=== johnson_ctr ===
johnson_ctr, clock network drawn from the DEF:
Drawn at 10 px/um.
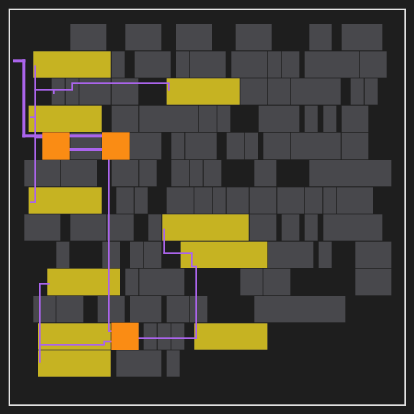

[src/rtl/johnson_pkg.sv]
// Shared types and decode helpers for the Johnson counter family.
// Functions take a maximum-width vector plus the live ring width so one body serves every WIDTH.
package johnson_pkg;

  localparam int JW_MAX = 64;

  typedef enum logic {
    DIR_FWD = 1'b0,
    DIR_REV = 1'b1
  } dir_e;

  // A legal twisted-ring code has at most one boundary between a run of ones and a run of zeros.
  function automatic logic johnson_valid(input logic [JW_MAX-1:0] q, input int width);
    int unsigned diffs;
    diffs = 0;
    for (int i = 0; i < JW_MAX - 1; i++) begin
      if ((i < width - 1) && (q[i] != q[i+1])) diffs++;
    end
    return (diffs <= 1);
  endfunction

  function automatic int unsigned johnson_idx(input logic [JW_MAX-1:0] q, input int width);
    int unsigned ones;
    ones = 0;
    for (int i = 0; i < JW_MAX; i++) begin
      if ((i < width) && q[i]) ones++;
    end
    if (!johnson_valid(q, width)) return 0;
    if (!q[width-1]) return ones;
    return unsigned'(width) + (unsigned'(width) - ones);
  endfunction

endpackage

[src/rtl/rst_len_mon.sv]
// Reset-length monitor: flags (sticky) any reset pulse shorter than MIN_RST_CYCLES.
// Deliberately not cleared by the reset it watches.
module rst_len_mon #(
  parameter int MIN_RST_CYCLES = 4,
  parameter bit SVA_EN         = 1'b1
) (
  input  logic i_clk,
  input  logic i_srst,
  output logic o_rst_short
);

  localparam int CNT_W = $clog2(MIN_RST_CYCLES + 1);
  localparam logic [CNT_W-1:0] MIN_CNT = CNT_W'(MIN_RST_CYCLES);

  logic [CNT_W-1:0] cnt_q, cnt_d;
  logic             srst_q;
  logic             short_q, short_d;

  always_comb begin
    cnt_d   = cnt_q;
    short_d = short_q;
    if (!i_srst) begin
      cnt_d = '0;
    end else if (cnt_q != MIN_CNT) begin
      cnt_d = cnt_q + 1'b1;
    end
    // Falling edge of reset with too few high cycles sets the flag; a full-length pulse clears it.
    if (!i_srst && srst_q && (cnt_q < MIN_CNT)) begin
      short_d = 1'b1;
    end else if (i_srst && (cnt_d == MIN_CNT)) begin
      short_d = 1'b0;
    end
  end

  always_ff @(posedge i_clk) begin
    cnt_q   <= cnt_d;
    srst_q  <= i_srst;
    short_q <= short_d;
  end

  assign o_rst_short = short_q;

`ifndef SYNTHESIS
  generate
    if (SVA_EN) begin : g_sva
      a_min_rst_len: assert property (@(posedge i_clk) (srst_q && !i_srst) |-> (cnt_q >= MIN_CNT))
        else $error("rst_len_mon: reset pulse of %0d cycles is shorter than MIN_RST_CYCLES=%0d",
                    cnt_q, MIN_RST_CYCLES);
    end
  endgenerate
`endif

endmodule

[src/rtl/johnson_ctr.sv]
// Parametrised Johnson counter with direction, raw load, illegal-code self-correction,
// registered wrap pulse and an attached reset-length monitor.
module johnson_ctr
  import johnson_pkg::*;
#(
  parameter int WIDTH          = 4,
  parameter int MIN_RST_CYCLES = 4,
  parameter bit RST_SVA_EN     = 1'b1,
  parameter int IDX_W          = $clog2(2*WIDTH)
) (
  input  logic             i_clk,
  input  logic             i_srst,
  input  logic             i_en,
  input  logic             i_dir,
  input  logic             i_load,
  input  logic [WIDTH-1:0] i_load_val,
  output logic [WIDTH-1:0] o_q,
  output logic [IDX_W-1:0] o_idx,
  output logic             o_wrap,
  output logic             o_illegal,
  output logic             o_rst_short
);

  localparam logic [IDX_W-1:0] LAST_IDX = IDX_W'(2*WIDTH - 1);

  logic [WIDTH-1:0] q_q, q_d;
  logic             wrap_q, wrap_d;
  logic             illegal;
  logic [IDX_W-1:0] idx;

  assign illegal = !johnson_valid(JW_MAX'(q_q), WIDTH);
  assign idx     = IDX_W'(johnson_idx(JW_MAX'(q_q), WIDTH));

  // Wrap is only ever raised by a genuine step, so reset, load and correction all leave it low.
  always_comb begin
    q_d    = q_q;
    wrap_d = 1'b0;
    if (i_srst) begin
      q_d = '0;
    end else if (i_load) begin
      q_d = i_load_val;
    end else if (i_en && illegal) begin
      q_d = '0;
    end else if (i_en) begin
      if (dir_e'(i_dir) == DIR_FWD) begin
        q_d    = {q_q[WIDTH-2:0], ~q_q[WIDTH-1]};
        wrap_d = (idx == LAST_IDX);
      end else begin
        q_d    = {~q_q[0], q_q[WIDTH-1:1]};
        wrap_d = (idx == '0);
      end
    end
  end

  always_ff @(posedge i_clk) begin
    if (i_srst) begin
      q_q    <= '0;
      wrap_q <= 1'b0;
    end else begin
      q_q    <= q_d;
      wrap_q <= wrap_d;
    end
  end

  rst_len_mon #(
    .MIN_RST_CYCLES (MIN_RST_CYCLES),
    .SVA_EN         (RST_SVA_EN)
  ) u_mon (
    .i_clk       (i_clk),
    .i_srst      (i_srst),
    .o_rst_short (o_rst_short)
  );

  assign o_q       = q_q;
  assign o_idx     = idx;
  assign o_wrap    = wrap_q;
  assign o_illegal = illegal;

endmodule

[config.mk]
export PLATFORM = sky130hd
export DESIGN_NAME = johnson_ctr
export DESIGN_NICKNAME = d
export VERILOG_FILES = /design/src/rtl/johnson_pkg.sv /design/src/rtl/rst_len_mon.sv /design/src/rtl/johnson_ctr.sv
export SDC_FILE = /design/constraint.sdc
export NUM_CORES = 1
export LEC_CHECK = 0
export CORE_UTILIZATION = 44
export CTS_CLUSTER_DIAMETER = 40
export DETAILED_ROUTE_END_ITERATION = 6
export GPL_ROUTABILITY_DRIVEN = 1
export HOLD_SLACK_MARGIN = 0.1
export PLACE_DENSITY = 0.78
export SYNTH_ARGS = -nofsm -noshare
export SYNTH_HDL_FRONTEND = slang
export SYNTH_SLANG_ARGS = --single-unit
export TNS_END_PERCENT = 50
[constraint.sdc]
create_clock -name i_clk -period 2.3 [get_ports i_clk]
set_input_delay 0.575 -clock i_clk [delete_from_list [all_inputs] [get_ports i_clk]]
set_output_delay 0.575 -clock i_clk [all_outputs]
set_load 0.03 [all_outputs]
=== pipe_interlock ===
$ cat src/rtl/pipe_interlock_pkg.sv
// Shared types and default constants for the pipeline hazard interlock.
// Scoreboard entries carry a fixed-width destination field wide enough for any supported RA_W.
package pipe_pkg;

  localparam int RA_W_MAX     = 8;
  localparam int DEF_DEPTH    = 3;
  localparam int DEF_LOAD_IDX = 1;
  localparam int DEF_BR_IDX   = 1;
  localparam int FWD_W        = $clog2(DEF_DEPTH + 1);

  typedef struct packed {
    logic                v;
    logic                wr;
    logic [RA_W_MAX-1:0] rd;
    logic                ld;
  } sb_entry_t;

endpackage

$ cat src/rtl/pipe_interlock_sat_counter.sv
// Saturating up-counter with synchronous active-high reset.
module sat_counter #(
  parameter int W = 16
) (
  input  logic         clk_i,
  input  logic         rst_i,
  input  logic         inc_i,
  output logic [W-1:0] count_o
);

  logic [W-1:0] count_q, count_d;

  always_comb begin
    count_d = count_q;
    if (inc_i && (count_q != '1)) begin
      count_d = count_q + W'(1);
    end
  end

  always_ff @(posedge clk_i) begin
    if (rst_i) begin
      count_q <= '0;
    end else begin
      count_q <= count_d;
    end
  end

  assign count_o = count_q;

endmodule

$ cat src/rtl/pipe_interlock.sv
// Hazard interlock: scoreboard of in-flight instructions after ID producing stall, flush,
// per-stage kill and operand-forwarding selects, plus saturating stall/flush counters.
module pipe_interlock
  import pipe_pkg::*;
#(
  parameter int RA_W     = 5,
  parameter int DEPTH    = DEF_DEPTH,
  parameter int LOAD_IDX = DEF_LOAD_IDX,
  parameter int BR_IDX   = DEF_BR_IDX,
  parameter int CNT_W    = 16
) (
  input  logic                       clk_i,
  input  logic                       rst_i,
  input  logic                       id_valid_i,
  input  logic [RA_W-1:0]            id_rs_i,
  input  logic [RA_W-1:0]            id_rt_i,
  input  logic                       id_use_rs_i,
  input  logic                       id_use_rt_i,
  input  logic                       id_wr_en_i,
  input  logic [RA_W-1:0]            id_rd_i,
  input  logic                       id_is_load_i,
  input  logic                       br_taken_i,
  output logic                       stall_if_o,
  output logic                       stall_id_o,
  output logic                       flush_id_o,
  output logic [DEPTH-1:0]           kill_o,
  output logic [$clog2(DEPTH+1)-1:0] fwd_a_sel_o,
  output logic [$clog2(DEPTH+1)-1:0] fwd_b_sel_o,
  output logic [CNT_W-1:0]           stall_cnt_o,
  output logic [CNT_W-1:0]           flush_cnt_o
);

  localparam int SW = $clog2(DEPTH + 1);

  sb_entry_t [DEPTH-1:0] sb_q, sb_d;

  logic [RA_W_MAX-1:0] rs_ext, rt_ext, rd_ext;
  logic [DEPTH-1:0]    match_a, match_b;
  logic [DEPTH:0][SW-1:0] sel_a, sel_b;
  logic [DEPTH:0]      hz_a, hz_b;
  logic                stall;

  always_comb begin
    rs_ext = '0;
    rt_ext = '0;
    rd_ext = '0;
    rs_ext[RA_W-1:0] = id_rs_i;
    rt_ext[RA_W-1:0] = id_rt_i;
    rd_ext[RA_W-1:0] = id_rd_i;
  end

  // Priority chains run from the oldest entry down so index 0 (youngest) wins.
  assign sel_a[DEPTH] = '0;
  assign sel_b[DEPTH] = '0;
  assign hz_a[DEPTH]  = 1'b0;
  assign hz_b[DEPTH]  = 1'b0;

  for (genvar k = 0; k < DEPTH; k++) begin : g_match
    localparam bit EARLY = (k < LOAD_IDX);
    assign match_a[k] = id_valid_i & id_use_rs_i & sb_q[k].v & sb_q[k].wr &
                        (rs_ext != '0) & (sb_q[k].rd == rs_ext);
    assign match_b[k] = id_valid_i & id_use_rt_i & sb_q[k].v & sb_q[k].wr &
                        (rt_ext != '0) & (sb_q[k].rd == rt_ext);
    assign sel_a[k] = match_a[k] ? SW'(k + 1) : sel_a[k+1];
    assign sel_b[k] = match_b[k] ? SW'(k + 1) : sel_b[k+1];
    assign hz_a[k]  = match_a[k] ? (EARLY & sb_q[k].ld) : hz_a[k+1];
    assign hz_b[k]  = match_b[k] ? (EARLY & sb_q[k].ld) : hz_b[k+1];
  end

  // A taken branch overrides load-use: the stalled instruction is flushed anyway.
  assign stall = (hz_a[0] | hz_b[0]) & ~br_taken_i;

  for (genvar k = 0; k < DEPTH; k++) begin : g_kill
    if (k == 0) begin : g_k0
      assign kill_o[k] = br_taken_i | stall;
    end else if (k <= BR_IDX) begin : g_kbr
      assign kill_o[k] = br_taken_i;
    end else begin : g_knone
      assign kill_o[k] = 1'b0;
    end
  end

  always_comb begin
    sb_d = '0;
    if (id_valid_i && !kill_o[0]) begin
      sb_d[0].v  = 1'b1;
      sb_d[0].wr = id_wr_en_i;
      sb_d[0].rd = rd_ext;
      sb_d[0].ld = id_is_load_i;
    end
    for (int k = 1; k < DEPTH; k++) begin
      sb_d[k] = kill_o[k] ? '0 : sb_q[k-1];
    end
  end

  always_ff @(posedge clk_i) begin
    if (rst_i) begin
      sb_q <= '0;
    end else begin
      sb_q <= sb_d;
    end
  end

  assign stall_if_o  = stall;
  assign stall_id_o  = stall;
  assign flush_id_o  = br_taken_i;
  assign fwd_a_sel_o = sel_a[0];
  assign fwd_b_sel_o = sel_b[0];

  sat_counter #(.W(CNT_W)) u_stall_cnt (
    .clk_i   (clk_i),
    .rst_i   (rst_i),
    .inc_i   (stall),
    .count_o (stall_cnt_o)
  );

  sat_counter #(.W(CNT_W)) u_flush_cnt (
    .clk_i   (clk_i),
    .rst_i   (rst_i),
    .inc_i   (br_taken_i),
    .count_o (flush_cnt_o)
  );

endmodule
$ cat config.mk
export PLATFORM = sky130hd
export DESIGN_NAME = pipe_interlock
export DESIGN_NICKNAME = d
export VERILOG_FILES = /design/src/rtl/pipe_interlock_pkg.sv /design/src/rtl/pipe_interlock_sat_counter.sv /design/src/rtl/pipe_interlock.sv
export SDC_FILE = /design/constraint.sdc
export NUM_CORES = 1
export LEC_CHECK = 0
export CAP_MARGIN = 10
export CORE_MARGIN = 2
export CORE_UTILIZATION = 54
export DETAILED_ROUTE_END_ITERATION = 12
export HOLD_SLACK_MARGIN = 0.08
export PLACE_DENSITY = 0.92
export SLEW_MARGIN = 20
export SYNTH_ARGS = -nofsm -noshare
export SYNTH_HDL_FRONTEND = slang
export SYNTH_HIERARCHICAL = 1
export SYNTH_SLANG_ARGS = --single-unit
$ cat constraint.sdc
create_clock -name clk_i -period 7.83 [get_ports clk_i]
set_input_delay 1.566 -clock clk_i [delete_from_list [all_inputs] [get_ports clk_i]]
set_output_delay 1.566 -clock clk_i [all_outputs]
set_load 0.05 [all_outputs]
=== fp_round_unit_flat ===
<file path="config.mk">
export PLATFORM = sky130hd
export DESIGN_NAME = fp_round_unit_flat
export DESIGN_NICKNAME = d
export VERILOG_FILES = /design/src/rtl/fp_round_unit_pkg.sv /design/src/rtl/fp_round_unit_if.sv /design/src/rtl/fp_round_decider.sv /design/src/rtl/fp_round_unit.sv /design/src/flat_wrapper.sv
export SDC_FILE = /design/constraint.sdc
export NUM_CORES = 1
export LEC_CHECK = 0
export CORE_ASPECT_RATIO = 0.7
export CORE_UTILIZATION = 40
export CTS_CLUSTER_DIAMETER = 150
export DETAILED_ROUTE_END_ITERATION = 8
export GPL_ROUTABILITY_DRIVEN = 1
export GPL_TIMING_DRIVEN = 0
export MAX_ROUTING_LAYER = met4
export PLACE_DENSITY_LB_ADDON = 0.08
export RECOVER_POWER = 25
export SYNTH_ARGS = -nofsm -noshare
export SYNTH_HDL_FRONTEND = slang
export SYNTH_SLANG_ARGS = --single-unit
</file>
<file path="constraint.sdc">
create_clock -name clk_i -period 4.16 [get_ports clk_i]
set_clock_uncertainty 0.15 [all_clocks]
set_input_delay 1.04 -clock clk_i [delete_from_list [all_inputs] [get_ports clk_i]]
set_output_delay 1.04 -clock clk_i [all_outputs]
set_load 0.02 [all_outputs]
</file>
<file path="src/rtl/fp_round_unit_pkg.sv">
// rtl/fp_round_unit_pkg.sv - shared float types, rounding-mode/FSM enums and special-value constants.
package fp_round_unit_pkg;

  typedef struct packed {
    logic        sign;
    logic [7:0]  exponent;
    logic [22:0] mantissa;
  } float_t;

  typedef enum logic {
    FREE = 1'b0,
    BUSY = 1'b1
  } fu_state_e;

  typedef enum logic [2:0] {
    RNE = 3'b000,
    RTZ = 3'b001,
    RDN = 3'b010,
    RUP = 3'b011,
    RMM = 3'b100
  } round_mode_e;

  typedef enum logic [1:0] {
    S_IDLE      = 2'd0,
    S_ROUND     = 2'd1,
    S_NORMALIZE = 2'd2,
    S_VALID     = 2'd3
  } fp_round_state_e;

  localparam float_t CANO_NAN   = 32'h7FC0_0000;
  localparam float_t P_INFTY    = 32'h7F80_0000;
  localparam float_t N_INFTY    = 32'hFF80_0000;
  localparam float_t MAX_FINITE = 32'h7F7F_FFFF;

  // Saturation target on overflow: either signed infinity or signed largest finite.
  function automatic float_t ovf_result(input logic sign, input logic [2:0] rm);
    logic to_inf;
    to_inf = (rm == RNE) || (rm == RMM) || ((rm == RDN) && sign) || ((rm == RUP) && !sign);
    if (to_inf) begin
      return sign ? N_INFTY : P_INFTY;
    end
    return '{sign: sign, exponent: MAX_FINITE.exponent, mantissa: MAX_FINITE.mantissa};
  endfunction

endpackage

</file>
<file path="src/rtl/fp_round_unit_if.sv">
// rtl/fp_round_unit_if.sv - operand/result bundle between the FP arithmetic units and the rounding stage.
interface fp_round_unit_if;
  import fp_round_unit_pkg::*;

  logic        valid_i;
  float_t      to_round_i;
  logic [2:0]  grs_i;
  logic [2:0]  rm_i;
  logic        overflow_i;
  logic        underflow_i;
  logic        invalid_i;

  float_t      result_o;
  logic        valid_o;
  fu_state_e   fu_state_o;
  logic        overflow_o;
  logic        underflow_o;
  logic        inexact_o;
  logic        invalid_op_o;

  modport slave (
    input  valid_i, to_round_i, grs_i, rm_i, overflow_i, underflow_i, invalid_i,
    output result_o, valid_o, fu_state_o, overflow_o, underflow_o, inexact_o, invalid_op_o
  );

  modport master (
    output valid_i, to_round_i, grs_i, rm_i, overflow_i, underflow_i, invalid_i,
    input  result_o, valid_o, fu_state_o, overflow_o, underflow_o, inexact_o, invalid_op_o
  );
endinterface

</file>
<file path="src/rtl/fp_round_decider.sv">
// rtl/fp_round_decider.sv - combinational increment/inexact/illegal-mode decision from sign, LSB, G/R/S and rm.
module fp_round_decider
  import fp_round_unit_pkg::*;
(
  input  logic       i_sign,
  input  logic       i_lsb,
  input  logic [2:0] i_grs,
  input  logic [2:0] i_rm,
  output logic       o_inc,
  output logic       o_inexact,
  output logic       o_illegal_rm
);

  logic w_g, w_r, w_s, w_any;

  assign w_g   = i_grs[2];
  assign w_r   = i_grs[1];
  assign w_s   = i_grs[0];
  assign w_any = w_g | w_r | w_s;

  always_comb begin
    o_inc        = 1'b0;
    o_illegal_rm = 1'b0;
    o_inexact    = w_any;
    case (i_rm)
      RNE:     o_inc = w_g & (w_r | w_s | i_lsb);
      RTZ:     o_inc = 1'b0;
      RDN:     o_inc = i_sign & w_any;
      RUP:     o_inc = !i_sign & w_any;
      RMM:     o_inc = w_g;
      default: o_illegal_rm = 1'b1;
    endcase
  end

endmodule

</file>
<file path="src/rtl/fp_round_unit.sv">
// rtl/fp_round_unit.sv - IEEE-754 single rounding stage: capture, round, normalize/saturate, one-cycle valid.
// Optional macro FP_ROUND_FTZ_EN flushes exponent-0 results to signed zero.
module fp_round_unit
  import fp_round_unit_pkg::*;
#(
  parameter int unsigned LATENCY_CHECK = 1
) (
  input  logic           clk_i,
  input  logic           rst_n_i,
  input  logic           clk_en_i,
  fp_round_unit_if.slave io_bus
);

  fp_round_state_e r_state, w_next;

  float_t      r_in;
  logic [2:0]  r_grs, r_rm;
  logic        r_ovf_in, r_unf_in, r_inv_in;
  logic [24:0] r_sum;
  logic        r_inexact, r_illegal;
  float_t      r_result;
  logic        r_ovf, r_unf, r_inx, r_invop;

  logic        w_capture, w_inc, w_inexact, w_illegal_rm, w_ovf_hit;
  float_t      w_res;
  logic [7:0]  w_exp;
  logic [22:0] w_man;
  logic        w_ovf_f, w_unf_f, w_inx_f, w_inv_f;

  assign w_capture = (r_state == S_IDLE) && io_bus.valid_i;

  always_ff @(posedge clk_i or negedge rst_n_i) begin
    if (!rst_n_i) begin
      r_state <= S_IDLE;
    end else if (clk_en_i) begin
      r_state <= w_next;
    end
  end

  always_comb begin
    w_next = r_state;
    case (r_state)
      S_IDLE:      if (io_bus.valid_i) w_next = S_ROUND;
      S_ROUND:     w_next = S_NORMALIZE;
      S_NORMALIZE: w_next = S_VALID;
      S_VALID:     w_next = S_IDLE;
      default:     w_next = S_IDLE;
    endcase
  end

  fp_round_decider u_decider (
    .i_sign       (r_in.sign),
    .i_lsb        (r_in.mantissa[0]),
    .i_grs        (r_grs),
    .i_rm         (r_rm),
    .o_inc        (w_inc),
    .o_inexact    (w_inexact),
    .o_illegal_rm (w_illegal_rm)
  );

  // Overflow is judged against the round-to-nearest magnitude, so directed modes that
  // saturate to MAX_FINITE still raise the flag.
  assign w_ovf_hit = r_ovf_in |
                     ((r_in.exponent == 8'd254) & (r_sum[24] | ((&r_in.mantissa) & r_grs[2])));

  always_comb begin
    w_res   = r_in;
    w_ovf_f = 1'b0;
    w_unf_f = 1'b0;
    w_inx_f = 1'b0;
    w_inv_f = 1'b0;
    w_exp   = r_in.exponent;
    w_man   = r_sum[22:0];
    if (r_sum[24]) begin
      w_exp = r_in.exponent + 8'd1;
      w_man = r_sum[23:1];
    end else if ((r_in.exponent == 8'd0) && r_sum[23]) begin
      w_exp = 8'd1;
    end

    if (r_inv_in || r_illegal) begin
      w_res   = CANO_NAN;
      w_inv_f = 1'b1;
    end else if (&r_in.exponent) begin
      w_res = (|r_in.mantissa) ? CANO_NAN : r_in;
    end else if (w_ovf_hit) begin
      w_res   = ovf_result(r_in.sign, r_rm);
      w_ovf_f = 1'b1;
      w_inx_f = 1'b1;
      w_unf_f = r_unf_in;
    end else begin
`ifdef FP_ROUND_FTZ_EN
      if (w_exp == 8'd0) begin
        w_res   = '{sign: r_in.sign, exponent: 8'd0, mantissa: 23'd0};
        w_inx_f = (|r_in.mantissa) | (|r_grs);
        w_unf_f = r_unf_in | (|r_in.mantissa) | (|r_grs);
      end else begin
        w_res   = '{sign: r_in.sign, exponent: w_exp, mantissa: w_man};
        w_inx_f = r_inexact;
        w_unf_f = r_unf_in;
      end
`else
      w_res   = '{sign: r_in.sign, exponent: w_exp, mantissa: w_man};
      w_inx_f = r_inexact;
      w_unf_f = r_unf_in | ((w_exp == 8'd0) & r_inexact);
`endif
    end
  end

  always_ff @(posedge clk_i or negedge rst_n_i) begin
    if (!rst_n_i) begin
      r_in      <= '0;
      r_grs     <= '0;
      r_rm      <= '0;
      r_ovf_in  <= 1'b0;
      r_unf_in  <= 1'b0;
      r_inv_in  <= 1'b0;
      r_sum     <= '0;
      r_inexact <= 1'b0;
      r_illegal <= 1'b0;
      r_result  <= '0;
      r_ovf     <= 1'b0;
      r_unf     <= 1'b0;
      r_inx     <= 1'b0;
      r_invop   <= 1'b0;
    end else if (clk_en_i) begin
      if (w_capture) begin
        r_in     <= io_bus.to_round_i;
        r_grs    <= io_bus.grs_i;
        r_rm     <= io_bus.rm_i;
        r_ovf_in <= io_bus.overflow_i;
        r_unf_in <= io_bus.underflow_i;
        r_inv_in <= io_bus.invalid_i;
      end
      if (r_state == S_ROUND) begin
        // Subnormals carry no hidden bit; a carry into bit 23 then promotes to exponent 1.
        r_sum     <= {1'b0, |r_in.exponent, r_in.mantissa} + 25'(w_inc);
        r_inexact <= w_inexact;
        r_illegal <= w_illegal_rm;
      end
      if (r_state == S_NORMALIZE) begin
        r_result <= w_res;
        r_ovf    <= w_ovf_f;
        r_unf    <= w_unf_f;
        r_inx    <= w_inx_f;
        r_invop  <= w_inv_f;
      end
    end
  end

  assign io_bus.result_o     = r_result;
  assign io_bus.valid_o      = (r_state == S_VALID);
  assign io_bus.fu_state_o   = (r_state == S_IDLE) ? FREE : BUSY;
  assign io_bus.overflow_o   = r_ovf;
  assign io_bus.underflow_o  = r_unf;
  assign io_bus.inexact_o    = r_inx;
  assign io_bus.invalid_op_o = r_invop;

  generate
    if (LATENCY_CHECK != 0) begin : g_latency_check
      logic [1:0] r_lat_cnt;
      always_ff @(posedge clk_i or negedge rst_n_i) begin
        if (!rst_n_i) begin
          r_lat_cnt <= '0;
        end else if (clk_en_i) begin
          if (w_capture) begin
            r_lat_cnt <= 2'd1;
          end else if (r_lat_cnt != 2'd3) begin
            r_lat_cnt <= r_lat_cnt + 2'd1;
          end
        end
      end
      a_latency: assert property (@(posedge clk_i) disable iff (!rst_n_i)
                                  (r_state == S_VALID) |-> (r_lat_cnt == 2'd3));
    end
  endgenerate

endmodule

</file>
<file path="src/flat_wrapper.sv">
// flat-port wrapper written by rule: the top's interface ports become plain ports
module fp_round_unit_flat import fp_round_unit_pkg::*;
#(
  parameter int unsigned LATENCY_CHECK = 1
)
  (clk_i, rst_n_i, clk_en_i, io_bus_valid_i, io_bus_to_round_i, io_bus_grs_i, io_bus_rm_i, io_bus_overflow_i, io_bus_underflow_i, io_bus_invalid_i, io_bus_result_o, io_bus_valid_o, io_bus_fu_state_o, io_bus_overflow_o, io_bus_underflow_o, io_bus_inexact_o, io_bus_invalid_op_o);
  fp_round_unit_if io_bus_i ();
  input  logic clk_i;
  input  logic rst_n_i;
  input  logic clk_en_i;
  input wire logic [$bits(io_bus_i.valid_i)-1:0] io_bus_valid_i;
  input wire logic [$bits(io_bus_i.to_round_i)-1:0] io_bus_to_round_i;
  input wire logic [$bits(io_bus_i.grs_i)-1:0] io_bus_grs_i;
  input wire logic [$bits(io_bus_i.rm_i)-1:0] io_bus_rm_i;
  input wire logic [$bits(io_bus_i.overflow_i)-1:0] io_bus_overflow_i;
  input wire logic [$bits(io_bus_i.underflow_i)-1:0] io_bus_underflow_i;
  input wire logic [$bits(io_bus_i.invalid_i)-1:0] io_bus_invalid_i;
  output wire logic [$bits(io_bus_i.result_o)-1:0] io_bus_result_o;
  output wire logic [$bits(io_bus_i.valid_o)-1:0] io_bus_valid_o;
  output wire logic [$bits(io_bus_i.fu_state_o)-1:0] io_bus_fu_state_o;
  output wire logic [$bits(io_bus_i.overflow_o)-1:0] io_bus_overflow_o;
  output wire logic [$bits(io_bus_i.underflow_o)-1:0] io_bus_underflow_o;
  output wire logic [$bits(io_bus_i.inexact_o)-1:0] io_bus_inexact_o;
  output wire logic [$bits(io_bus_i.invalid_op_o)-1:0] io_bus_invalid_op_o;
  assign io_bus_i.valid_i = io_bus_valid_i;
  assign io_bus_i.to_round_i = io_bus_to_round_i;
  assign io_bus_i.grs_i = io_bus_grs_i;
  assign io_bus_i.rm_i = io_bus_rm_i;
  assign io_bus_i.overflow_i = io_bus_overflow_i;
  assign io_bus_i.underflow_i = io_bus_underflow_i;
  assign io_bus_i.invalid_i = io_bus_invalid_i;
  assign io_bus_result_o = io_bus_i.result_o;
  assign io_bus_valid_o = io_bus_i.valid_o;
  assign io_bus_fu_state_o = io_bus_i.fu_state_o;
  assign io_bus_overflow_o = io_bus_i.overflow_o;
  assign io_bus_underflow_o = io_bus_i.underflow_o;
  assign io_bus_inexact_o = io_bus_i.inexact_o;
  assign io_bus_invalid_op_o = io_bus_i.invalid_op_o;
  fp_round_unit #(.LATENCY_CHECK(LATENCY_CHECK)) u_core (.clk_i(clk_i), .rst_n_i(rst_n_i), .clk_en_i(clk_en_i), .io_bus(io_bus_i));
endmodule
</file>
=== gerente_pilha_flat ===
`config.mk`:
```
export PLATFORM = sky130hd
export DESIGN_NAME = gerente_pilha_flat
export DESIGN_NICKNAME = d
export VERILOG_FILES = /design/src/rtl/gerente_pilha_if.sv /design/src/rtl/gerente_pilha.sv /design/src/flat_wrapper.sv
export SDC_FILE = /design/constraint.sdc
export NUM_CORES = 1
export LEC_CHECK = 0
export CORE_MARGIN = 2
export CORE_UTILIZATION = 30
export CTS_BUF_LIST = sky130_fd_sc_hd__clkbuf_4 sky130_fd_sc_hd__clkbuf_8 sky130_fd_sc_hd__clkbuf_16
export CTS_CLUSTER_DIAMETER = 30
export CTS_CLUSTER_SIZE = 30
export DETAILED_ROUTE_END_ITERATION = 8
export SLEW_MARGIN = 15
export SYNTH_ARGS = -nofsm -noshare
export SYNTH_HDL_FRONTEND = slang
export SYNTH_SLANG_ARGS = --single-unit
```
`constraint.sdc`:
```
create_clock -name clock -period 2.2 [get_ports clock]
set_clock_uncertainty 0.15 [all_clocks]
set_input_delay 0.55 -clock clock [delete_from_list [all_inputs] [get_ports clock]]
set_output_delay 0.55 -clock clock [all_outputs]
set_load 0.01 [all_outputs]
```
`src/rtl/gerente_pilha_if.sv`:
```
// Handshake and stack-RAM bus of the stack controller.
// slave  : the controller side (gerente_pilha).
// master : the environment side (requester plus the stack RAM).
interface gerente_pilha_if #(
    parameter int WIDTH = 16,
    parameter int AW    = 5
) ();
    logic             req_valid;
    logic             req_ready;
    logic [1:0]       req_op;
    logic [WIDTH-1:0] req_data;
    logic             resp_valid;
    logic             resp_ready;
    logic [WIDTH-1:0] resp_data;
    logic             resp_err;
    logic [AW-1:0]    mem_addr;
    logic             mem_wren;
    logic [WIDTH-1:0] mem_wdata;
    logic [WIDTH-1:0] mem_rdata;

    modport slave (
        input  req_valid, req_op, req_data, resp_ready, mem_rdata,
        output req_ready, resp_valid, resp_data, resp_err,
               mem_addr, mem_wren, mem_wdata
    );

    modport master (
        output req_valid, req_op, req_data, resp_ready, mem_rdata,
        input  req_ready, resp_valid, resp_data, resp_err,
               mem_addr, mem_wren, mem_wdata
    );
endinterface

```
`src/rtl/gerente_pilha.sv`:
```
// Stack controller: serves push / pop / replace-top / peek requests one at a
// time against an external synchronous-read stack RAM, tracking occupancy.
module gerente_pilha #(
    parameter  int WIDTH = 16,
    parameter  int DEPTH = 32,
    localparam int AW    = $clog2(DEPTH)
) (
    input  logic            clock,
    input  logic            reset,
    gerente_pilha_if.slave  bus,
    output logic [AW:0]     count,
    output logic            full,
    output logic            empty
);

    typedef enum logic [2:0] {
        IDLE,
        WRITE,
        READ,
        WAIT,
        RESP
    } state_t;

    localparam logic [1:0]    OP_PUSH = 2'b00;
    localparam logic [1:0]    OP_POP  = 2'b01;
    localparam logic [1:0]    OP_REPL = 2'b10;
    localparam logic [AW:0]   DEPTH_C = (AW+1)'(DEPTH);
    localparam logic [AW:0]   ONE_C   = (AW+1)'(1);
    localparam logic [AW-1:0] ONE_A   = AW'(1);

    state_t        state;
    logic [1:0]    op_q;
    logic [AW-1:0] top_addr;
    logic          reject;

    // Address of the current top entry; when the stack is full the low AW
    // bits of count wrap to 0 so this still lands on DEPTH-1.
    assign top_addr = count[AW-1:0] - ONE_A;

    // A push needs a free slot, every other operation needs an occupied one.
    assign reject = (bus.req_op == OP_PUSH) ? full : empty;

    assign full           = (count == DEPTH_C);
    assign empty          = (count == '0);
    assign bus.req_ready  = (state == IDLE);
    assign bus.resp_valid = (state == RESP);

    // Single FSM: accepts one operation, sequences the RAM access, then holds
    // the response until the requester takes it.
    always_ff @(posedge clock or negedge reset) begin
        if (!reset) begin
            state         <= IDLE;
            op_q          <= OP_PUSH;
            count         <= '0;
            bus.resp_data <= '0;
            bus.resp_err  <= 1'b0;
            bus.mem_addr  <= '0;
            bus.mem_wren  <= 1'b0;
            bus.mem_wdata <= '0;
        end else begin
            case (state)
                IDLE: begin
                    if (bus.req_valid) begin
                        op_q <= bus.req_op;
                        if (reject) begin
                            bus.resp_err  <= 1'b1;
                            bus.resp_data <= '0;
                            state         <= RESP;
                        end else if (bus.req_op == OP_PUSH) begin
                            bus.mem_addr  <= count[AW-1:0];
                            bus.mem_wren  <= 1'b1;
                            bus.mem_wdata <= bus.req_data;
                            state         <= WRITE;
                        end else if (bus.req_op == OP_REPL) begin
                            bus.mem_addr  <= top_addr;
                            bus.mem_wren  <= 1'b1;
                            bus.mem_wdata <= bus.req_data;
                            state         <= WRITE;
                        end else begin
                            bus.mem_addr  <= top_addr;
                            state         <= READ;
                        end
                    end
                end
                WRITE: begin
                    bus.mem_wren  <= 1'b0;
                    bus.resp_data <= bus.mem_wdata;
                    bus.resp_err  <= 1'b0;
                    if (op_q == OP_PUSH) begin
                        count <= count + ONE_C;
                    end
                    state <= RESP;
                end
                READ: begin
                    state <= WAIT;
                end
                WAIT: begin
                    bus.resp_data <= bus.mem_rdata;
                    bus.resp_err  <= 1'b0;
                    if (op_q == OP_POP) begin
                        count <= count - ONE_C;
                    end
                    state <= RESP;
                end
                RESP: begin
                    if (bus.resp_ready) begin
                        state <= IDLE;
                    end
                end
                default: begin
                    state <= IDLE;
                end
            endcase
        end
    end

endmodule

```
`src/flat_wrapper.sv`:
```
// flat-port wrapper written by rule: the top's interface ports become plain ports
module gerente_pilha_flat 
#(
    parameter  int WIDTH = 16,
    parameter  int DEPTH = 32,
    localparam int AW    = $clog2(DEPTH)
)
  (clock, reset, count, full, empty, bus_req_valid, bus_req_op, bus_req_data, bus_resp_ready, bus_mem_rdata, bus_req_ready, bus_resp_valid, bus_resp_data, bus_resp_err, bus_mem_addr, bus_mem_wren, bus_mem_wdata);
  gerente_pilha_if #(.WIDTH(WIDTH), .AW((5))) bus_i ();
  input  logic clock;
  input  logic reset;
  output logic [AW:0] count;
  output logic full;
  output logic empty;
  input wire logic [$bits(bus_i.req_valid)-1:0] bus_req_valid;
  input wire logic [$bits(bus_i.req_op)-1:0] bus_req_op;
  input wire logic [$bits(bus_i.req_data)-1:0] bus_req_data;
  input wire logic [$bits(bus_i.resp_ready)-1:0] bus_resp_ready;
  input wire logic [$bits(bus_i.mem_rdata)-1:0] bus_mem_rdata;
  output wire logic [$bits(bus_i.req_ready)-1:0] bus_req_ready;
  output wire logic [$bits(bus_i.resp_valid)-1:0] bus_resp_valid;
  output wire logic [$bits(bus_i.resp_data)-1:0] bus_resp_data;
  output wire logic [$bits(bus_i.resp_err)-1:0] bus_resp_err;
  output wire logic [$bits(bus_i.mem_addr)-1:0] bus_mem_addr;
  output wire logic [$bits(bus_i.mem_wren)-1:0] bus_mem_wren;
  output wire logic [$bits(bus_i.mem_wdata)-1:0] bus_mem_wdata;
  assign bus_i.req_valid = bus_req_valid;
  assign bus_i.req_op = bus_req_op;
  assign bus_i.req_data = bus_req_data;
  assign bus_i.resp_ready = bus_resp_ready;
  assign bus_i.mem_rdata = bus_mem_rdata;
  assign bus_req_ready = bus_i.req_ready;
  assign bus_resp_valid = bus_i.resp_valid;
  assign bus_resp_data = bus_i.resp_data;
  assign bus_resp_err = bus_i.resp_err;
  assign bus_mem_addr = bus_i.mem_addr;
  assign bus_mem_wren = bus_i.mem_wren;
  assign bus_mem_wdata = bus_i.mem_wdata;
  gerente_pilha #(.WIDTH(WIDTH), .DEPTH(DEPTH)) u_core (.clock(clock), .reset(reset), .bus(bus_i), .count(count), .full(full), .empty(empty));
endmodule
```

==> gallery <==
Local utilization.
(a)
Drawn at 4 px/um. 8 x 8 tiles, from white (low) to dark blue (high), 0 to 100% covered.
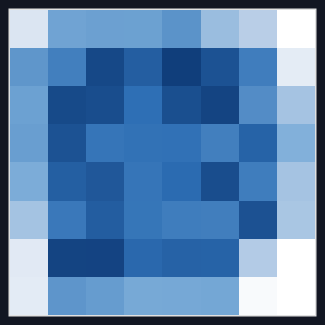
(b)
Drawn at 3 px/um. 14 x 10 tiles, from white (low) to dark blue (high), 0 to 100% covered.
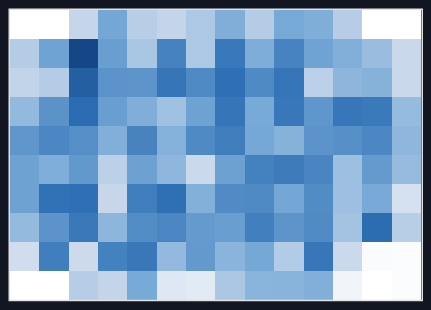
(c)
Drawn at 4 px/um. 9 x 9 tiles, from white (low) to dark blue (high), 0 to 100% covered.
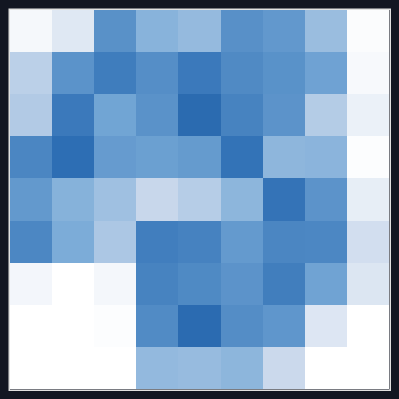
(d)
Drawn at 10 px/um. 8 x 8 tiles, from white (low) to dark blue (high), 0 to 100% covered.
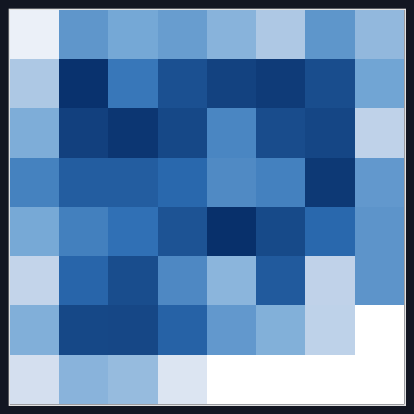
Of these, largest die: (b)
Of these, smallest die: (d)
- (c) = gerente_pilha_flat
- (a) = pipe_interlock
- (d) = johnson_ctr
- (b) = fp_round_unit_flat

Key to (d):
The mean over all tiles is 59%. The emptiest ninth of the die: bottom right. 38% of the tiles are over 75% full.

pipe_interlock, the metal 3 layer:
Drawn at 6 px/um. Cells faint in the background.
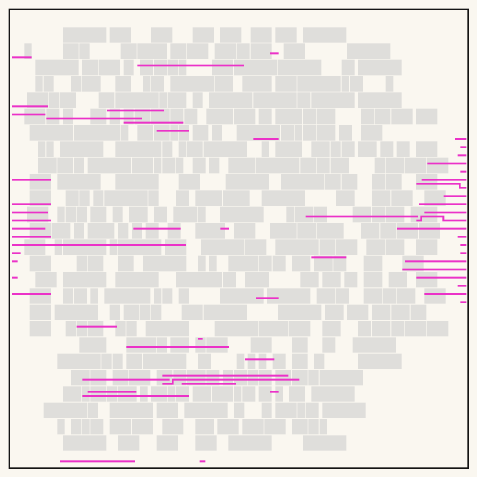
54 nets have wire on it. The longest straight run is 28.8 um.
grt met3 use: 5.095%
final wirelength: 6.855 mm

==> GITHUB_STEP_SUMMARY, pipe_interlock <==
## PnR job results

| Metric | Value |
|---|---|
| Run status | `complete, no violations` |
| Pwr dens | `~140 mW/mm^2` |
| Wire length on met1 | `about 3 mm` |
| Final TNS setup | `0 ns` |
| Core area | `0.005075 sq mm` |
| Post-synthesis compound-gate area fraction | `a little under an eighth` |
| Row cnt | `26` |
| DP Wirelength | `between 4 and 5 mm` |
| Post-synth top cells | `dfxtp_1 (54), xnor2_1 (28), a21oi_1 (22), or4_1 (20), nand2_1 (16)` |
| Die area | `between 0.005 and 0.006 sq mm` |
| CP endpoint | `stall_id_o` |
| Routed wl met3 | `around 420 um` |
| Top Metal Used | `met4` |
| Setup Skew | `slightly below 0.006 ns` |
| DRT Pass-1 Iters | `4` |
| CP arrival | `slightly below 5 ns` |
| Syn nets | `333` |
| Clock network power | `~160 uW` |
| XOR Share, Synth | `about a tenth` |
| Core Util at FP | `55.52%` |
| Clk root buf | `clkbuf_8` |
| Hold depth | `1` |
| Cell Int Power | `370.0 uW` |
| Avg Inst Size Synth | `slightly above 9 sq um` |
| Yosys top cell by area | `dfxtp_1` |
| Final core occ | `70.24%` |
| Vias | `between 2,000 and 3,000` |
| YS warnings | `6` |
| Yosys top cell area share | `between 30% and 40%` |
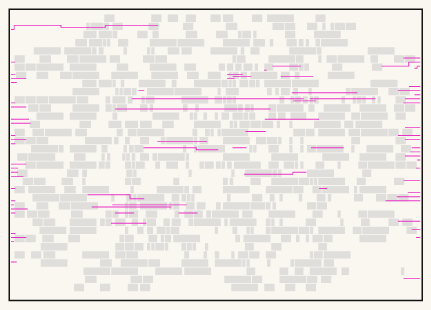
fp_round_unit_flat: the metal 3 layer
Drawn at 3 px/um. Cells faint in the background.
The longest straight run is 57.0 um. The layer carries 625 um of wire. The wires run mostly horizontal. The layer holds 5.3% of the routed length.

==> GITHUB_STEP_SUMMARY, fp_round_unit_flat <==
## PnR job results

| Metric | Value |
|---|---|
| Run status | `finished with violations` |
| Violated checks | `max-capacitance violations, max-slew violations` |
| Hold-critical path endpoint | `u_core.io_bus.inexact_o$_DFFE_PN0P_` |
| Yosys top cell area share | `about half` |
| Crit path DRT | `4.22 ns` |
| Instance count on the critical path | `13` |
| Non-Filler Instances | `731` |
| Slew Limit Fails | `37` |
| Hold path startpoint | `u_core.io_bus.inexact_o$_DFFE_PN0P_` |
| Routed met2 length | `around 4.7 mm` |
| Setup repair bufs after CTS | `0` |
| MaxCap Viol Count | `1` |
| Syn nets | `526` |
| Multi-input combinational area share | `35.95%` |
| Tap Cells | `around 160` |
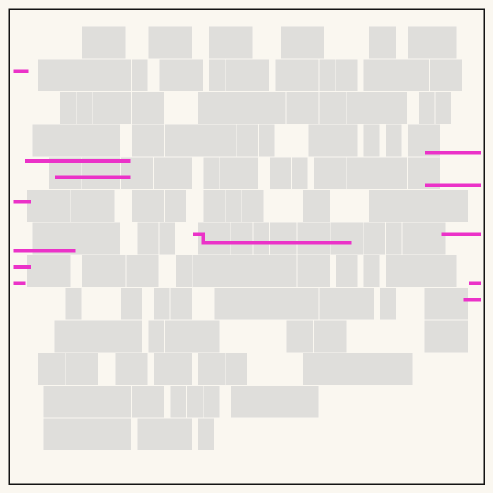
johnson_ctr: the metal 3 layer
Drawn at 12 px/um. Cells faint in the background.
The layer holds 3.7% of the routed length. 12 nets have wire on it.

About 'clock network drawn from the DEF' of johnson_ctr:
Orange marks clock drivers, count 3. Yellow marks flip-flops, count 10. Purple marks clock wires, length 115 um.
There are 4 routed clock nets.
clock network power: 119 uW
Setup Skew: 0.003930 ns
Latency at later pin: 0.26 ns

==> GITHUB_STEP_SUMMARY, johnson_ctr <==
## PnR job results

| Metric | Value |
|---|---|
| Max Fanout on Critical Path | `6` |
| Worst hold slack | `approximately 0.47 ns` |
| Hold depth | `2` |
| Violated checks | `negative setup slack` |
| Switching Power | `between 150 and 200 uW` |
| Syn nets | `between 90 and 100` |
| P_comb | `232 uW` |
| WP buf/inv | `4` |
| Post-synthesis compound-gate area fraction | `around 15%` |
| Placed cells | `around 110` |
| CP Cell Sequence | `inv_4, ha_4, inv_2, fa_2, nand2b_1, mux2_4, inv_2, buf_6` |
| Routed met2 length | `~630 um` |
| # IOs | `19` |
| Wire length on met1 | `roughly 690 um` |
| Worst hold path type | `register to register` |
| Largest net degree at the start of global routing | `11` |
| Post-route setup slack | `-0.07991 ns` |
| Antenna diodes | `0` |
| Clock transition at the registers of the reported paths | `0.06 ns` |
| Pwr dens | `approximately 590 mW/mm^2` |
| Crit path DRT | `approximately 1.7 ns` |
| Dominant comb cell | `simple AND/OR/NAND/NOR gates` |
| Top Metal Used | `met4` |
| MaxCap Viol Count | `0` |
| Run status | `finished with violations` |
| Reg area | `209.0 sq um` |
| Tap Cells | `15` |
| Final setup fails | `2` |
| XOR Share, Synth | `between 4 and 5%` |
| Slew headroom | `between 70% and 80%` |
gerente_pilha_flat, the metal 1 layer:
Drawn at 3 px/um. Supply wires on this layer in grey.
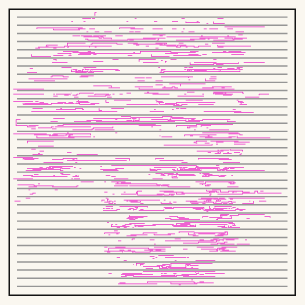
The wires run mostly horizontal. The layer carries 2,920 um of wire. The longest straight run is 31.7 um. 331 nets have wire on it. The layer holds 46% of the routed length.
Vias: 2,057
final wirelength: 6.368 mm

gerente_pilha_flat, the metal 3 layer:
Drawn at 4 px/um. Cells faint in the background.
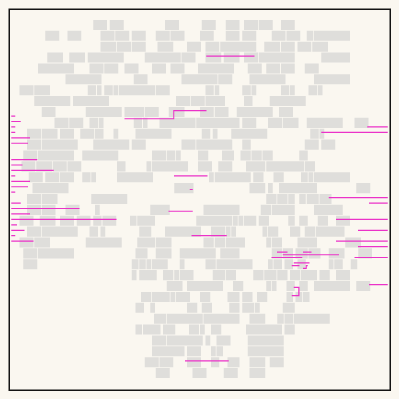
41 nets have wire on it. The wires run mostly horizontal. The layer holds 4.7% of the routed length. The layer carries 297 um of wire.

==> GITHUB_STEP_SUMMARY, gerente_pilha_flat <==
## PnR job results

| Metric | Value |
|---|---|
| Run status | `finished with violations` |
| Violated checks | `negative setup slack` |
| Grt ovf | `0` |
| Slew Limit Fails | `0` |
| MaxCap Viol Count | `0` |
| Top cells excl fill/tap | `clkdlybuf4s50_1 (81), dfrtp_1 (48), buf_4 (31), nand2_1 (27), mux2_2 (22)` |
| Worst hold slack | `between 0.05 and 0.06 ns` |
| # IOs | `between 80 and 90` |
| Core Util at FP | `between 30% and 40%` |
| Most used routing layer | `met2` |
| Post-route setup slack | `-0.1266 ns` |
| Number of global-route vias before repair | `slightly above 2,000` |
| Final setup fails | `2` |
| Area reported by Yosys stat | `roughly 0.0025 sq mm` |
| Residual DRC | `0` |
| Largest net degree at the start of global routing | `~51` |
| Count of final hold-check violations | `0` |
| Distinct lib cells | `~40` |
| Setup crit start | `u_core.count[0]$_DFFE_PN0P_` |
| Overall power | `about 5.2 mW` |
| DRT Pass-1 Iters | `4` |

=== uart_prog_loader ===
<file path="src/rtl/uart_prog_loader.sv">
// UART program loader: receives a SYNC/COUNT/payload/CHK frame and writes each
// payload byte into nibble-wide program memory while holding the CPU in reset.
module uart_prog_loader #(
   parameter int         MEM_ADDR_WIDTH = 5,
   parameter logic [7:0] SYNC_BYTE      = 8'hA5,
   parameter int         TIMEOUT_CYCLES = 65535,
   parameter int         TIMEOUT_WIDTH  = 16
) (
   input  logic                      clk_i,
   input  logic                      reset_i,
   input  logic [7:0]                rx_data_i,
   input  logic                      rx_valid_i,
   output logic                      mem_we_o,
   output logic [MEM_ADDR_WIDTH-1:0] mem_addr_o,
   output logic [3:0]                mem_data_o,
   output logic                      cpu_hold_o,
   output logic                      load_done_o,
   output logic                      load_err_o
);

   localparam int MAX_COUNT = 2 ** (MEM_ADDR_WIDTH - 1);
   localparam logic [TIMEOUT_WIDTH-1:0] TIMEOUT_LAST = TIMEOUT_WIDTH'(TIMEOUT_CYCLES - 1);

   typedef enum logic [2:0] {
      ST_IDLE,
      ST_COUNT,
      ST_DATA,
      ST_WR_LO,
      ST_WR_HI,
      ST_CHECK
   } state_t;

   state_t                    state_reg, state_next;
   logic [MEM_ADDR_WIDTH-1:0] addr_reg, addr_next;
   logic [MEM_ADDR_WIDTH-1:0] count_reg, count_next;
   logic [MEM_ADDR_WIDTH-1:0] bytes_reg, bytes_next;
   logic [7:0]                chk_reg, chk_next;
   logic [7:0]                byte_reg, byte_next;
   logic [TIMEOUT_WIDTH-1:0]  timeout_reg, timeout_next;
   logic                      hold_reg, hold_next;
   logic                      err_reg, err_next;
   logic                      done_reg, done_next;
   logic                      wait_state;
   logic                      timed_out;

   always_ff @(posedge clk_i or posedge reset_i) begin
      if (reset_i) begin
         state_reg   <= ST_IDLE;
         addr_reg    <= '0;
         count_reg   <= '0;
         bytes_reg   <= '0;
         chk_reg     <= '0;
         byte_reg    <= '0;
         timeout_reg <= '0;
         hold_reg    <= 1'b0;
         err_reg     <= 1'b0;
         done_reg    <= 1'b0;
      end else begin
         state_reg   <= state_next;
         addr_reg    <= addr_next;
         count_reg   <= count_next;
         bytes_reg   <= bytes_next;
         chk_reg     <= chk_next;
         byte_reg    <= byte_next;
         timeout_reg <= timeout_next;
         hold_reg    <= hold_next;
         err_reg     <= err_next;
         done_reg    <= done_next;
      end
   end

   // Timeout fires on the TIMEOUT_CYCLES-th consecutive silent cycle of a waiting state.
   assign wait_state = (state_reg == ST_COUNT) || (state_reg == ST_DATA) || (state_reg == ST_CHECK);
   assign timed_out  = wait_state && !rx_valid_i && (timeout_reg == TIMEOUT_LAST);

   always_comb begin
      state_next = state_reg;
      addr_next  = addr_reg;
      count_next = count_reg;
      bytes_next = bytes_reg;
      chk_next   = chk_reg;
      byte_next  = byte_reg;
      hold_next  = hold_reg;
      err_next   = err_reg;
      done_next  = 1'b0;

      case (state_reg)
         ST_IDLE: begin
            if (rx_valid_i && rx_data_i == SYNC_BYTE) begin
               state_next = ST_COUNT;
               hold_next  = 1'b1;
               err_next   = 1'b0;
               addr_next  = '0;
               bytes_next = '0;
               chk_next   = '0;
            end
         end
         ST_COUNT: begin
            if (rx_valid_i) begin
               chk_next   = rx_data_i;
               count_next = rx_data_i[MEM_ADDR_WIDTH-1:0];
               if (rx_data_i != 8'd0 && rx_data_i <= 8'(MAX_COUNT)) begin
                  state_next = ST_DATA;
               end else begin
                  state_next = ST_IDLE;
                  err_next   = 1'b1;
                  hold_next  = 1'b0;
               end
            end
         end
         ST_DATA: begin
            if (rx_valid_i) begin
               byte_next  = rx_data_i;
               chk_next   = chk_reg + rx_data_i;
               bytes_next = bytes_reg + MEM_ADDR_WIDTH'(1);
               state_next = ST_WR_LO;
            end
         end
         ST_WR_LO: begin
            addr_next  = addr_reg + MEM_ADDR_WIDTH'(1);
            state_next = ST_WR_HI;
            if (rx_valid_i) err_next = 1'b1;
         end
         ST_WR_HI: begin
            addr_next  = addr_reg + MEM_ADDR_WIDTH'(1);
            state_next = (bytes_reg == count_reg) ? ST_CHECK : ST_DATA;
            if (rx_valid_i) err_next = 1'b1;
         end
         ST_CHECK: begin
            if (rx_valid_i) begin
               state_next = ST_IDLE;
               hold_next  = 1'b0;
               if (rx_data_i == chk_reg) done_next = 1'b1;
               else err_next = 1'b1;
            end
         end
         default: state_next = ST_IDLE;
      endcase

      if (timed_out) begin
         state_next = ST_IDLE;
         err_next   = 1'b1;
         hold_next  = 1'b0;
      end

      // Counter restarts on any strobe and on every state change.
      if (wait_state && !rx_valid_i && state_next == state_reg)
         timeout_next = timeout_reg + TIMEOUT_WIDTH'(1);
      else
         timeout_next = '0;
   end

   assign mem_we_o    = (state_reg == ST_WR_LO) || (state_reg == ST_WR_HI);
   assign mem_addr_o  = addr_reg;
   assign mem_data_o  = (state_reg == ST_WR_LO) ? byte_reg[3:0] :
                        (state_reg == ST_WR_HI) ? byte_reg[7:4] : 4'h0;
   assign cpu_hold_o  = hold_reg;
   assign load_done_o = done_reg;
   assign load_err_o  = err_reg;

endmodule

</file>
<file path="config.mk">
export PLATFORM = sky130hd
export DESIGN_NAME = uart_prog_loader
export DESIGN_NICKNAME = d
export VERILOG_FILES = /design/src/rtl/uart_prog_loader.sv
export SDC_FILE = /design/constraint.sdc
export NUM_CORES = 1
export LEC_CHECK = 0
export ABC_AREA = 1
export ABC_CLOCK_PERIOD_IN_PS = 1600
export CORE_ASPECT_RATIO = 0.6
export CORE_UTILIZATION = 52
export DETAILED_ROUTE_END_ITERATION = 6
export PLACE_DENSITY = 0.86
export SYNTH_ARGS = -nofsm -noshare
export SYNTH_HDL_FRONTEND = slang
export SYNTH_SLANG_ARGS = --single-unit
</file>
<file path="constraint.sdc">
create_clock -name clk_i -period 1.6 [get_ports clk_i]
set_clock_uncertainty 0.1 [all_clocks]
set_input_delay 0.32 -clock clk_i [delete_from_list [all_inputs] [get_ports clk_i]]
set_output_delay 0.32 -clock clk_i [all_outputs]
set_load 0.01 [all_outputs]
</file>
=== pipe_hazard_ctrl_flat ===
<file path="config.mk">
export PLATFORM = sky130hd
export DESIGN_NAME = pipe_hazard_ctrl_flat
export DESIGN_NICKNAME = d
export VERILOG_FILES = /design/src/rtl/pipe_hazard_ctrl_if.sv /design/src/rtl/pipe_hazard_ctrl.sv /design/src/flat_wrapper.sv
export SDC_FILE = /design/constraint.sdc
export NUM_CORES = 1
export LEC_CHECK = 0
export CAP_MARGIN = 25
export CORE_UTILIZATION = 37
export DETAILED_ROUTE_END_ITERATION = 8
export GPL_TIMING_DRIVEN = 1
export PLACE_DENSITY = 0.76
export SYNTH_ARGS = -nofsm -noshare
export SYNTH_HDL_FRONTEND = slang
export SYNTH_SLANG_ARGS = --single-unit
</file>
<file path="constraint.sdc">
create_clock -name clk -period 2.1 [get_ports clk]
set_input_delay 0.21 -clock clk [delete_from_list [all_inputs] [get_ports clk]]
set_output_delay 0.21 -clock clk [all_outputs]
set_load 0.05 [all_outputs]
</file>
<file path="src/rtl/pipe_hazard_ctrl_if.sv">
// pipe_hazard_ctrl_if
//   Bundle between the core pipeline and the hazard controller.
//   master : pipeline side, drives decode/execute status, receives enables.
//   slave  : hazard controller, reads status, drives enables and counters.
//
// Handshake semantics: id_valid qualifies id_opc/id_rs1/id_rs2 in the same
// cycle (fields are don't-care while id_valid=0); ex_load qualifies ex_rd;
// ex_resolve is a single-cycle pulse that only has meaning while the
// controller waits for a control transfer; ext_stall is a level that freezes
// the whole pipeline for as long as it is high. There is no backpressure
// toward the pipeline other than the enables themselves.
interface pipe_hazard_ctrl_if;
  logic        ext_stall;
  logic        id_valid;
  logic [6:0]  id_opc;
  logic [4:0]  id_rs1;
  logic [4:0]  id_rs2;
  logic        ex_load;
  logic [4:0]  ex_rd;
  logic        ex_resolve;

  logic        pc_en;
  logic        ifid_en;
  logic        idex_en;
  logic        ifid_flush;
  logic        idex_bubble;
  logic        halt;
  logic        ct_timeout;
  logic [15:0] stall_cycles;
  logic [15:0] flush_cycles;

  modport master (
    output ext_stall, id_valid, id_opc, id_rs1, id_rs2, ex_load, ex_rd, ex_resolve,
    input  pc_en, ifid_en, idex_en, ifid_flush, idex_bubble, halt, ct_timeout,
           stall_cycles, flush_cycles
  );

  modport slave (
    input  ext_stall, id_valid, id_opc, id_rs1, id_rs2, ex_load, ex_rd, ex_resolve,
    output pc_en, ifid_en, idex_en, ifid_flush, idex_bubble, halt, ct_timeout,
           stall_cycles, flush_cycles
  );
endinterface

</file>
<file path="src/rtl/pipe_hazard_ctrl.sv">
// pipe_hazard_ctrl
//   Pipeline hazard controller: load-use stalls, control-transfer flush and
//   wait, halt, external memory stall, optional performance counters.
//
// Parameters
//   LOAD_STALL_CYCLES  total stall cycles per load-use hazard (1..3)
//   MAX_CT_WAIT        control-transfer wait cycles before ct_timeout (2..255)
//
// Ports
//   clk        rising-edge clock
//   rst        synchronous, active-high reset
//   bus        pipe_hazard_ctrl_if.slave (status in, enables/counters out)
//   dbg_state  current FSM state: 0 RUN, 1 LD_STALL, 2 CT_WAIT, 3 HALT
//
// Build option
//   PIPE_HAZARD_CTRL_PERF_EN  when defined, stall_cycles/flush_cycles count;
//                             otherwise both are tied to zero.
//
// Enables and flush/bubble controls are combinational from the registered
// state and the current-cycle inputs, so a hazard is acted on in the same
// cycle it is seen. All outputs read as idle while rst is high.
module pipe_hazard_ctrl #(
  parameter int LOAD_STALL_CYCLES = 1,
  parameter int MAX_CT_WAIT       = 8
) (
  input  logic              clk,
  input  logic              rst,
  pipe_hazard_ctrl_if.slave bus,
  output logic [1:0]        dbg_state
);

  typedef enum logic [1:0] {
    ST_RUN      = 2'd0,
    ST_LD_STALL = 2'd1,
    ST_CT_WAIT  = 2'd2,
    ST_HALT     = 2'd3
  } state_t;

  // Cycles still to spend in LD_STALL after the first stall cycle in RUN.
  localparam logic [1:0] LD_EXTRA = 2'(LOAD_STALL_CYCLES - 1);
  localparam logic [7:0] CT_LIMIT = 8'(MAX_CT_WAIT);

  state_t     state_q, state_d;
  logic [1:0] ld_cnt_q, ld_cnt_d;
  logic [7:0] wait_cnt_q, wait_cnt_d;
  logic       ct_timeout_q, ct_timeout_d;

  logic pc_en_c, ifid_en_c, idex_en_c, ifid_flush_c, idex_bubble_c;
  logic count_stall, count_flush;

  // ---------------------------------------------------------------- decode
  logic is_ct_opc, is_halt_opc, lu_hazard;

  assign is_ct_opc   = (bus.id_opc == 7'b1101111) ||   // JAL
                       (bus.id_opc == 7'b1100111) ||   // JALR
                       (bus.id_opc == 7'b1100011);     // BRANCH
  assign is_halt_opc = (bus.id_opc == 7'b0000000);

  // x0 is never a real destination, so a load to x0 cannot create a hazard.
  assign lu_hazard = bus.id_valid && bus.ex_load && (bus.ex_rd != 5'd0) &&
                     ((bus.ex_rd == bus.id_rs1) || (bus.ex_rd == bus.id_rs2));

  // ------------------------------------------------------- next state/outs
  always_comb begin
    state_d       = state_q;
    ld_cnt_d      = ld_cnt_q;
    wait_cnt_d    = wait_cnt_q;
    ct_timeout_d  = ct_timeout_q;
    pc_en_c       = 1'b0;
    ifid_en_c     = 1'b0;
    idex_en_c     = 1'b0;
    ifid_flush_c  = 1'b0;
    idex_bubble_c = 1'b0;
    count_stall   = 1'b0;
    count_flush   = 1'b0;

    // HALT holds everything off; ext_stall freezes every other state,
    // including any pending ex_resolve.
    if (state_q != ST_HALT && !bus.ext_stall) begin
      case (state_q)
        ST_RUN: begin
          pc_en_c   = 1'b1;
          ifid_en_c = 1'b1;
          idex_en_c = 1'b1;
          if (bus.id_valid && is_halt_opc) begin
            pc_en_c       = 1'b0;
            ifid_en_c     = 1'b0;
            idex_bubble_c = 1'b1;
            state_d       = ST_HALT;
          end else if (lu_hazard) begin
            // First stall cycle happens here in RUN.
            pc_en_c       = 1'b0;
            ifid_en_c     = 1'b0;
            idex_bubble_c = 1'b1;
            count_stall   = 1'b1;
            if (LOAD_STALL_CYCLES > 1) begin
              state_d  = ST_LD_STALL;
              ld_cnt_d = LD_EXTRA;
            end
          end else if (bus.id_valid && is_ct_opc) begin
            // The CT itself moves on into ID-EX; the wrong-path fetch is killed.
            pc_en_c      = 1'b0;
            ifid_flush_c = 1'b1;
            count_flush  = 1'b1;
            state_d      = ST_CT_WAIT;
            wait_cnt_d   = 8'd0;
          end
        end

        ST_LD_STALL: begin
          idex_en_c     = 1'b1;
          idex_bubble_c = 1'b1;
          count_stall   = 1'b1;
          ld_cnt_d      = ld_cnt_q - 2'd1;
          if (ld_cnt_q == 2'd1) begin
            state_d = ST_RUN;
          end
        end

        ST_CT_WAIT: begin
          ifid_en_c     = 1'b1;
          idex_en_c     = 1'b1;
          ifid_flush_c  = 1'b1;
          idex_bubble_c = 1'b1;
          count_flush   = 1'b1;
          if (bus.ex_resolve) begin
            // PC loads the resolved target this cycle.
            pc_en_c = 1'b1;
            state_d = ST_RUN;
          end else begin
            if (wait_cnt_q != 8'hFF) begin
              wait_cnt_d = wait_cnt_q + 8'd1;
            end
            if (wait_cnt_d == CT_LIMIT) begin
              ct_timeout_d = 1'b1;
            end
          end
        end

        default: ;
      endcase
    end
  end

  // ------------------------------------------------------------- registers
  always_ff @(posedge clk) begin
    if (rst) begin
      state_q      <= ST_RUN;
      ld_cnt_q     <= 2'd0;
      wait_cnt_q   <= 8'd0;
      ct_timeout_q <= 1'b0;
    end else begin
      state_q      <= state_d;
      ld_cnt_q     <= ld_cnt_d;
      wait_cnt_q   <= wait_cnt_d;
      ct_timeout_q <= ct_timeout_d;
    end
  end

  // ----------------------------------------------------- perf counters
`ifdef PIPE_HAZARD_CTRL_PERF_EN
  logic [15:0] stall_cnt_q, flush_cnt_q;

  // count_* are only raised on non-stalled, non-reset cycles, so ext_stall
  // cycles are excluded by construction.
  always_ff @(posedge clk) begin
    if (rst) begin
      stall_cnt_q <= 16'd0;
      flush_cnt_q <= 16'd0;
    end else begin
      if (count_stall && stall_cnt_q != 16'hFFFF) begin
        stall_cnt_q <= stall_cnt_q + 16'd1;
      end
      if (count_flush && flush_cnt_q != 16'hFFFF) begin
        flush_cnt_q <= flush_cnt_q + 16'd1;
      end
    end
  end

  assign bus.stall_cycles = rst ? 16'd0 : stall_cnt_q;
  assign bus.flush_cycles = rst ? 16'd0 : flush_cnt_q;
`else
  logic unused_perf;
  assign unused_perf      = count_stall ^ count_flush;
  assign bus.stall_cycles = 16'd0;
  assign bus.flush_cycles = 16'd0;
`endif

  // ------------------------------------------------------------- outputs
  assign bus.pc_en       = !rst && pc_en_c;
  assign bus.ifid_en     = !rst && ifid_en_c;
  assign bus.idex_en     = !rst && idex_en_c;
  assign bus.ifid_flush  = !rst && ifid_flush_c;
  assign bus.idex_bubble = !rst && idex_bubble_c;
  assign bus.halt        = !rst && (state_q == ST_HALT);
  assign bus.ct_timeout  = !rst && ct_timeout_q;
  assign dbg_state       = rst ? ST_RUN : state_q;

endmodule

</file>
<file path="src/flat_wrapper.sv">
// flat-port wrapper written by rule: the top's interface ports become plain ports
module pipe_hazard_ctrl_flat 
#(
  parameter int LOAD_STALL_CYCLES = 1,
  parameter int MAX_CT_WAIT       = 8
)
  (clk, rst, dbg_state, bus_ext_stall, bus_id_valid, bus_id_opc, bus_id_rs1, bus_id_rs2, bus_ex_load, bus_ex_rd, bus_ex_resolve, bus_pc_en, bus_ifid_en, bus_idex_en, bus_ifid_flush, bus_idex_bubble, bus_halt, bus_ct_timeout, bus_stall_cycles, bus_flush_cycles);
  pipe_hazard_ctrl_if bus_i ();
  input  logic clk;
  input  logic rst;
  output logic [1:0] dbg_state;
  input wire logic [$bits(bus_i.ext_stall)-1:0] bus_ext_stall;
  input wire logic [$bits(bus_i.id_valid)-1:0] bus_id_valid;
  input wire logic [$bits(bus_i.id_opc)-1:0] bus_id_opc;
  input wire logic [$bits(bus_i.id_rs1)-1:0] bus_id_rs1;
  input wire logic [$bits(bus_i.id_rs2)-1:0] bus_id_rs2;
  input wire logic [$bits(bus_i.ex_load)-1:0] bus_ex_load;
  input wire logic [$bits(bus_i.ex_rd)-1:0] bus_ex_rd;
  input wire logic [$bits(bus_i.ex_resolve)-1:0] bus_ex_resolve;
  output wire logic [$bits(bus_i.pc_en)-1:0] bus_pc_en;
  output wire logic [$bits(bus_i.ifid_en)-1:0] bus_ifid_en;
  output wire logic [$bits(bus_i.idex_en)-1:0] bus_idex_en;
  output wire logic [$bits(bus_i.ifid_flush)-1:0] bus_ifid_flush;
  output wire logic [$bits(bus_i.idex_bubble)-1:0] bus_idex_bubble;
  output wire logic [$bits(bus_i.halt)-1:0] bus_halt;
  output wire logic [$bits(bus_i.ct_timeout)-1:0] bus_ct_timeout;
  output wire logic [$bits(bus_i.stall_cycles)-1:0] bus_stall_cycles;
  output wire logic [$bits(bus_i.flush_cycles)-1:0] bus_flush_cycles;
  assign bus_i.ext_stall = bus_ext_stall;
  assign bus_i.id_valid = bus_id_valid;
  assign bus_i.id_opc = bus_id_opc;
  assign bus_i.id_rs1 = bus_id_rs1;
  assign bus_i.id_rs2 = bus_id_rs2;
  assign bus_i.ex_load = bus_ex_load;
  assign bus_i.ex_rd = bus_ex_rd;
  assign bus_i.ex_resolve = bus_ex_resolve;
  assign bus_pc_en = bus_i.pc_en;
  assign bus_ifid_en = bus_i.ifid_en;
  assign bus_idex_en = bus_i.idex_en;
  assign bus_ifid_flush = bus_i.ifid_flush;
  assign bus_idex_bubble = bus_i.idex_bubble;
  assign bus_halt = bus_i.halt;
  assign bus_ct_timeout = bus_i.ct_timeout;
  assign bus_stall_cycles = bus_i.stall_cycles;
  assign bus_flush_cycles = bus_i.flush_cycles;
  pipe_hazard_ctrl #(.LOAD_STALL_CYCLES(LOAD_STALL_CYCLES), .MAX_CT_WAIT(MAX_CT_WAIT)) u_core (.clk(clk), .rst(rst), .bus(bus_i), .dbg_state(dbg_state));
endmodule
</file>
=== fp_align_shiftright ===
[src/rtl/fp_align_shiftright.sv]
// Two-stage right-shift aligner: 25-bit mantissa with guard/round/sticky capture
// and exponent adjust, valid/ready handshake on both sides.
module fp_align_shiftright (
  input  logic        clk,
  input  logic        rst_n,
  input  logic        in_valid,
  output logic        in_ready,
  input  logic [24:0] in_mant,
  input  logic [5:0]  in_nshift,
  input  logic [7:0]  in_exp,
  output logic        out_valid,
  input  logic        out_ready,
  output logic [24:0] out_mant,
  output logic        out_guard,
  output logic        out_round,
  output logic        out_sticky,
  output logic [8:0]  out_exp
);

  logic        r_v1;
  logic        r_v2;
  logic [26:0] r_ext1;
  logic [26:0] r_ext2;
  logic        r_sticky1;
  logic        r_sticky2;
  logic [2:0]  r_fine1;
  logic [8:0]  r_exp1;
  logic [8:0]  r_exp2;

  logic        w_load1;
  logic        w_load2;
  logic [5:0]  w_coarseAmt;
  logic [82:0] w_coarse;
  logic [33:0] w_fine;

  assign w_load2  = !r_v2 || out_ready;
  assign w_load1  = !r_v1 || w_load2;
  assign in_ready = w_load1;

  // Widened words keep every shifted-out bit visible so the sticky OR sees all of them.
  assign w_coarseAmt = {in_nshift[5:3], 3'b000};
  assign w_coarse    = {in_mant, 2'b00, 56'd0} >> w_coarseAmt;
  assign w_fine      = {r_ext1, 7'd0} >> r_fine1;

  always_ff @(posedge clk or negedge rst_n) begin
    if (!rst_n) begin
      r_v1 <= 1'b0;
      r_v2 <= 1'b0;
    end else begin
      if (w_load1) r_v1 <= in_valid;
      if (w_load2) r_v2 <= r_v1;
    end
  end

  always_ff @(posedge clk) begin
    if (w_load1 && in_valid) begin
      r_ext1    <= w_coarse[82:56];
      r_sticky1 <= |w_coarse[55:0];
      r_fine1   <= in_nshift[2:0];
      r_exp1    <= {1'b0, in_exp} + {3'b000, in_nshift};
    end
    if (w_load2 && r_v1) begin
      r_ext2    <= w_fine[33:7];
      r_sticky2 <= r_sticky1 | (|w_fine[6:0]);
      r_exp2    <= r_exp1;
    end
  end

  // Data registers carry no reset; gating on the valid flag forces zeros during reset.
  assign out_valid  = r_v2;
  assign out_mant   = r_v2 ? r_ext2[26:2] : 25'd0;
  assign out_guard  = r_v2 & r_ext2[1];
  assign out_round  = r_v2 & r_ext2[0];
  assign out_sticky = r_v2 & r_sticky2;
  assign out_exp    = r_v2 ? r_exp2 : 9'd0;

endmodule

[config.mk]
export PLATFORM = sky130hd
export DESIGN_NAME = fp_align_shiftright
export DESIGN_NICKNAME = d
export VERILOG_FILES = /design/src/rtl/fp_align_shiftright.sv
export SDC_FILE = /design/constraint.sdc
export NUM_CORES = 1
export LEC_CHECK = 0
export ABC_CLOCK_PERIOD_IN_PS = 2700
export CAP_MARGIN = 10
export CORE_ASPECT_RATIO = 1.25
export CORE_UTILIZATION = 40
export CTS_CLUSTER_DIAMETER = 30
export DETAILED_ROUTE_END_ITERATION = 12
export SETUP_SLACK_MARGIN = 0.02
export SLEW_MARGIN = 20
export SYNTH_ARGS = -nofsm -noshare
export SYNTH_HDL_FRONTEND = slang
export SYNTH_SLANG_ARGS = --single-unit
export TNS_END_PERCENT = 1
[constraint.sdc]
create_clock -name clk -period 2.7 [get_ports clk]
set_clock_uncertainty 0.15 [all_clocks]
set_input_delay 0.405 -clock clk [delete_from_list [all_inputs] [get_ports clk]]
set_output_delay 0.405 -clock clk [all_outputs]
set_load 0.01 [all_outputs]
fp_align_shiftright, local utilization:
Drawn at 3 px/um. 10 x 12 tiles, from white (low) to dark blue (high), 0 to 100% covered.
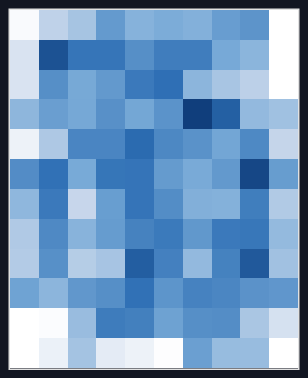
The mean over all tiles is 49%. 5.8% of the tiles are over 75% full. 6.7% of the tiles are nearly empty. The emptiest ninth of the die: bottom left. The fullest tile reaches 94%.

==> GITHUB_STEP_SUMMARY, fp_align_shiftright <==
## PnR job results

| Metric | Value |
|---|---|
| Yosys top cell by instances | `edfxtp_1` |
| Fraction of area in clock buffers and inverters | `4.829%` |
| Logic Gate Count | `~260` |
| Wire per inst | `14.01 um` |
| Non-Filler Instances | `between 600 and 700` |
| Mux area share | `around 18%` |
| LEAKAGE | `approximately 2.2 nW` |
| Slew Limit Fails | `0` |
| Crit path top cell by count | `or4_1` |
| Setup crit end kind | `register` |
| Yosys Instances | `367` |
| Fill count | `954` |
| Most used routing layer | `met2` |
| Routed wl met3 | `between 200 and 300 um` |
| EDFF count, synth | `between 70 and 80` |
| XOR Share, Synth | `less than 1%` |
| Post-synth seq share | `roughly 53%` |
| CTS tree | `done` |
| CTS Sinks | `79` |
| Run status | `complete, no violations` |
| # IOs | `82` |
| Overall power | `~3.3 mW` |
| Min Tclk post-route | `~2.6 ns` |
| Most numerous logic cell after layout | `clkdlybuf4s50_1` |
pipe_hazard_ctrl_flat, clock nets:
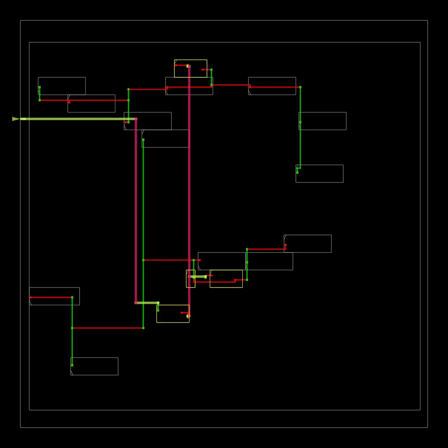
Seq Cell Count: 13
Num CTS Buffers: 3
Setup Skew: 0.006195 ns
Latency at later pin: 0.25 ns

==> GITHUB_STEP_SUMMARY, pipe_hazard_ctrl_flat <==
## PnR job results

| Metric | Value |
|---|---|
| Final period util | `between 90% and 100%` |
| Pwr dens | `between 300 and 400 mW/mm^2` |
| Critical R2R Launch | `u_core.state_q[0]$_SDFFE_PP0P_` |
| Top Metal Used | `met4` |
| Crit path DRT | `1.89 ns` |
| YS warnings | `0` |
| Slowest stage cell, crit path | `or4_4` |
| Cell area leaders | `dfxtp_1 (19%), buf_4 (17%), xnor2_1 (6.9%)` |
| Residual DRC | `0` |
| Distinct lib cells | `roughly 45` |
| Setup crit start | `bus_id_opc[5]` |
| Count of final hold-check violations | `0` |
| Run status | `complete, no violations` |
| Worst hold path type | `register to register` |
| Multi-input combinational area share | `between 50% and 60%` |
| Core area | `0.003468 sq mm` |
| Post-synthesis compound-gate area fraction | `between 20% and 30%` |
| Instance count on the critical path | `6` |
| Hold depth | `2` |
uart_prog_loader, clock nets:
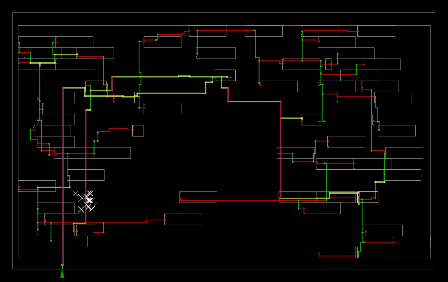
Num CTS Buffers: 5
Latency at later pin: 0.35 ns
# clk buffers: 7
CTS Sinks: 53

uart_prog_loader, the metal 3 layer:
Drawn at 6 px/um. Cells faint in the background.
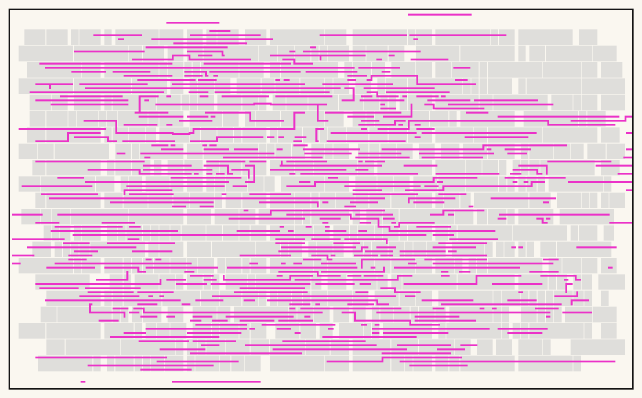
The wires run mostly horizontal. The layer carries 3,310 um of wire. The longest straight run is 58.7 um.

==> GITHUB_STEP_SUMMARY, uart_prog_loader <==
## PnR job results

| Metric | Value |
|---|---|
| Most numerous logic cell after layout | `buf_4` |
| Run status | `finished with violations` |
| Fill count | `approximately 170` |
| RSZ-0062 raised after global routing | `true` |
| Port Buf Inserts | `23` |
| Antenna violation net count after detailed routing | `0` |
| Residual DRC | `just over 50` |
| Max power group | `combinational cells` |
| Fmax | `approximately 420 MHz` |
| R2R Setup Slk | `-0.79 ns` |
| LEAKAGE | `about 2.6 nW` |
| Post-route setup slack | `-0.7887 ns` |
| Vias per Instance | `slightly above 7` |
| Final setup fails | `between 50 and 60` |
| Hold-critical path endpoint | `byte_reg[7]$_DFFE_PP0P_` |
| Plain + repair buffers | `roughly 150` |
| Violated checks | `design-rule violations, negative setup slack` |
| Met1 Use GR | `a little over half` |
| Htree depth | `2` |

=== button_debouncer ===
button_debouncer, the metal 1 layer:
Drawn at 6 px/um. Supply wires on this layer in grey.
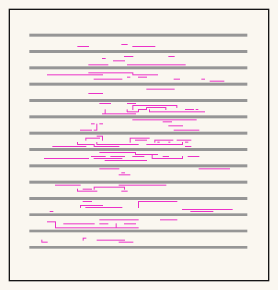

`config.mk`:
```
export PLATFORM = sky130hd
export DESIGN_NAME = button_debouncer
export DESIGN_NICKNAME = d
export VERILOG_FILES = /design/src/rtl/debounce_pkg.sv /design/src/rtl/sync_chain.sv /design/src/rtl/button_debouncer.sv
export SDC_FILE = /design/constraint.sdc
export NUM_CORES = 1
export LEC_CHECK = 0
export CELL_PAD_IN_SITES_DETAIL_PLACEMENT = 1
export CELL_PAD_IN_SITES_GLOBAL_PLACEMENT = 1
export CORE_AREA = 3 3 40 42
export DETAILED_ROUTE_END_ITERATION = 10
export DIE_AREA = 0 0 43 45
export PLACE_DENSITY = 0.65
export SETUP_SLACK_MARGIN = 0.02
export SYNTH_ARGS = -nofsm -noshare
export SYNTH_HDL_FRONTEND = slang
export SYNTH_SLANG_ARGS = --single-unit
```
`constraint.sdc`:
```
create_clock -name clk -period 2.15 [get_ports clk]
set_clock_uncertainty 0.05 [all_clocks]
set_input_delay 0.43 -clock clk [delete_from_list [all_inputs] [get_ports clk]]
set_output_delay 0.43 -clock clk [all_outputs]
set_load 0.1 [all_outputs]
```
`src/rtl/debounce_pkg.sv`:
```
// Shared types and defaults for the button debouncer and related
// input-conditioning blocks.
package debounce_pkg;

  // Four filter states: two stable levels and two qualification phases.
  typedef enum logic [1:0] {
    IDLE_LO = 2'b00,
    WAIT_HI = 2'b01,
    IDLE_HI = 2'b10,
    WAIT_LO = 2'b11
  } deb_state_t;

  // Default synchronizer depth; two flops are enough for lab clock rates.
  localparam int DEB_SYNC_DEFAULT = 2;

endpackage

```
`src/rtl/sync_chain.sv`:
```
// Metastability synchronizer: a plain shift register with asynchronous
// active-low clear. Only the final stage may be read by downstream logic.
module sync_chain #(
  parameter int STAGES = 2
) (
  input  logic clk,
  input  logic clr_n,
  input  logic d,
  output logic q
);

  logic [STAGES-1:0] stage_r;

  // Shift the raw input through the chain one flop per clock.
  always_ff @(posedge clk or negedge clr_n) begin
    if (!clr_n) begin
      stage_r <= '0;
    end else begin
      stage_r <= {stage_r[STAGES-2:0], d};
    end
  end

  assign q = stage_r[STAGES-1];

endmodule

```
`src/rtl/button_debouncer.sv`:
```
// Button/switch debouncer: synchronizer followed by a counter-based
// stability filter. Produces a clean level plus one-cycle rise/fall pulses.
// Build option: define BUTTON_DEBOUNCER_TOGGLE_EN to add the `toggle`
// output, which flips once per debounced press.
module button_debouncer
  import debounce_pkg::*;
#(
  parameter int STABLE_CYCLES = 4,
  parameter int SYNC_STAGES   = DEB_SYNC_DEFAULT
) (
  input  logic clk,
  input  logic clr_n,
  input  logic din,
  output logic level,
  output logic rise,
  output logic fall
`ifdef BUTTON_DEBOUNCER_TOGGLE_EN
  ,
  output logic toggle
`endif
);

  // Counter is cleared on every state change, so it only needs to reach
  // STABLE_CYCLES-1 and can never wrap.
  localparam int             CW       = $clog2(STABLE_CYCLES + 1);
  localparam logic [CW-1:0]  CNT_ONE  = CW'(1);
  localparam logic [CW-1:0]  CNT_LAST = CW'(STABLE_CYCLES - 1);

  logic           s_s;
  deb_state_t     state_r;
  logic [CW-1:0]  cnt_r;
  logic           level_r;
  logic           rise_r;
  logic           fall_r;
`ifdef BUTTON_DEBOUNCER_TOGGLE_EN
  logic           toggle_r;
`endif

  sync_chain #(
    .STAGES (SYNC_STAGES)
  ) u_sync (
    .clk   (clk),
    .clr_n (clr_n),
    .d     (din),
    .q     (s_s)
  );

  // Stability filter: qualify each new synchronized value for
  // STABLE_CYCLES samples before committing it to the level output.
  always_ff @(posedge clk or negedge clr_n) begin
    if (!clr_n) begin
      state_r  <= IDLE_LO;
      cnt_r    <= '0;
      level_r  <= 1'b0;
      rise_r   <= 1'b0;
      fall_r   <= 1'b0;
`ifdef BUTTON_DEBOUNCER_TOGGLE_EN
      toggle_r <= 1'b0;
`endif
    end else begin
      rise_r <= 1'b0;
      fall_r <= 1'b0;
      case (state_r)
        IDLE_LO: begin
          if (s_s) begin
            state_r <= WAIT_HI;
            cnt_r   <= CNT_ONE;
          end else begin
            state_r <= IDLE_LO;
          end
        end
        WAIT_HI: begin
          if (!s_s) begin
            state_r <= IDLE_LO;
            cnt_r   <= '0;
          end else if (cnt_r == CNT_LAST) begin
            state_r  <= IDLE_HI;
            cnt_r    <= '0;
            level_r  <= 1'b1;
            rise_r   <= 1'b1;
`ifdef BUTTON_DEBOUNCER_TOGGLE_EN
            toggle_r <= ~toggle_r;
`endif
          end else begin
            cnt_r <= cnt_r + CNT_ONE;
          end
        end
        IDLE_HI: begin
          if (!s_s) begin
            state_r <= WAIT_LO;
            cnt_r   <= CNT_ONE;
          end else begin
            state_r <= IDLE_HI;
          end
        end
        WAIT_LO: begin
          if (s_s) begin
            state_r <= IDLE_HI;
            cnt_r   <= '0;
          end else if (cnt_r == CNT_LAST) begin
            state_r <= IDLE_LO;
            cnt_r   <= '0;
            level_r <= 1'b0;
            fall_r  <= 1'b1;
          end else begin
            cnt_r <= cnt_r + CNT_ONE;
          end
        end
        default: begin
          state_r <= IDLE_LO;
          cnt_r   <= '0;
          level_r <= 1'b0;
        end
      endcase
    end
  end

  assign level = level_r;
  assign rise  = rise_r;
  assign fall  = fall_r;
`ifdef BUTTON_DEBOUNCER_TOGGLE_EN
  assign toggle = toggle_r;
`endif

endmodule

```
=== alu_cmd_sequencer ===
**src/rtl/alu_cmd_sequencer.sv**
```systemverilog
// Packet controller between the UART byte streams and the ALU datapath: parses
// add/mul/div command packets, sequences the external units, returns LE results.
module alu_cmd_sequencer #(
  parameter int unsigned TimeoutCycles = 1000000,
  parameter logic [15:0] MaxLen        = 16'd1024
) (
  input  logic        clk_i,
  input  logic        rst_i,
  input  logic [7:0]  rx_tdata_i,
  input  logic        rx_tvalid_i,
  output logic        rx_tready_o,
  output logic [7:0]  tx_tdata_o,
  output logic        tx_tvalid_o,
  input  logic        tx_tready_i,
  output logic [31:0] mul_a_o,
  output logic [31:0] mul_b_o,
  output logic        mul_valid_o,
  input  logic        mul_ready_i,
  input  logic        mul_done_i,
  input  logic [31:0] mul_p_i,
  output logic [31:0] div_a_o,
  output logic [31:0] div_b_o,
  output logic        div_valid_o,
  input  logic        div_ready_i,
  input  logic        div_done_i,
  input  logic [31:0] div_q_i,
  input  logic [31:0] div_r_i,
  output logic        busy_o,
  output logic        err_o
);

  localparam logic [7:0] OpAdd = 8'hAD;
  localparam logic [7:0] OpMul = 8'h63;
  localparam logic [7:0] OpDiv = 8'h5B;
  localparam int TW = $clog2(TimeoutCycles + 1);
  localparam logic [TW-1:0] ToutLast = TW'(TimeoutCycles - 1);

  typedef enum logic [2:0] {HDR, OPND, EXEC, RESP, DRAIN} state_e;

  state_e        state_q, state_d;
  logic [1:0]    hdr_cnt_q, byte_cnt_q;
  logic [7:0]    opcode_q, len_lo_q;
  logic [15:0]   ops_left_q, drain_left_q;
  logic          first_q, req_pend_q;
  logic [31:0]   op_q, acc_q, dvd_q, quo_q, rem_q;
  logic [2:0]    resp_idx_q;
  logic          tx_valid_q, err_q;
  logic [7:0]    tx_data_q;
  logic [TW-1:0] tout_q;

  logic        rx_fire, tx_fire, is_add, is_mul, is_div;
  logic        hdr_ok, tout_active, tout_hit, exec_done, resp_last;
  logic [15:0] hdr_len, drain_len;
  logic [7:0]  resp_cur, resp_nxt;

  function automatic logic [7:0] pick_byte(input logic [2:0] idx, input logic div,
                                           input logic [31:0] a, input logic [31:0] q,
                                           input logic [31:0] r);
    logic [31:0] w;
    w = div ? (idx[2] ? r : q) : a;
    return w[{idx[1:0], 3'b000} +: 8];
  endfunction

  assign rx_tready_o = (state_q == HDR) || (state_q == OPND) || (state_q == DRAIN);
  assign rx_fire     = rx_tvalid_i && rx_tready_o;
  assign tx_fire     = tx_valid_q && tx_tready_i;
  assign is_add      = (opcode_q == OpAdd);
  assign is_mul      = (opcode_q == OpMul);
  assign is_div      = (opcode_q == OpDiv);

  // Length arrives LSB first; the high byte is the live rx byte.
  assign hdr_len   = {rx_tdata_i, len_lo_q};
  assign drain_len = (hdr_len < 16'd4) ? 16'd0 : hdr_len - 16'd4;
  assign hdr_ok    = (is_add || is_mul || is_div) && (hdr_len[1:0] == 2'b00) &&
                     (hdr_len >= 16'd8) && (hdr_len <= MaxLen) &&
                     (!is_div || hdr_len == 16'd12);

  assign tout_active = ((state_q == HDR) && (hdr_cnt_q != 2'd0)) ||
                       (state_q == OPND) || (state_q == DRAIN);
  assign tout_hit    = tout_active && !rx_fire && (tout_q == ToutLast);

  assign resp_last = (resp_idx_q == (is_div ? 3'd7 : 3'd3));
  assign resp_cur  = pick_byte(resp_idx_q, is_div, acc_q, quo_q, rem_q);
  assign resp_nxt  = pick_byte(resp_idx_q + 3'd1, is_div, acc_q, quo_q, rem_q);

  assign mul_valid_o = (state_q == EXEC) && is_mul && req_pend_q;
  assign div_valid_o = (state_q == EXEC) && is_div && req_pend_q;
  assign mul_a_o     = acc_q;
  assign mul_b_o     = op_q;
  assign div_a_o     = dvd_q;
  assign div_b_o     = op_q;
  assign tx_tvalid_o = tx_valid_q;
  assign tx_tdata_o  = tx_data_q;
  assign busy_o      = (state_q != HDR);
  assign err_o       = err_q;

  always_ff @(posedge clk_i) begin
    if (rst_i) state_q <= HDR;
    else       state_q <= state_d;
  end

  always_comb begin
    state_d   = state_q;
    exec_done = 1'b0;
    case (state_q)
      HDR: begin
        if (rx_fire && hdr_cnt_q == 2'd3) begin
          if (hdr_ok)                  state_d = OPND;
          else if (drain_len == 16'd0) state_d = HDR;
          else                         state_d = DRAIN;
        end
      end
      OPND: if (rx_fire && byte_cnt_q == 2'd3) state_d = EXEC;
      EXEC: begin
        // A done pulse that lands together with the accepting handshake still counts.
        if (is_add || first_q) exec_done = 1'b1;
        else if (is_mul)       exec_done = mul_done_i && (!req_pend_q || mul_ready_i);
        else                   exec_done = div_done_i && (!req_pend_q || div_ready_i);
        if (exec_done) state_d = (ops_left_q == 16'd1) ? RESP : OPND;
      end
      RESP:  if (tx_fire && resp_last) state_d = HDR;
      DRAIN: if (rx_fire && drain_left_q == 16'd1) state_d = HDR;
      default: state_d = HDR;
    endcase
    if (tout_hit) state_d = HDR;
  end

  always_ff @(posedge clk_i) begin
    if (rst_i) begin
      hdr_cnt_q    <= '0;
      byte_cnt_q   <= '0;
      opcode_q     <= '0;
      len_lo_q     <= '0;
      ops_left_q   <= '0;
      drain_left_q <= '0;
      first_q      <= 1'b0;
      req_pend_q   <= 1'b0;
      op_q         <= '0;
      acc_q        <= '0;
      dvd_q        <= '0;
      quo_q        <= '0;
      rem_q        <= '0;
      resp_idx_q   <= '0;
      tx_valid_q   <= 1'b0;
      tx_data_q    <= '0;
      err_q        <= 1'b0;
      tout_q       <= '0;
    end else begin
      err_q <= 1'b0;
      if (rx_fire || !tout_active) tout_q <= '0;
      else                         tout_q <= tout_q + TW'(1);

      case (state_q)
        HDR: begin
          if (rx_fire) begin
            hdr_cnt_q <= hdr_cnt_q + 2'd1;
            if (hdr_cnt_q == 2'd0) opcode_q <= rx_tdata_i;
            if (hdr_cnt_q == 2'd2) len_lo_q <= rx_tdata_i;
            if (hdr_cnt_q == 2'd3) begin
              if (hdr_ok) begin
                ops_left_q <= {2'b00, hdr_len[15:2]} - 16'd1;
                acc_q      <= '0;
                first_q    <= 1'b1;
                byte_cnt_q <= '0;
              end else begin
                err_q        <= 1'b1;
                drain_left_q <= drain_len;
              end
            end
          end
        end
        OPND: begin
          if (rx_fire) begin
            op_q       <= {rx_tdata_i, op_q[31:8]};
            byte_cnt_q <= byte_cnt_q + 2'd1;
            if (byte_cnt_q == 2'd3) req_pend_q <= !first_q && (is_mul || is_div);
          end
        end
        EXEC: begin
          if ((mul_valid_o && mul_ready_i) || (div_valid_o && div_ready_i)) req_pend_q <= 1'b0;
          if (exec_done) begin
            first_q    <= 1'b0;
            req_pend_q <= 1'b0;
            ops_left_q <= ops_left_q - 16'd1;
            resp_idx_q <= '0;
            if (is_add)       acc_q <= acc_q + op_q;
            else if (is_mul)  acc_q <= first_q ? op_q : mul_p_i;
            else if (first_q) dvd_q <= op_q;
            else begin
              quo_q <= div_q_i;
              rem_q <= div_r_i;
            end
          end
        end
        RESP: begin
          if (!tx_valid_q) begin
            tx_valid_q <= 1'b1;
            tx_data_q  <= resp_cur;
          end else if (tx_fire) begin
            if (resp_last) tx_valid_q <= 1'b0;
            else begin
              resp_idx_q <= resp_idx_q + 3'd1;
              tx_data_q  <= resp_nxt;
            end
          end
        end
        DRAIN: if (rx_fire) drain_left_q <= drain_left_q - 16'd1;
        default: ;
      endcase

      if (tout_hit) begin
        err_q      <= 1'b1;
        tout_q     <= '0;
        hdr_cnt_q  <= '0;
        byte_cnt_q <= '0;
      end
    end
  end

endmodule

```
**config.mk**
```make
export PLATFORM = sky130hd
export DESIGN_NAME = alu_cmd_sequencer
export DESIGN_NICKNAME = d
export VERILOG_FILES = /design/src/rtl/alu_cmd_sequencer.sv
export SDC_FILE = /design/constraint.sdc
export NUM_CORES = 1
export LEC_CHECK = 0
export CELL_PAD_IN_SITES_DETAIL_PLACEMENT = 0
export CELL_PAD_IN_SITES_GLOBAL_PLACEMENT = 2
export CORE_MARGIN = 3
export CORE_UTILIZATION = 28
export DETAILED_ROUTE_END_ITERATION = 12
export GPL_ROUTABILITY_DRIVEN = 0
export PLACE_DENSITY_LB_ADDON = 0.1
export SYNTH_ARGS = -nofsm -noshare
export SYNTH_HDL_FRONTEND = slang
export SYNTH_SLANG_ARGS = --single-unit
```
**constraint.sdc**
```tcl
create_clock -name clk_i -period 2.6 [get_ports clk_i]
set_input_delay 0.65 -clock clk_i [delete_from_list [all_inputs] [get_ports clk_i]]
set_output_delay 0.65 -clock clk_i [all_outputs]
set_load 0.02 [all_outputs]
```

==> screenshots <==
Clock network drawn from the DEF.
image #1
Drawn at 8 px/um.
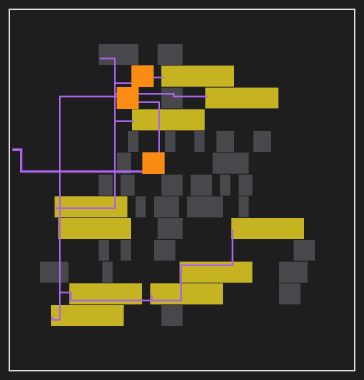
image #2
Drawn at 1.5 px/um.
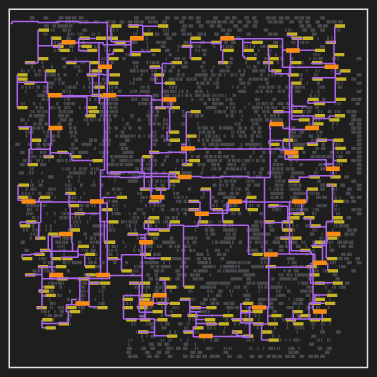
| picture | from |
|---|---|
| image #2 | alu_cmd_sequencer |
| image #1 | button_debouncer |
- largest die: image #2

Key to image #1:
Purple marks clock wires, length 154 um. Orange marks clock drivers, count 3. Yellow marks flip-flops, count 10.
There are 4 routed clock nets.

alu_cmd_sequencer, the metal 3 layer:
Drawn at 2 px/um. Cells faint in the background.
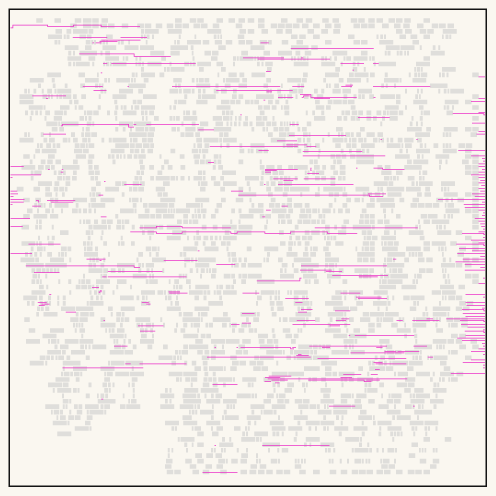
The layer holds 4.7% of the routed length. 209 nets have wire on it. The longest straight run is 69.5 um. The layer carries 3,010 um of wire. The wires run mostly horizontal.

alu_cmd_sequencer, clock nets:
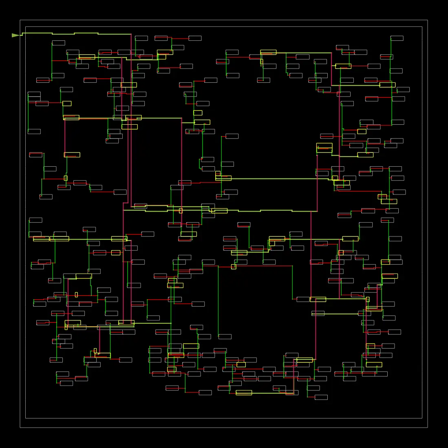
Seq Cell Count: 250
Latency at later pin: 0.55 ns
CTS Sinks: 250
# clk buffers: 52

==> GITHUB_STEP_SUMMARY, alu_cmd_sequencer <==
## PnR job results

| Metric | Value |
|---|---|
| Run status | `finished with violations` |
| Violated checks | `negative setup slack` |
| Post-route setup slack | `-0.09922 ns` |
| Slew Limit Fails | `0` |
| Sequential cell power | `a little under 4 mW` |
| Clock Path Buffers | `3` |
| MI comb area | `0.009534 sq mm` |
| Mux area share | `about a tenth` |
| Adder Area Share | `between 3 and 4%` |
| Vias | `15,660` |
| Critical R2R Launch | `mul_a_o[0]$_SDFFE_PP0P_` |
| CTS tree | `done` |
| Wire length on met1 | `28.67 mm` |
| Post-synth seq share | `roughly 33%` |
| Pwr dens | `443.1 mW/mm^2` |
| Final setup fails | `8` |
| Layout cells sized above 1 | `20.93%` |
| P&R area growth vs syn | `44.41%` |
| Violation tally from detailed-route iteration zero | `around 1,100` |
| Fraction of area in clock buffers and inverters | `5.420%` |
| YS warnings | `0` |
| Final wirelength | `between 60 and 70 mm` |
| Worst R2R End | `mul_a_o[30]$_SDFFE_PP0P_` |
| Initial antenna violation count | `0` |
| Cell Int Power | `a little over 7 mW` |
button_debouncer, I/O nets highlighted:
Drawn at 8 px/um.
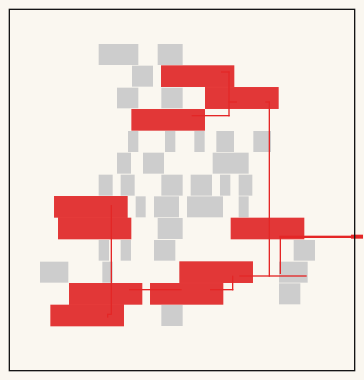
Red marks `clr_n`, direction input, end cells 10, buffers 1, wire 81.2 um.

button_debouncer, local utilization:
Drawn at 8 px/um. 9 x 9 tiles, from white (low) to dark blue (high), 0 to 100% covered.
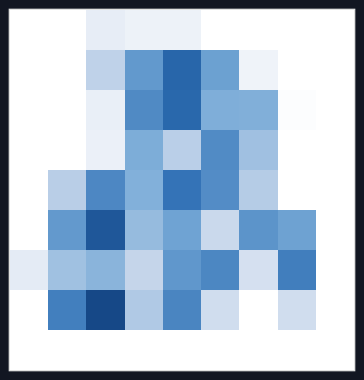
The mean over all tiles is 25%. 44% of the tiles are nearly empty. The emptiest ninth of the die: top left. The fullest tile reaches 90%. 4.9% of the tiles are over 75% full. The densest ninth of the die: middle.

About 'the metal 1 layer' of button_debouncer:
The layer holds 40% of the routed length. 40 nets have wire on it.
Vias: 277
met1 Use GR: 12.72%
final wirelength: 793 um

==> GITHUB_STEP_SUMMARY, button_debouncer <==
## PnR job results

| Metric | Value |
|---|---|
| Run status | `complete, no violations` |
| Routed wl met3 | `45 um` |
| # IOs | `6` |
| Initial antenna violation count | `0` |
| Instance count on the critical path | `1` |
| Area reported by Yosys stat | `slightly below 400 sq um` |
| Tap Cells | `15` |
| Core Util at FP | `30.96%` |
| LEAKAGE | `between 0.2 and 0.25 nW` |
| Final TNS setup | `0 ns` |
| Sequential cell power | `approximately 270 uW` |
| Worst R2R End | `level$_DFFE_PN0P_` |
| Worst hold path type | `register to register` |
| CTS tree | `done` |
| Die area | `0.001935 sq mm` |
| Setup crit end kind | `output port` |
| Synth Flop Type | `dfrtp_1` |
| Ys flops | `10` |
| Combinational fraction of design power | `25.8%` |
| Yosys top cell by instances | `dfrtp_1` |
| Final core occ | `between 30% and 40%` |
| Post-route setup slack | `0.7366 ns` |
| Yosys top cell area share | `62.89%` |
| Sw frac | `33.96%` |
| Post-Syn Area | `around 400 sq um` |
| R2R Setup Slk | `about 0.87 ns` |
| Post-synth ARST share | `100.0%` |
| Total track usage | `between 10% and 20%` |
| DRT Pass-1 Iters | `1` |

=== fifo ===
===== src/rtl/fifo_pkg.sv =====
// Shared definitions for the FIFO slice: depth/pointer-width helpers and
// the common reset value used for masked read data.
package fifo_pkg;

    // Reset/idle value bit, replicated to the data width where used
    localparam logic IPS_RST_DATA = 1'b0;

    // Number of words held by a buffer addressed with n bits
    function automatic int ips_depth(input int n);
        return 32'sd1 <<< n;
    endfunction

    // Pointer width: one extra bit beyond the address distinguishes full from empty
    function automatic int ips_ptr_w(input int n);
        return n + 32'sd1;
    endfunction

endpackage


===== src/rtl/fifo_ptr.sv =====
// Wrapping (FIFO_SIZE+1)-bit pointer used for both the write and read side
// of the FIFO. It advances by one per accepted transfer.
module fifo_ptr #(
    parameter int PTR_W = 3
) (
    input  logic             i_clk,
    input  logic             i_rst_n,
    input  logic             i_inc,
    output logic [PTR_W-1:0] o_ptr
);

    logic [PTR_W-1:0] ptr_r;

    // Advance by one on each transfer; wraps naturally modulo 2**PTR_W
    always_ff @(posedge i_clk or negedge i_rst_n) begin
        if (!i_rst_n) begin
            ptr_r <= {PTR_W{1'b0}};
        end else if (i_inc) begin
            ptr_r <= ptr_r + {{(PTR_W-1){1'b0}}, 1'b1};
        end else begin
            ptr_r <= ptr_r;
        end
    end

    assign o_ptr = ptr_r;

endmodule


===== src/rtl/fifo.sv =====
// Circular first-word-fall-through FIFO with valid/ready on both sides.
// Optional registered fill level on o_level when FIFO_LEVEL_EN is defined.
module fifo
    import fifo_pkg::*;
#(
    parameter int FIFO_WIDTH = 18,
    parameter int FIFO_SIZE  = 2
) (
    input  logic                  i_clk,
    input  logic                  i_rst_n,
    input  logic                  i_wr_valid,
    output logic                  o_wr_ready,
    input  logic [FIFO_WIDTH-1:0] i_wr_data,
    output logic                  o_rd_valid,
    input  logic                  i_rd_ready,
    output logic [FIFO_WIDTH-1:0] o_rd_data
`ifdef FIFO_LEVEL_EN
    ,
    output logic [FIFO_SIZE:0]    o_level
`endif
);

    localparam int DEPTH = ips_depth(FIFO_SIZE);
    localparam int PTR_W = ips_ptr_w(FIFO_SIZE);

    logic [FIFO_WIDTH-1:0] mem_r [DEPTH];
    logic [PTR_W-1:0]      wr_ptr_s;
    logic [PTR_W-1:0]      rd_ptr_s;
    logic                  full_s;
    logic                  empty_s;
    logic                  wr_fire_s;
    logic                  rd_fire_s;

    fifo_ptr #(.PTR_W(PTR_W)) u_wr_ptr (
        .i_clk   (i_clk),
        .i_rst_n (i_rst_n),
        .i_inc   (wr_fire_s),
        .o_ptr   (wr_ptr_s)
    );

    fifo_ptr #(.PTR_W(PTR_W)) u_rd_ptr (
        .i_clk   (i_clk),
        .i_rst_n (i_rst_n),
        .i_inc   (rd_fire_s),
        .o_ptr   (rd_ptr_s)
    );

    // Flags come only from registered pointers, so valid/ready never loop back
    always_comb begin
        empty_s   = (wr_ptr_s == rd_ptr_s);
        full_s    = (wr_ptr_s[PTR_W-1] != rd_ptr_s[PTR_W-1]) &&
                    (wr_ptr_s[PTR_W-2:0] == rd_ptr_s[PTR_W-2:0]);
        wr_fire_s = i_wr_valid && !full_s;
        rd_fire_s = i_rd_ready && !empty_s;
    end

    assign o_wr_ready = !full_s;
    assign o_rd_valid = !empty_s;

    // Fall-through read port, held at the idle value while nothing is stored
    always_comb begin
        if (empty_s) begin
            o_rd_data = {FIFO_WIDTH{IPS_RST_DATA}};
        end else begin
            o_rd_data = mem_r[rd_ptr_s[PTR_W-2:0]];
        end
    end

    // Storage write; contents are intentionally not cleared by reset
    always_ff @(posedge i_clk) begin
        if (wr_fire_s) begin
            mem_r[wr_ptr_s[PTR_W-2:0]] <= i_wr_data;
        end
    end

`ifdef FIFO_LEVEL_EN
    logic [FIFO_SIZE:0] level_r;

    // Track words stored; moves on the same edge as the pointers
    always_ff @(posedge i_clk or negedge i_rst_n) begin
        if (!i_rst_n) begin
            level_r <= {(FIFO_SIZE+1){1'b0}};
        end else begin
            case ({wr_fire_s, rd_fire_s})
                2'b10:   level_r <= level_r + {{FIFO_SIZE{1'b0}}, 1'b1};
                2'b01:   level_r <= level_r - {{FIFO_SIZE{1'b0}}, 1'b1};
                default: level_r <= level_r;
            endcase
        end
    end

    assign o_level = level_r;
`endif

endmodule


===== config.mk =====
export PLATFORM = sky130hd
export DESIGN_NAME = fifo
export DESIGN_NICKNAME = d
export VERILOG_FILES = /design/src/rtl/fifo_pkg.sv /design/src/rtl/fifo_ptr.sv /design/src/rtl/fifo.sv
export SDC_FILE = /design/constraint.sdc
export NUM_CORES = 1
export LEC_CHECK = 0
export CORE_MARGIN = 4
export CORE_UTILIZATION = 40
export CTS_CLUSTER_DIAMETER = 120
export DETAILED_ROUTE_END_ITERATION = 10
export HOLD_SLACK_MARGIN = 0.08
export MAX_ROUTING_LAYER = met4
export PLACE_DENSITY = 0.63
export SYNTH_ARGS = -nofsm -noshare
export SYNTH_HDL_FRONTEND = slang
export SYNTH_SLANG_ARGS = --single-unit

===== constraint.sdc =====
create_clock -name i_clk -period 3.65 [get_ports i_clk]
set_clock_uncertainty 0.15 [all_clocks]
set_input_delay 0.365 -clock i_clk [delete_from_list [all_inputs] [get_ports i_clk]]
set_output_delay 0.365 -clock i_clk [all_outputs]
set_load 0.01 [all_outputs]

=== mips_cpu_muldiv ===
$ cat config.mk
export PLATFORM = sky130hd
export DESIGN_NAME = mips_cpu_muldiv
export DESIGN_NICKNAME = d
export VERILOG_FILES = /design/src/rtl/mips_cpu_muldiv_pkg.sv /design/src/rtl/mips_cpu_muldiv_step.sv /design/src/rtl/mips_cpu_muldiv.sv
export SDC_FILE = /design/constraint.sdc
export NUM_CORES = 1
export LEC_CHECK = 0
export ABC_AREA = 1
export ABC_CLOCK_PERIOD_IN_PS = 6800
export CAP_MARGIN = 10
export CORE_UTILIZATION = 55
export DETAILED_ROUTE_END_ITERATION = 6
export HOLD_SLACK_MARGIN = 0.02
export PLACE_DENSITY = 0.87
export SLEW_MARGIN = 20
export SYNTH_ARGS = -nofsm -noshare
export SYNTH_HDL_FRONTEND = slang
export SYNTH_SLANG_ARGS = --single-unit
$ cat constraint.sdc
create_clock -name clk -period 6.8 [get_ports clk]
set_clock_uncertainty 0.05 [all_clocks]
set_input_delay 1.36 -clock clk [delete_from_list [all_inputs] [get_ports clk]]
set_output_delay 1.36 -clock clk [all_outputs]
set_load 0.01 [all_outputs]
$ cat src/rtl/mips_cpu_muldiv_pkg.sv
// Shared types for the MIPS multiply/divide unit: operation codes issued by
// the ALU, the FSM state encoding and a small decode helper.
package mips_cpu_muldiv_pkg;

    typedef enum logic [2:0] {
        MULT  = 3'd0,
        MULTU = 3'd1,
        DIV   = 3'd2,
        DIVU  = 3'd3,
        MTHI  = 3'd4,
        MTLO  = 3'd5
    } muldiv_op_t;

    typedef enum logic [1:0] {
        S_IDLE   = 2'd0,
        S_RUN    = 2'd1,
        S_FINISH = 2'd2
    } muldiv_state_t;

    // True for the two's-complement variants (operands need sign handling).
    function automatic logic op_is_signed(input logic [2:0] op);
        return (op == MULT) || (op == DIV);
    endfunction

endpackage

$ cat src/rtl/mips_cpu_muldiv_step.sv
// One radix-2 iteration of the multiply/divide datapath.
//   Multiply: shift-add over the {acc_hi, acc_lo} accumulator; acc_lo starts
//             as the multiplier and is consumed LSB first.
//   Divide:   restoring shift-subtract; acc_hi is the partial remainder and
//             acc_lo shifts the dividend out while quotient bits shift in.
module mips_cpu_muldiv_step #(
    parameter int WIDTH = 32
) (
    input  logic             is_div,
    input  logic [WIDTH-1:0] acc_hi,
    input  logic [WIDTH-1:0] acc_lo,
    input  logic [WIDTH-1:0] operand,
    output logic [WIDTH-1:0] acc_hi_next,
    output logic [WIDTH-1:0] acc_lo_next
);

    logic [WIDTH:0] sum_s;
    logic [WIDTH:0] shifted_s;
    logic [WIDTH:0] diff_s;

    // Compute both the add/shift and the trial-subtract result, select by op.
    always_comb begin
        sum_s       = {1'b0, acc_hi} + (acc_lo[0] ? {1'b0, operand} : {(WIDTH+1){1'b0}});
        shifted_s   = {acc_hi, acc_lo[WIDTH-1]};
        diff_s      = shifted_s - {1'b0, operand};
        acc_hi_next = acc_hi;
        acc_lo_next = acc_lo;
        if (is_div) begin
            if (diff_s[WIDTH] == 1'b0) begin
                acc_hi_next = diff_s[WIDTH-1:0];
                acc_lo_next = {acc_lo[WIDTH-2:0], 1'b1};
            end else begin
                acc_hi_next = shifted_s[WIDTH-1:0];
                acc_lo_next = {acc_lo[WIDTH-2:0], 1'b0};
            end
        end else begin
            acc_hi_next = sum_s[WIDTH:1];
            acc_lo_next = {sum_s[0], acc_lo[WIDTH-1:1]};
        end
    end

endmodule

$ cat src/rtl/mips_cpu_muldiv.sv
// Iterative multiply/divide unit owning the architectural HI/LO registers.
// Operations are issued via start/op and run for WIDTH iterations on
// unsigned magnitudes; the sign is restored in FINISH when HI/LO are written.
// Optional build macro MIPS_CPU_MULDIV_FAST_MULT_EN: MULT/MULTU use a
// single-cycle combinational multiplier and never raise busy.
module mips_cpu_muldiv
    import mips_cpu_muldiv_pkg::*;
#(
    parameter int WIDTH = 32
) (
    input  logic             clk,
    input  logic             reset,
    input  logic             start,
    input  logic [2:0]       op,
    input  logic [WIDTH-1:0] a,
    input  logic [WIDTH-1:0] b,
    input  logic             flush,
    output logic             busy,
    output logic             done,
    output logic [WIDTH-1:0] hi,
    output logic [WIDTH-1:0] lo
);

    localparam int CNT_W = $clog2(WIDTH + 1);

    muldiv_state_t      state_r, state_next;
    logic [CNT_W-1:0]   cnt_r;
    logic [WIDTH-1:0]   acc_hi_r, acc_lo_r, operand_r, a_orig_r;
    logic               is_div_r, neg_q_r, neg_r_r, dbz_r;
    logic [WIDTH-1:0]   hi_r, lo_r;
    logic               busy_r, done_r;

    logic               is_mul_op_s, is_div_op_s, signed_s, a_neg_s, b_neg_s;
    logic [WIDTH-1:0]   a_mag_s, b_mag_s;
    logic [WIDTH-1:0]   step_hi_s, step_lo_s;
    logic [2*WIDTH-1:0] prod_raw_s, prod_fix_s;
    logic [WIDTH-1:0]   fix_hi_s, fix_lo_s;
`ifdef MIPS_CPU_MULDIV_FAST_MULT_EN
    logic [2*WIDTH-1:0] fast_prod_s;
`endif

    assign busy = busy_r;
    assign done = done_r;
    assign hi   = hi_r;
    assign lo   = lo_r;

    // Decode the issued op and take operand magnitudes for signed variants.
    always_comb begin
        is_mul_op_s = (op == MULT) || (op == MULTU);
        is_div_op_s = (op == DIV)  || (op == DIVU);
        signed_s    = op_is_signed(op);
        a_neg_s     = signed_s & a[WIDTH-1];
        b_neg_s     = signed_s & b[WIDTH-1];
        a_mag_s     = a_neg_s ? (-a) : a;
        b_mag_s     = b_neg_s ? (-b) : b;
    end

`ifdef MIPS_CPU_MULDIV_FAST_MULT_EN
    // Single-cycle unsigned product of the magnitudes.
    always_comb begin
        fast_prod_s = (2*WIDTH)'(a_mag_s) * (2*WIDTH)'(b_mag_s);
    end
`endif

    mips_cpu_muldiv_step #(.WIDTH(WIDTH)) u_step (
        .is_div      (is_div_r),
        .acc_hi      (acc_hi_r),
        .acc_lo      (acc_lo_r),
        .operand     (operand_r),
        .acc_hi_next (step_hi_s),
        .acc_lo_next (step_lo_s)
    );

    // Sign fix-up of the magnitude result, including divide-by-zero override.
    always_comb begin
        prod_raw_s = {acc_hi_r, acc_lo_r};
        prod_fix_s = neg_q_r ? (-prod_raw_s) : prod_raw_s;
        fix_hi_s   = '0;
        fix_lo_s   = '0;
        if (is_div_r) begin
            if (dbz_r) begin
                fix_lo_s = '1;
                fix_hi_s = a_orig_r;
            end else begin
                fix_lo_s = neg_q_r ? (-acc_lo_r) : acc_lo_r;
                fix_hi_s = neg_r_r ? (-acc_hi_r) : acc_hi_r;
            end
        end else begin
            fix_hi_s = prod_fix_s[2*WIDTH-1:WIDTH];
            fix_lo_s = prod_fix_s[WIDTH-1:0];
        end
    end

    // Next-state logic: start wins over flush in IDLE, flush aborts RUN only.
    always_comb begin
        state_next = state_r;
        case (state_r)
            S_IDLE: begin
                if (start && is_div_op_s) begin
                    state_next = S_RUN;
                end else if (start && is_mul_op_s) begin
`ifdef MIPS_CPU_MULDIV_FAST_MULT_EN
                    state_next = S_FINISH;
`else
                    state_next = S_RUN;
`endif
                end else begin
                    state_next = S_IDLE;
                end
            end
            S_RUN: begin
                if (flush) begin
                    state_next = S_IDLE;
                end else if (cnt_r == CNT_W'(WIDTH - 1)) begin
                    state_next = S_FINISH;
                end else begin
                    state_next = S_RUN;
                end
            end
            S_FINISH: state_next = S_IDLE;
            default:  state_next = S_IDLE;
        endcase
    end

    // FSM state register.
    always_ff @(posedge clk or posedge reset) begin
        if (reset) begin
            state_r <= S_IDLE;
        end else begin
            state_r <= state_next;
        end
    end

    // Datapath: operand latch, iteration, HI/LO write and handshake outputs.
    always_ff @(posedge clk or posedge reset) begin
        if (reset) begin
            cnt_r     <= '0;
            acc_hi_r  <= '0;
            acc_lo_r  <= '0;
            operand_r <= '0;
            a_orig_r  <= '0;
            is_div_r  <= 1'b0;
            neg_q_r   <= 1'b0;
            neg_r_r   <= 1'b0;
            dbz_r     <= 1'b0;
            hi_r      <= '0;
            lo_r      <= '0;
            busy_r    <= 1'b0;
            done_r    <= 1'b0;
        end else begin
            done_r <= 1'b0;
            busy_r <= (state_next == S_RUN) ||
                      ((state_next == S_FINISH) && (state_r == S_RUN));
            case (state_r)
                S_IDLE: begin
                    if (start) begin
                        cnt_r <= '0;
                        case (op)
                            MTHI: hi_r <= a;
                            MTLO: lo_r <= a;
                            MULT, MULTU: begin
                                is_div_r  <= 1'b0;
                                dbz_r     <= 1'b0;
                                neg_q_r   <= a_neg_s ^ b_neg_s;
                                neg_r_r   <= 1'b0;
                                operand_r <= a_mag_s;
                                a_orig_r  <= a;
`ifdef MIPS_CPU_MULDIV_FAST_MULT_EN
                                acc_hi_r  <= fast_prod_s[2*WIDTH-1:WIDTH];
                                acc_lo_r  <= fast_prod_s[WIDTH-1:0];
`else
                                acc_hi_r  <= '0;
                                acc_lo_r  <= b_mag_s;
`endif
                            end
                            DIV, DIVU: begin
                                is_div_r  <= 1'b1;
                                dbz_r     <= (b == '0);
                                neg_q_r   <= a_neg_s ^ b_neg_s;
                                neg_r_r   <= a_neg_s;
                                operand_r <= b_mag_s;
                                a_orig_r  <= a;
                                acc_hi_r  <= '0;
                                acc_lo_r  <= a_mag_s;
                            end
                            default: ;
                        endcase
                    end else begin
                        cnt_r <= cnt_r;
                    end
                end
                S_RUN: begin
                    if (!flush) begin
                        acc_hi_r <= step_hi_s;
                        acc_lo_r <= step_lo_s;
                        cnt_r    <= cnt_r + CNT_W'(1);
                    end else begin
                        cnt_r    <= '0;
                    end
                end
                S_FINISH: begin
                    hi_r   <= fix_hi_s;
                    lo_r   <= fix_lo_s;
                    done_r <= 1'b1;
                end
                default: ;
            endcase
        end
    end

endmodule


## Gallery

Clock network drawn from the DEF.
shot_01.png
Drawn at 4 px/um.
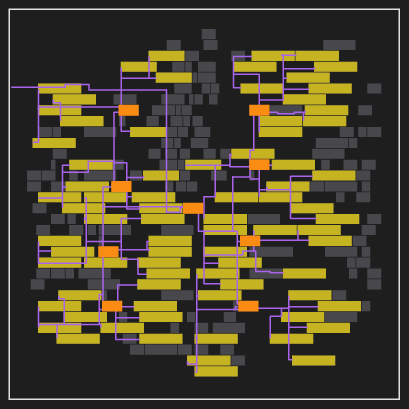
shot_02.png
Drawn at 2 px/um.
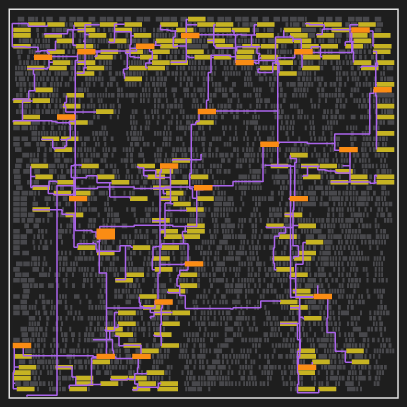
mips_cpu_muldiv -> shot_02.png
fifo -> shot_01.png

Key to shot_01.png:
Purple marks clock wires, length 860 um. Yellow marks flip-flops, count 78. Orange marks clock drivers, count 9.
Position of the flops: all over the die. There are 10 routed clock nets.

fifo, clock nets:
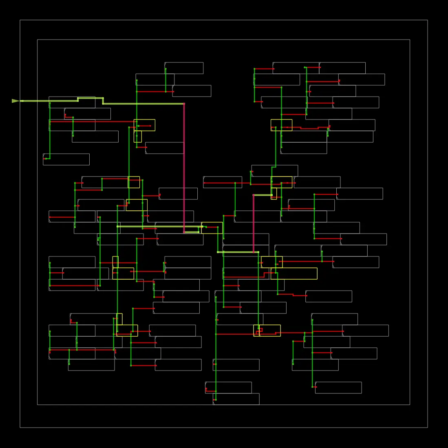
CTS Sinks: 78
Num CTS Buffers: 9
# clk buffers: 11
Latency at later pin: 0.33 ns

==> GITHUB_STEP_SUMMARY, fifo <==
## PnR job results

| Metric | Value |
|---|---|
| Run status | `complete, no violations` |
| Hold bufs inserted after CTS | `0` |
| Post-Synthesis Cells | `~160` |
| Top Metal Used | `met4` |
| GP Congestion | `slightly above 0.9` |
| Final wirelength | `5.928 mm` |
| Number of global-route vias before repair | `1,800` |
| Die area | `between 0.009 and 0.01 sq mm` |
| Routed wl met3 | `around 210 um` |
| P_comb | `approximately 1.5 mW` |
| Clock transition at the registers of the reported paths | `~0.07 ns` |
| Yosys top cell by area | `edfxtp_1` |
| Htree depth | `3` |
| Overall power | `3.383 mW` |
| CP startpoint kind | `register` |
| Yosys top cell by instances | `edfxtp_1` |
| Post-synth top cells | `edfxtp_1 (72), mux4_2 (18), nor2b_1 (17), dfrtp_1 (6)` |
| Worst hold slack | `~0.13 ns` |
| Vias per Instance | `just over 5` |
| Critical R2R Launch | `u_wr_ptr.o_ptr[1]$_DFFE_PN0P_` |
| Violation tally from detailed-route iteration zero | `77` |
| Clock Path Buffers | `2` |
| Total track usage | `between 10 and 15%` |
mips_cpu_muldiv, clock nets:
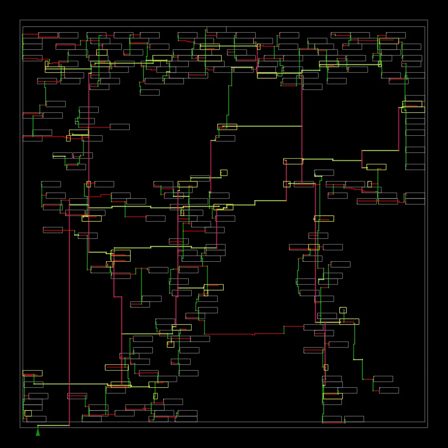
# clk buffers: 31
CTS Sinks: 206

mips_cpu_muldiv, local utilization:
Drawn at 2 px/um. 19 x 19 tiles, from white (low) to dark blue (high), 0 to 100% covered.
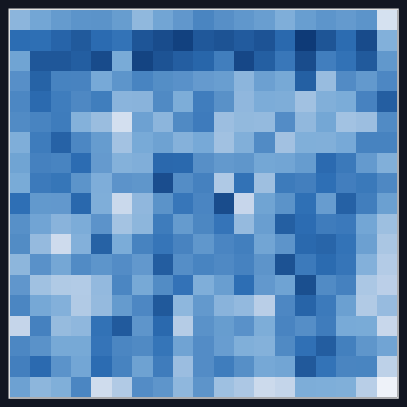
The mean over all tiles is 59%. The fullest tile reaches 96%. 16% of the tiles are over 75% full.

==> GITHUB_STEP_SUMMARY, mips_cpu_muldiv <==
## PnR job results

| Metric | Value |
|---|---|
| Run status | `complete, no violations` |
| Adder Area Share | `under 10%` |
| Wire per inst | `~22 um` |
| Post-Syn Area | `0.02019 sq mm` |
| Syn nets | `3,671` |
| Overall power | `between 8 and 9 mW` |
| Slew Limit Fails | `0` |
| Worst-margin pin slew | `~1.1 ns` |
| Hold path startpoint | `a_orig_r[19]$_DFFE_PP0P_` |
| P&R area growth vs syn | `12.28%` |
| Core area | `~0.036 sq mm` |
| Final core occ | `a little over three fifths` |
| LEAKAGE | `about 12 nW` |
| Top cells excl fill/tap | `nand2_1 (1,093), nor2_1 (554), inv_1 (447), nand3_1 (295), a21oi_1 (235)` |
| Clock Path Buffers | `3` |
| Met1 Use GR | `61.43%` |
| CP endpoint | `acc_lo_r[19]$_DFFE_PP0P_` |
| Yosys top cell area share | `approximately a quarter` |
| XOR Share, Synth | `approximately 2.8%` |
| Routed wl met3 | `~12 mm` |
| Post-synth ARST share | `100.0%` |
| Vias | `around 24,000` |
| Dpl ws | `between 2 and 2.5 ns` |
| Dominant comb cell | `simple AND/OR/NAND/NOR gates` |
| Mux area share | `0%` |
| Layout cells sized above 1 | `~2.8%` |
| WS Path Type | `input port to register` |
| Sequential cell power | `about 2.3 mW` |
| Hold depth | `2` |

=== usb_stat_pkt_tx ===
<file path="src/rtl/usb_stat_pkt_tx.sv">
//==============================================================================
// Module      : usb_stat_pkt_tx
// Description : Transmit framer for FTDI link readback/status frames
//               (sync, addr, reserved, len, hdr check, data, data check).
// Revision    : 1.0 - initial release
//==============================================================================
`default_nettype none

module usb_stat_pkt_tx #(
    parameter logic [7:0] SYNC_B0 = 8'h5E,
    parameter logic [7:0] SYNC_B1 = 8'h4D,
    parameter int         MAX_LEN = 8
) (
    input  logic                 clk_ftdi,
    input  logic                 n_rst,
    input  logic                 tx_req,
    input  logic [7:0]           tx_addr,
    input  logic [3:0]           tx_len,
    input  logic [8*MAX_LEN-1:0] tx_data,
    output logic [7:0]           q,
    output logic                 q_valid,
    input  logic                 q_ready,
    output logic                 tx_busy,
    output logic                 tx_done,
    output logic                 tx_err
);

    localparam int         C_DW      = 8 * MAX_LEN;
    localparam logic [3:0] C_MAX_LEN = 4'(MAX_LEN);

    typedef enum logic [3:0] {
        S_IDLE  = 4'd0,
        S_SYNC0 = 4'd1,
        S_SYNC1 = 4'd2,
        S_ADDR  = 4'd3,
        S_RSV   = 4'd4,
        S_LEN   = 4'd5,
        S_HCHK  = 4'd6,
        S_DATA  = 4'd7,
        S_DCHK  = 4'd8
    } state_t;

    state_t          r_state;
    state_t          w_next_state;
    logic [7:0]      r_addr;
    logic [3:0]      r_len;
    logic [C_DW-1:0] r_data;
    logic [3:0]      r_cnt;
    logic [7:0]      r_chk;
    logic            r_err;

    logic            w_len_ok;
    logic            w_start;
    logic            w_hs;
    logic            w_last_data;
    logic [7:0]      w_data_byte;

    assign w_len_ok    = (tx_len != 4'd0) && (tx_len <= C_MAX_LEN);
    assign w_start     = (r_state == S_IDLE) && tx_req && w_len_ok;
    assign w_hs        = q_valid && q_ready;
    assign w_last_data = (r_cnt == (r_len - 4'd1));
    assign w_data_byte = r_data[C_DW-1 -: 8];

    assign q_valid = (r_state != S_IDLE);
    assign tx_busy = (r_state != S_IDLE);
    // Combinational so the pulse lands in the same cycle the check byte is taken.
    assign tx_done = (r_state == S_DCHK) && q_ready;
    assign tx_err  = r_err;

    always_ff @(posedge clk_ftdi or negedge n_rst) begin
        if (!n_rst) begin
            r_state <= S_IDLE;
        end else begin
            r_state <= w_next_state;
        end
    end

    always_comb begin
        w_next_state = r_state;
        case (r_state)
            S_IDLE:  if (w_start)              w_next_state = S_SYNC0;
            S_SYNC0: if (w_hs)                 w_next_state = S_SYNC1;
            S_SYNC1: if (w_hs)                 w_next_state = S_ADDR;
            S_ADDR:  if (w_hs)                 w_next_state = S_RSV;
            S_RSV:   if (w_hs)                 w_next_state = S_LEN;
            S_LEN:   if (w_hs)                 w_next_state = S_HCHK;
            S_HCHK:  if (w_hs)                 w_next_state = S_DATA;
            S_DATA:  if (w_hs && w_last_data)  w_next_state = S_DCHK;
            S_DCHK:  if (w_hs)                 w_next_state = S_IDLE;
            default:                           w_next_state = S_IDLE;
        endcase
    end

    always_comb begin
        q = 8'h00;
        case (r_state)
            S_SYNC0: q = SYNC_B0;
            S_SYNC1: q = SYNC_B1;
            S_ADDR:  q = r_addr;
            S_RSV:   q = 8'h00;
            S_LEN:   q = {4'h0, r_len};
            S_HCHK:  q = r_addr ^ {4'h0, r_len};
            S_DATA:  q = w_data_byte;
            S_DCHK:  q = r_chk;
            default: q = 8'h00;
        endcase
    end

    // Payload is captured at request time; the shift register presents the next byte at the MSB.
    always_ff @(posedge clk_ftdi or negedge n_rst) begin
        if (!n_rst) begin
            r_addr <= 8'h00;
            r_len  <= 4'h0;
            r_data <= '0;
            r_cnt  <= 4'h0;
            r_chk  <= 8'h00;
            r_err  <= 1'b0;
        end else begin
            r_err <= (r_state == S_IDLE) && tx_req && !w_len_ok;
            if (w_start) begin
                r_addr <= tx_addr;
                r_len  <= tx_len;
                r_data <= tx_data;
                r_cnt  <= 4'h0;
                r_chk  <= 8'h00;
            end else if ((r_state == S_DATA) && w_hs) begin
                r_data <= r_data << 8;
                r_cnt  <= r_cnt + 4'd1;
                r_chk  <= r_chk ^ w_data_byte;
            end
        end
    end

endmodule

`default_nettype wire

</file>
<file path="config.mk">
export PLATFORM = sky130hd
export DESIGN_NAME = usb_stat_pkt_tx
export DESIGN_NICKNAME = d
export VERILOG_FILES = /design/src/rtl/usb_stat_pkt_tx.sv
export SDC_FILE = /design/constraint.sdc
export NUM_CORES = 1
export LEC_CHECK = 0
export ABC_CLOCK_PERIOD_IN_PS = 4030
export CAP_MARGIN = 10
export CORE_ASPECT_RATIO = 1.2
export CORE_MARGIN = 2
export CORE_UTILIZATION = 43
export CTS_CLUSTER_DIAMETER = 40
export DETAILED_ROUTE_END_ITERATION = 10
export GPL_ROUTABILITY_DRIVEN = 0
export PLACE_DENSITY = 0.79
export SYNTH_ARGS = -nofsm -noshare
export SYNTH_HDL_FRONTEND = slang
export SYNTH_SLANG_ARGS = --single-unit
export TNS_END_PERCENT = 50
</file>
<file path="constraint.sdc">
create_clock -name clk_ftdi -period 4.03 [get_ports clk_ftdi]
set_clock_uncertainty 0.15 [all_clocks]
set_input_delay 0.806 -clock clk_ftdi [delete_from_list [all_inputs] [get_ports clk_ftdi]]
set_output_delay 0.806 -clock clk_ftdi [all_outputs]
set_load 0.01 [all_outputs]
</file>
usb_stat_pkt_tx, the metal 1 layer:
Drawn at 2 px/um. Supply wires on this layer in grey.
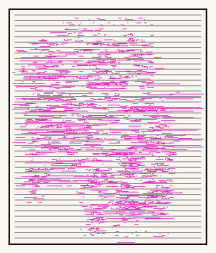
The layer carries 4,290 um of wire. 481 nets have wire on it. The wires run mostly horizontal.

usb_stat_pkt_tx, local utilization:
Drawn at 3 px/um. 10 x 12 tiles, from white (low) to dark blue (high), 0 to 100% covered.
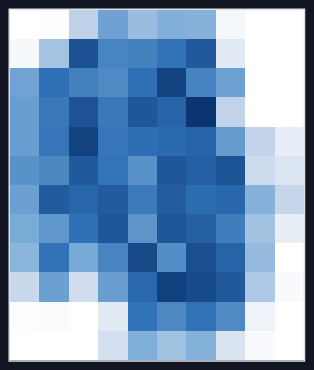
The densest ninth of the die: middle. The mean over all tiles is 49%. The fullest tile reaches 98%. 15% of the tiles are nearly empty. The emptiest ninth of the die: top right. 26% of the tiles are over 75% full.
core area: 0.01041 sq mm
final core occ: 55.45%
Core Util at FP: 43.72%

==> GITHUB_STEP_SUMMARY <==
## PnR job results

| Metric | Value |
|---|---|
| Switching Power | `around 1.2 mW` |
| Post-Synth Simple-Gate Area | `10.03%` |
| DP Wirelength | `between 7 and 8 mm` |
| CP endpoint | `q[0]` |
| Final setup fails | `0` |
| Slew Limit Fails | `0` |
| # IOs | `92` |
| Layout cells sized above 1 | `under 10%` |
| R2R Setup Slk | `between 1 and 1.5 ns` |
| Die height | `116.7 um` |
| Biggest regs | `r_data: 64 flops, r_addr: 8 flops, r_chk: 8 flops` |
| Most numerous logic cell after layout | `dfrtp_1` |
| LEAKAGE | `2.981 nW` |
| Die area | `0.01143 sq mm` |
| Sequential cell power | `1.61 mW` |
| Violation tally from detailed-route iteration zero | `291` |
| Antenna violation net count after detailed routing | `0` |
| Post-synthesis compound-gate area fraction | `25.75%` |
| MaxCap Viol Count | `0` |
| Num CTS Buffers | `9` |
| Min Tclk post-route | `3.616 ns` |
| Setup crit end kind | `output port` |
| MI comb area | `slightly below 0.002 sq mm` |
| Final nets | `around 570` |
| Cell area leaders | `dfrtp_1 (51%), a22o_1 (11%), a21o_1 (9.1%)` |
| Post-route setup slack | `between 0.4 and 0.5 ns` |
| Residual DRC | `0` |
| Total track usage | `18.68%` |
| Run status | `complete, no violations` |


==> screenshots <==
Clock network drawn from the DEF.
picture 1
Drawn at 4 px/um.
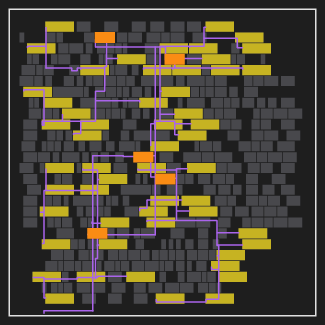
picture 2
Drawn at 4 px/um.
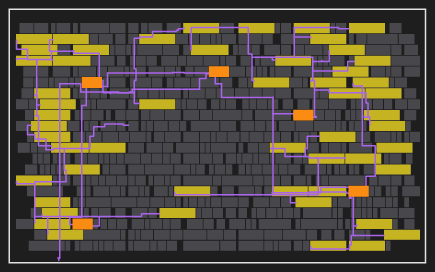
picture 3
Drawn at 3 px/um.
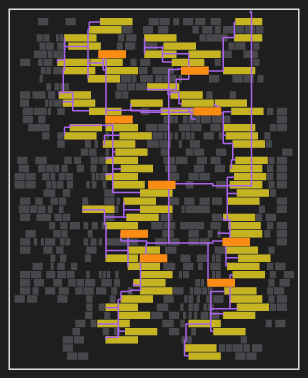
picture 4
Drawn at 4 px/um.
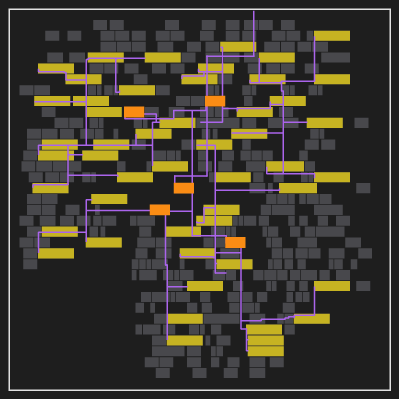
picture 5
Drawn at 3 px/um.
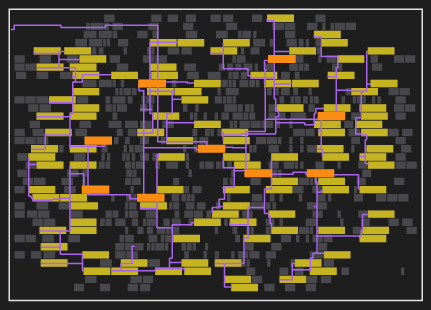
picture 6
Drawn at 3 px/um.
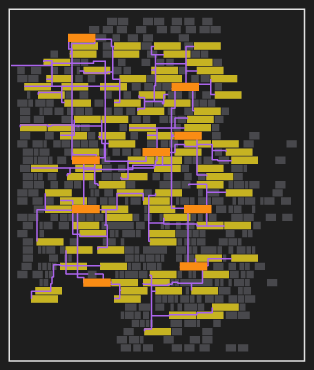
- largest die: picture 5
fp_align_shiftright: picture 3
fp_round_unit_flat: picture 5
gerente_pilha_flat: picture 4
uart_prog_loader: picture 2
pipe_interlock: picture 1
usb_stat_pkt_tx: picture 6

Key to picture 2:
Purple marks clock wires, length 783 um. Yellow marks flip-flops, count 53. Orange marks clock drivers, count 5.
There are 6 routed clock nets. Position of the flops: all over the die.


==> notes/layouts.md <==
Pictures saved along the way, in no particular order.

Clock nets.
Plate I
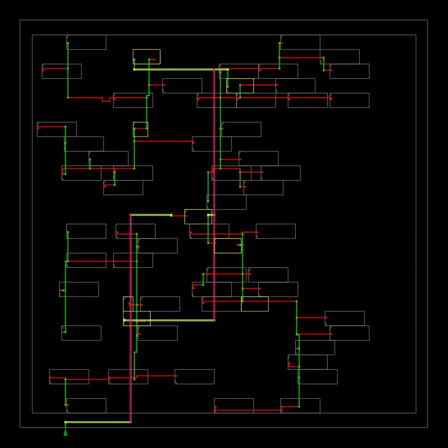
Plate II
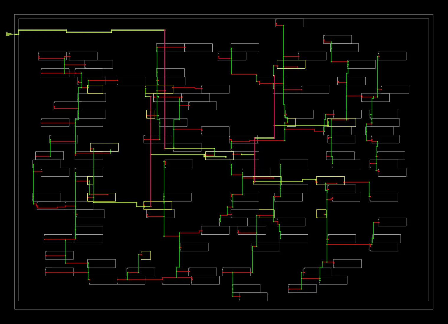
Plate III
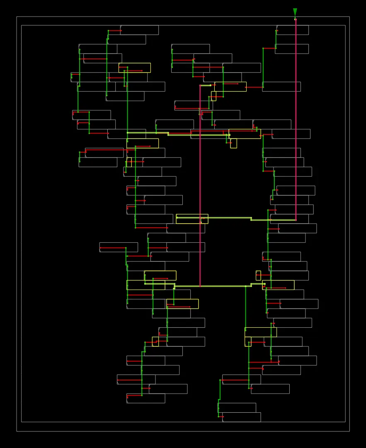
Plate IV
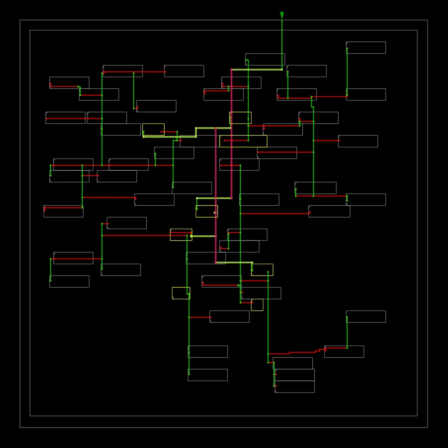
Plate V
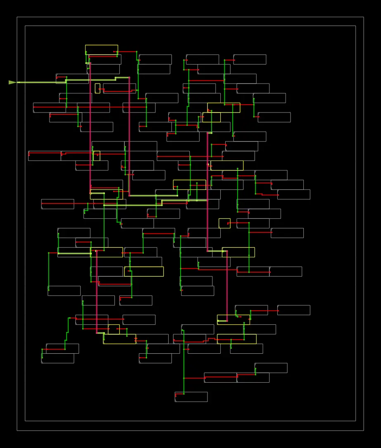
- fp_align_shiftright = Plate III
- fp_round_unit_flat = Plate II
- gerente_pilha_flat = Plate IV
- pipe_interlock = Plate I
- usb_stat_pkt_tx = Plate V

Power is estimated from default activity; no workload was simulated.
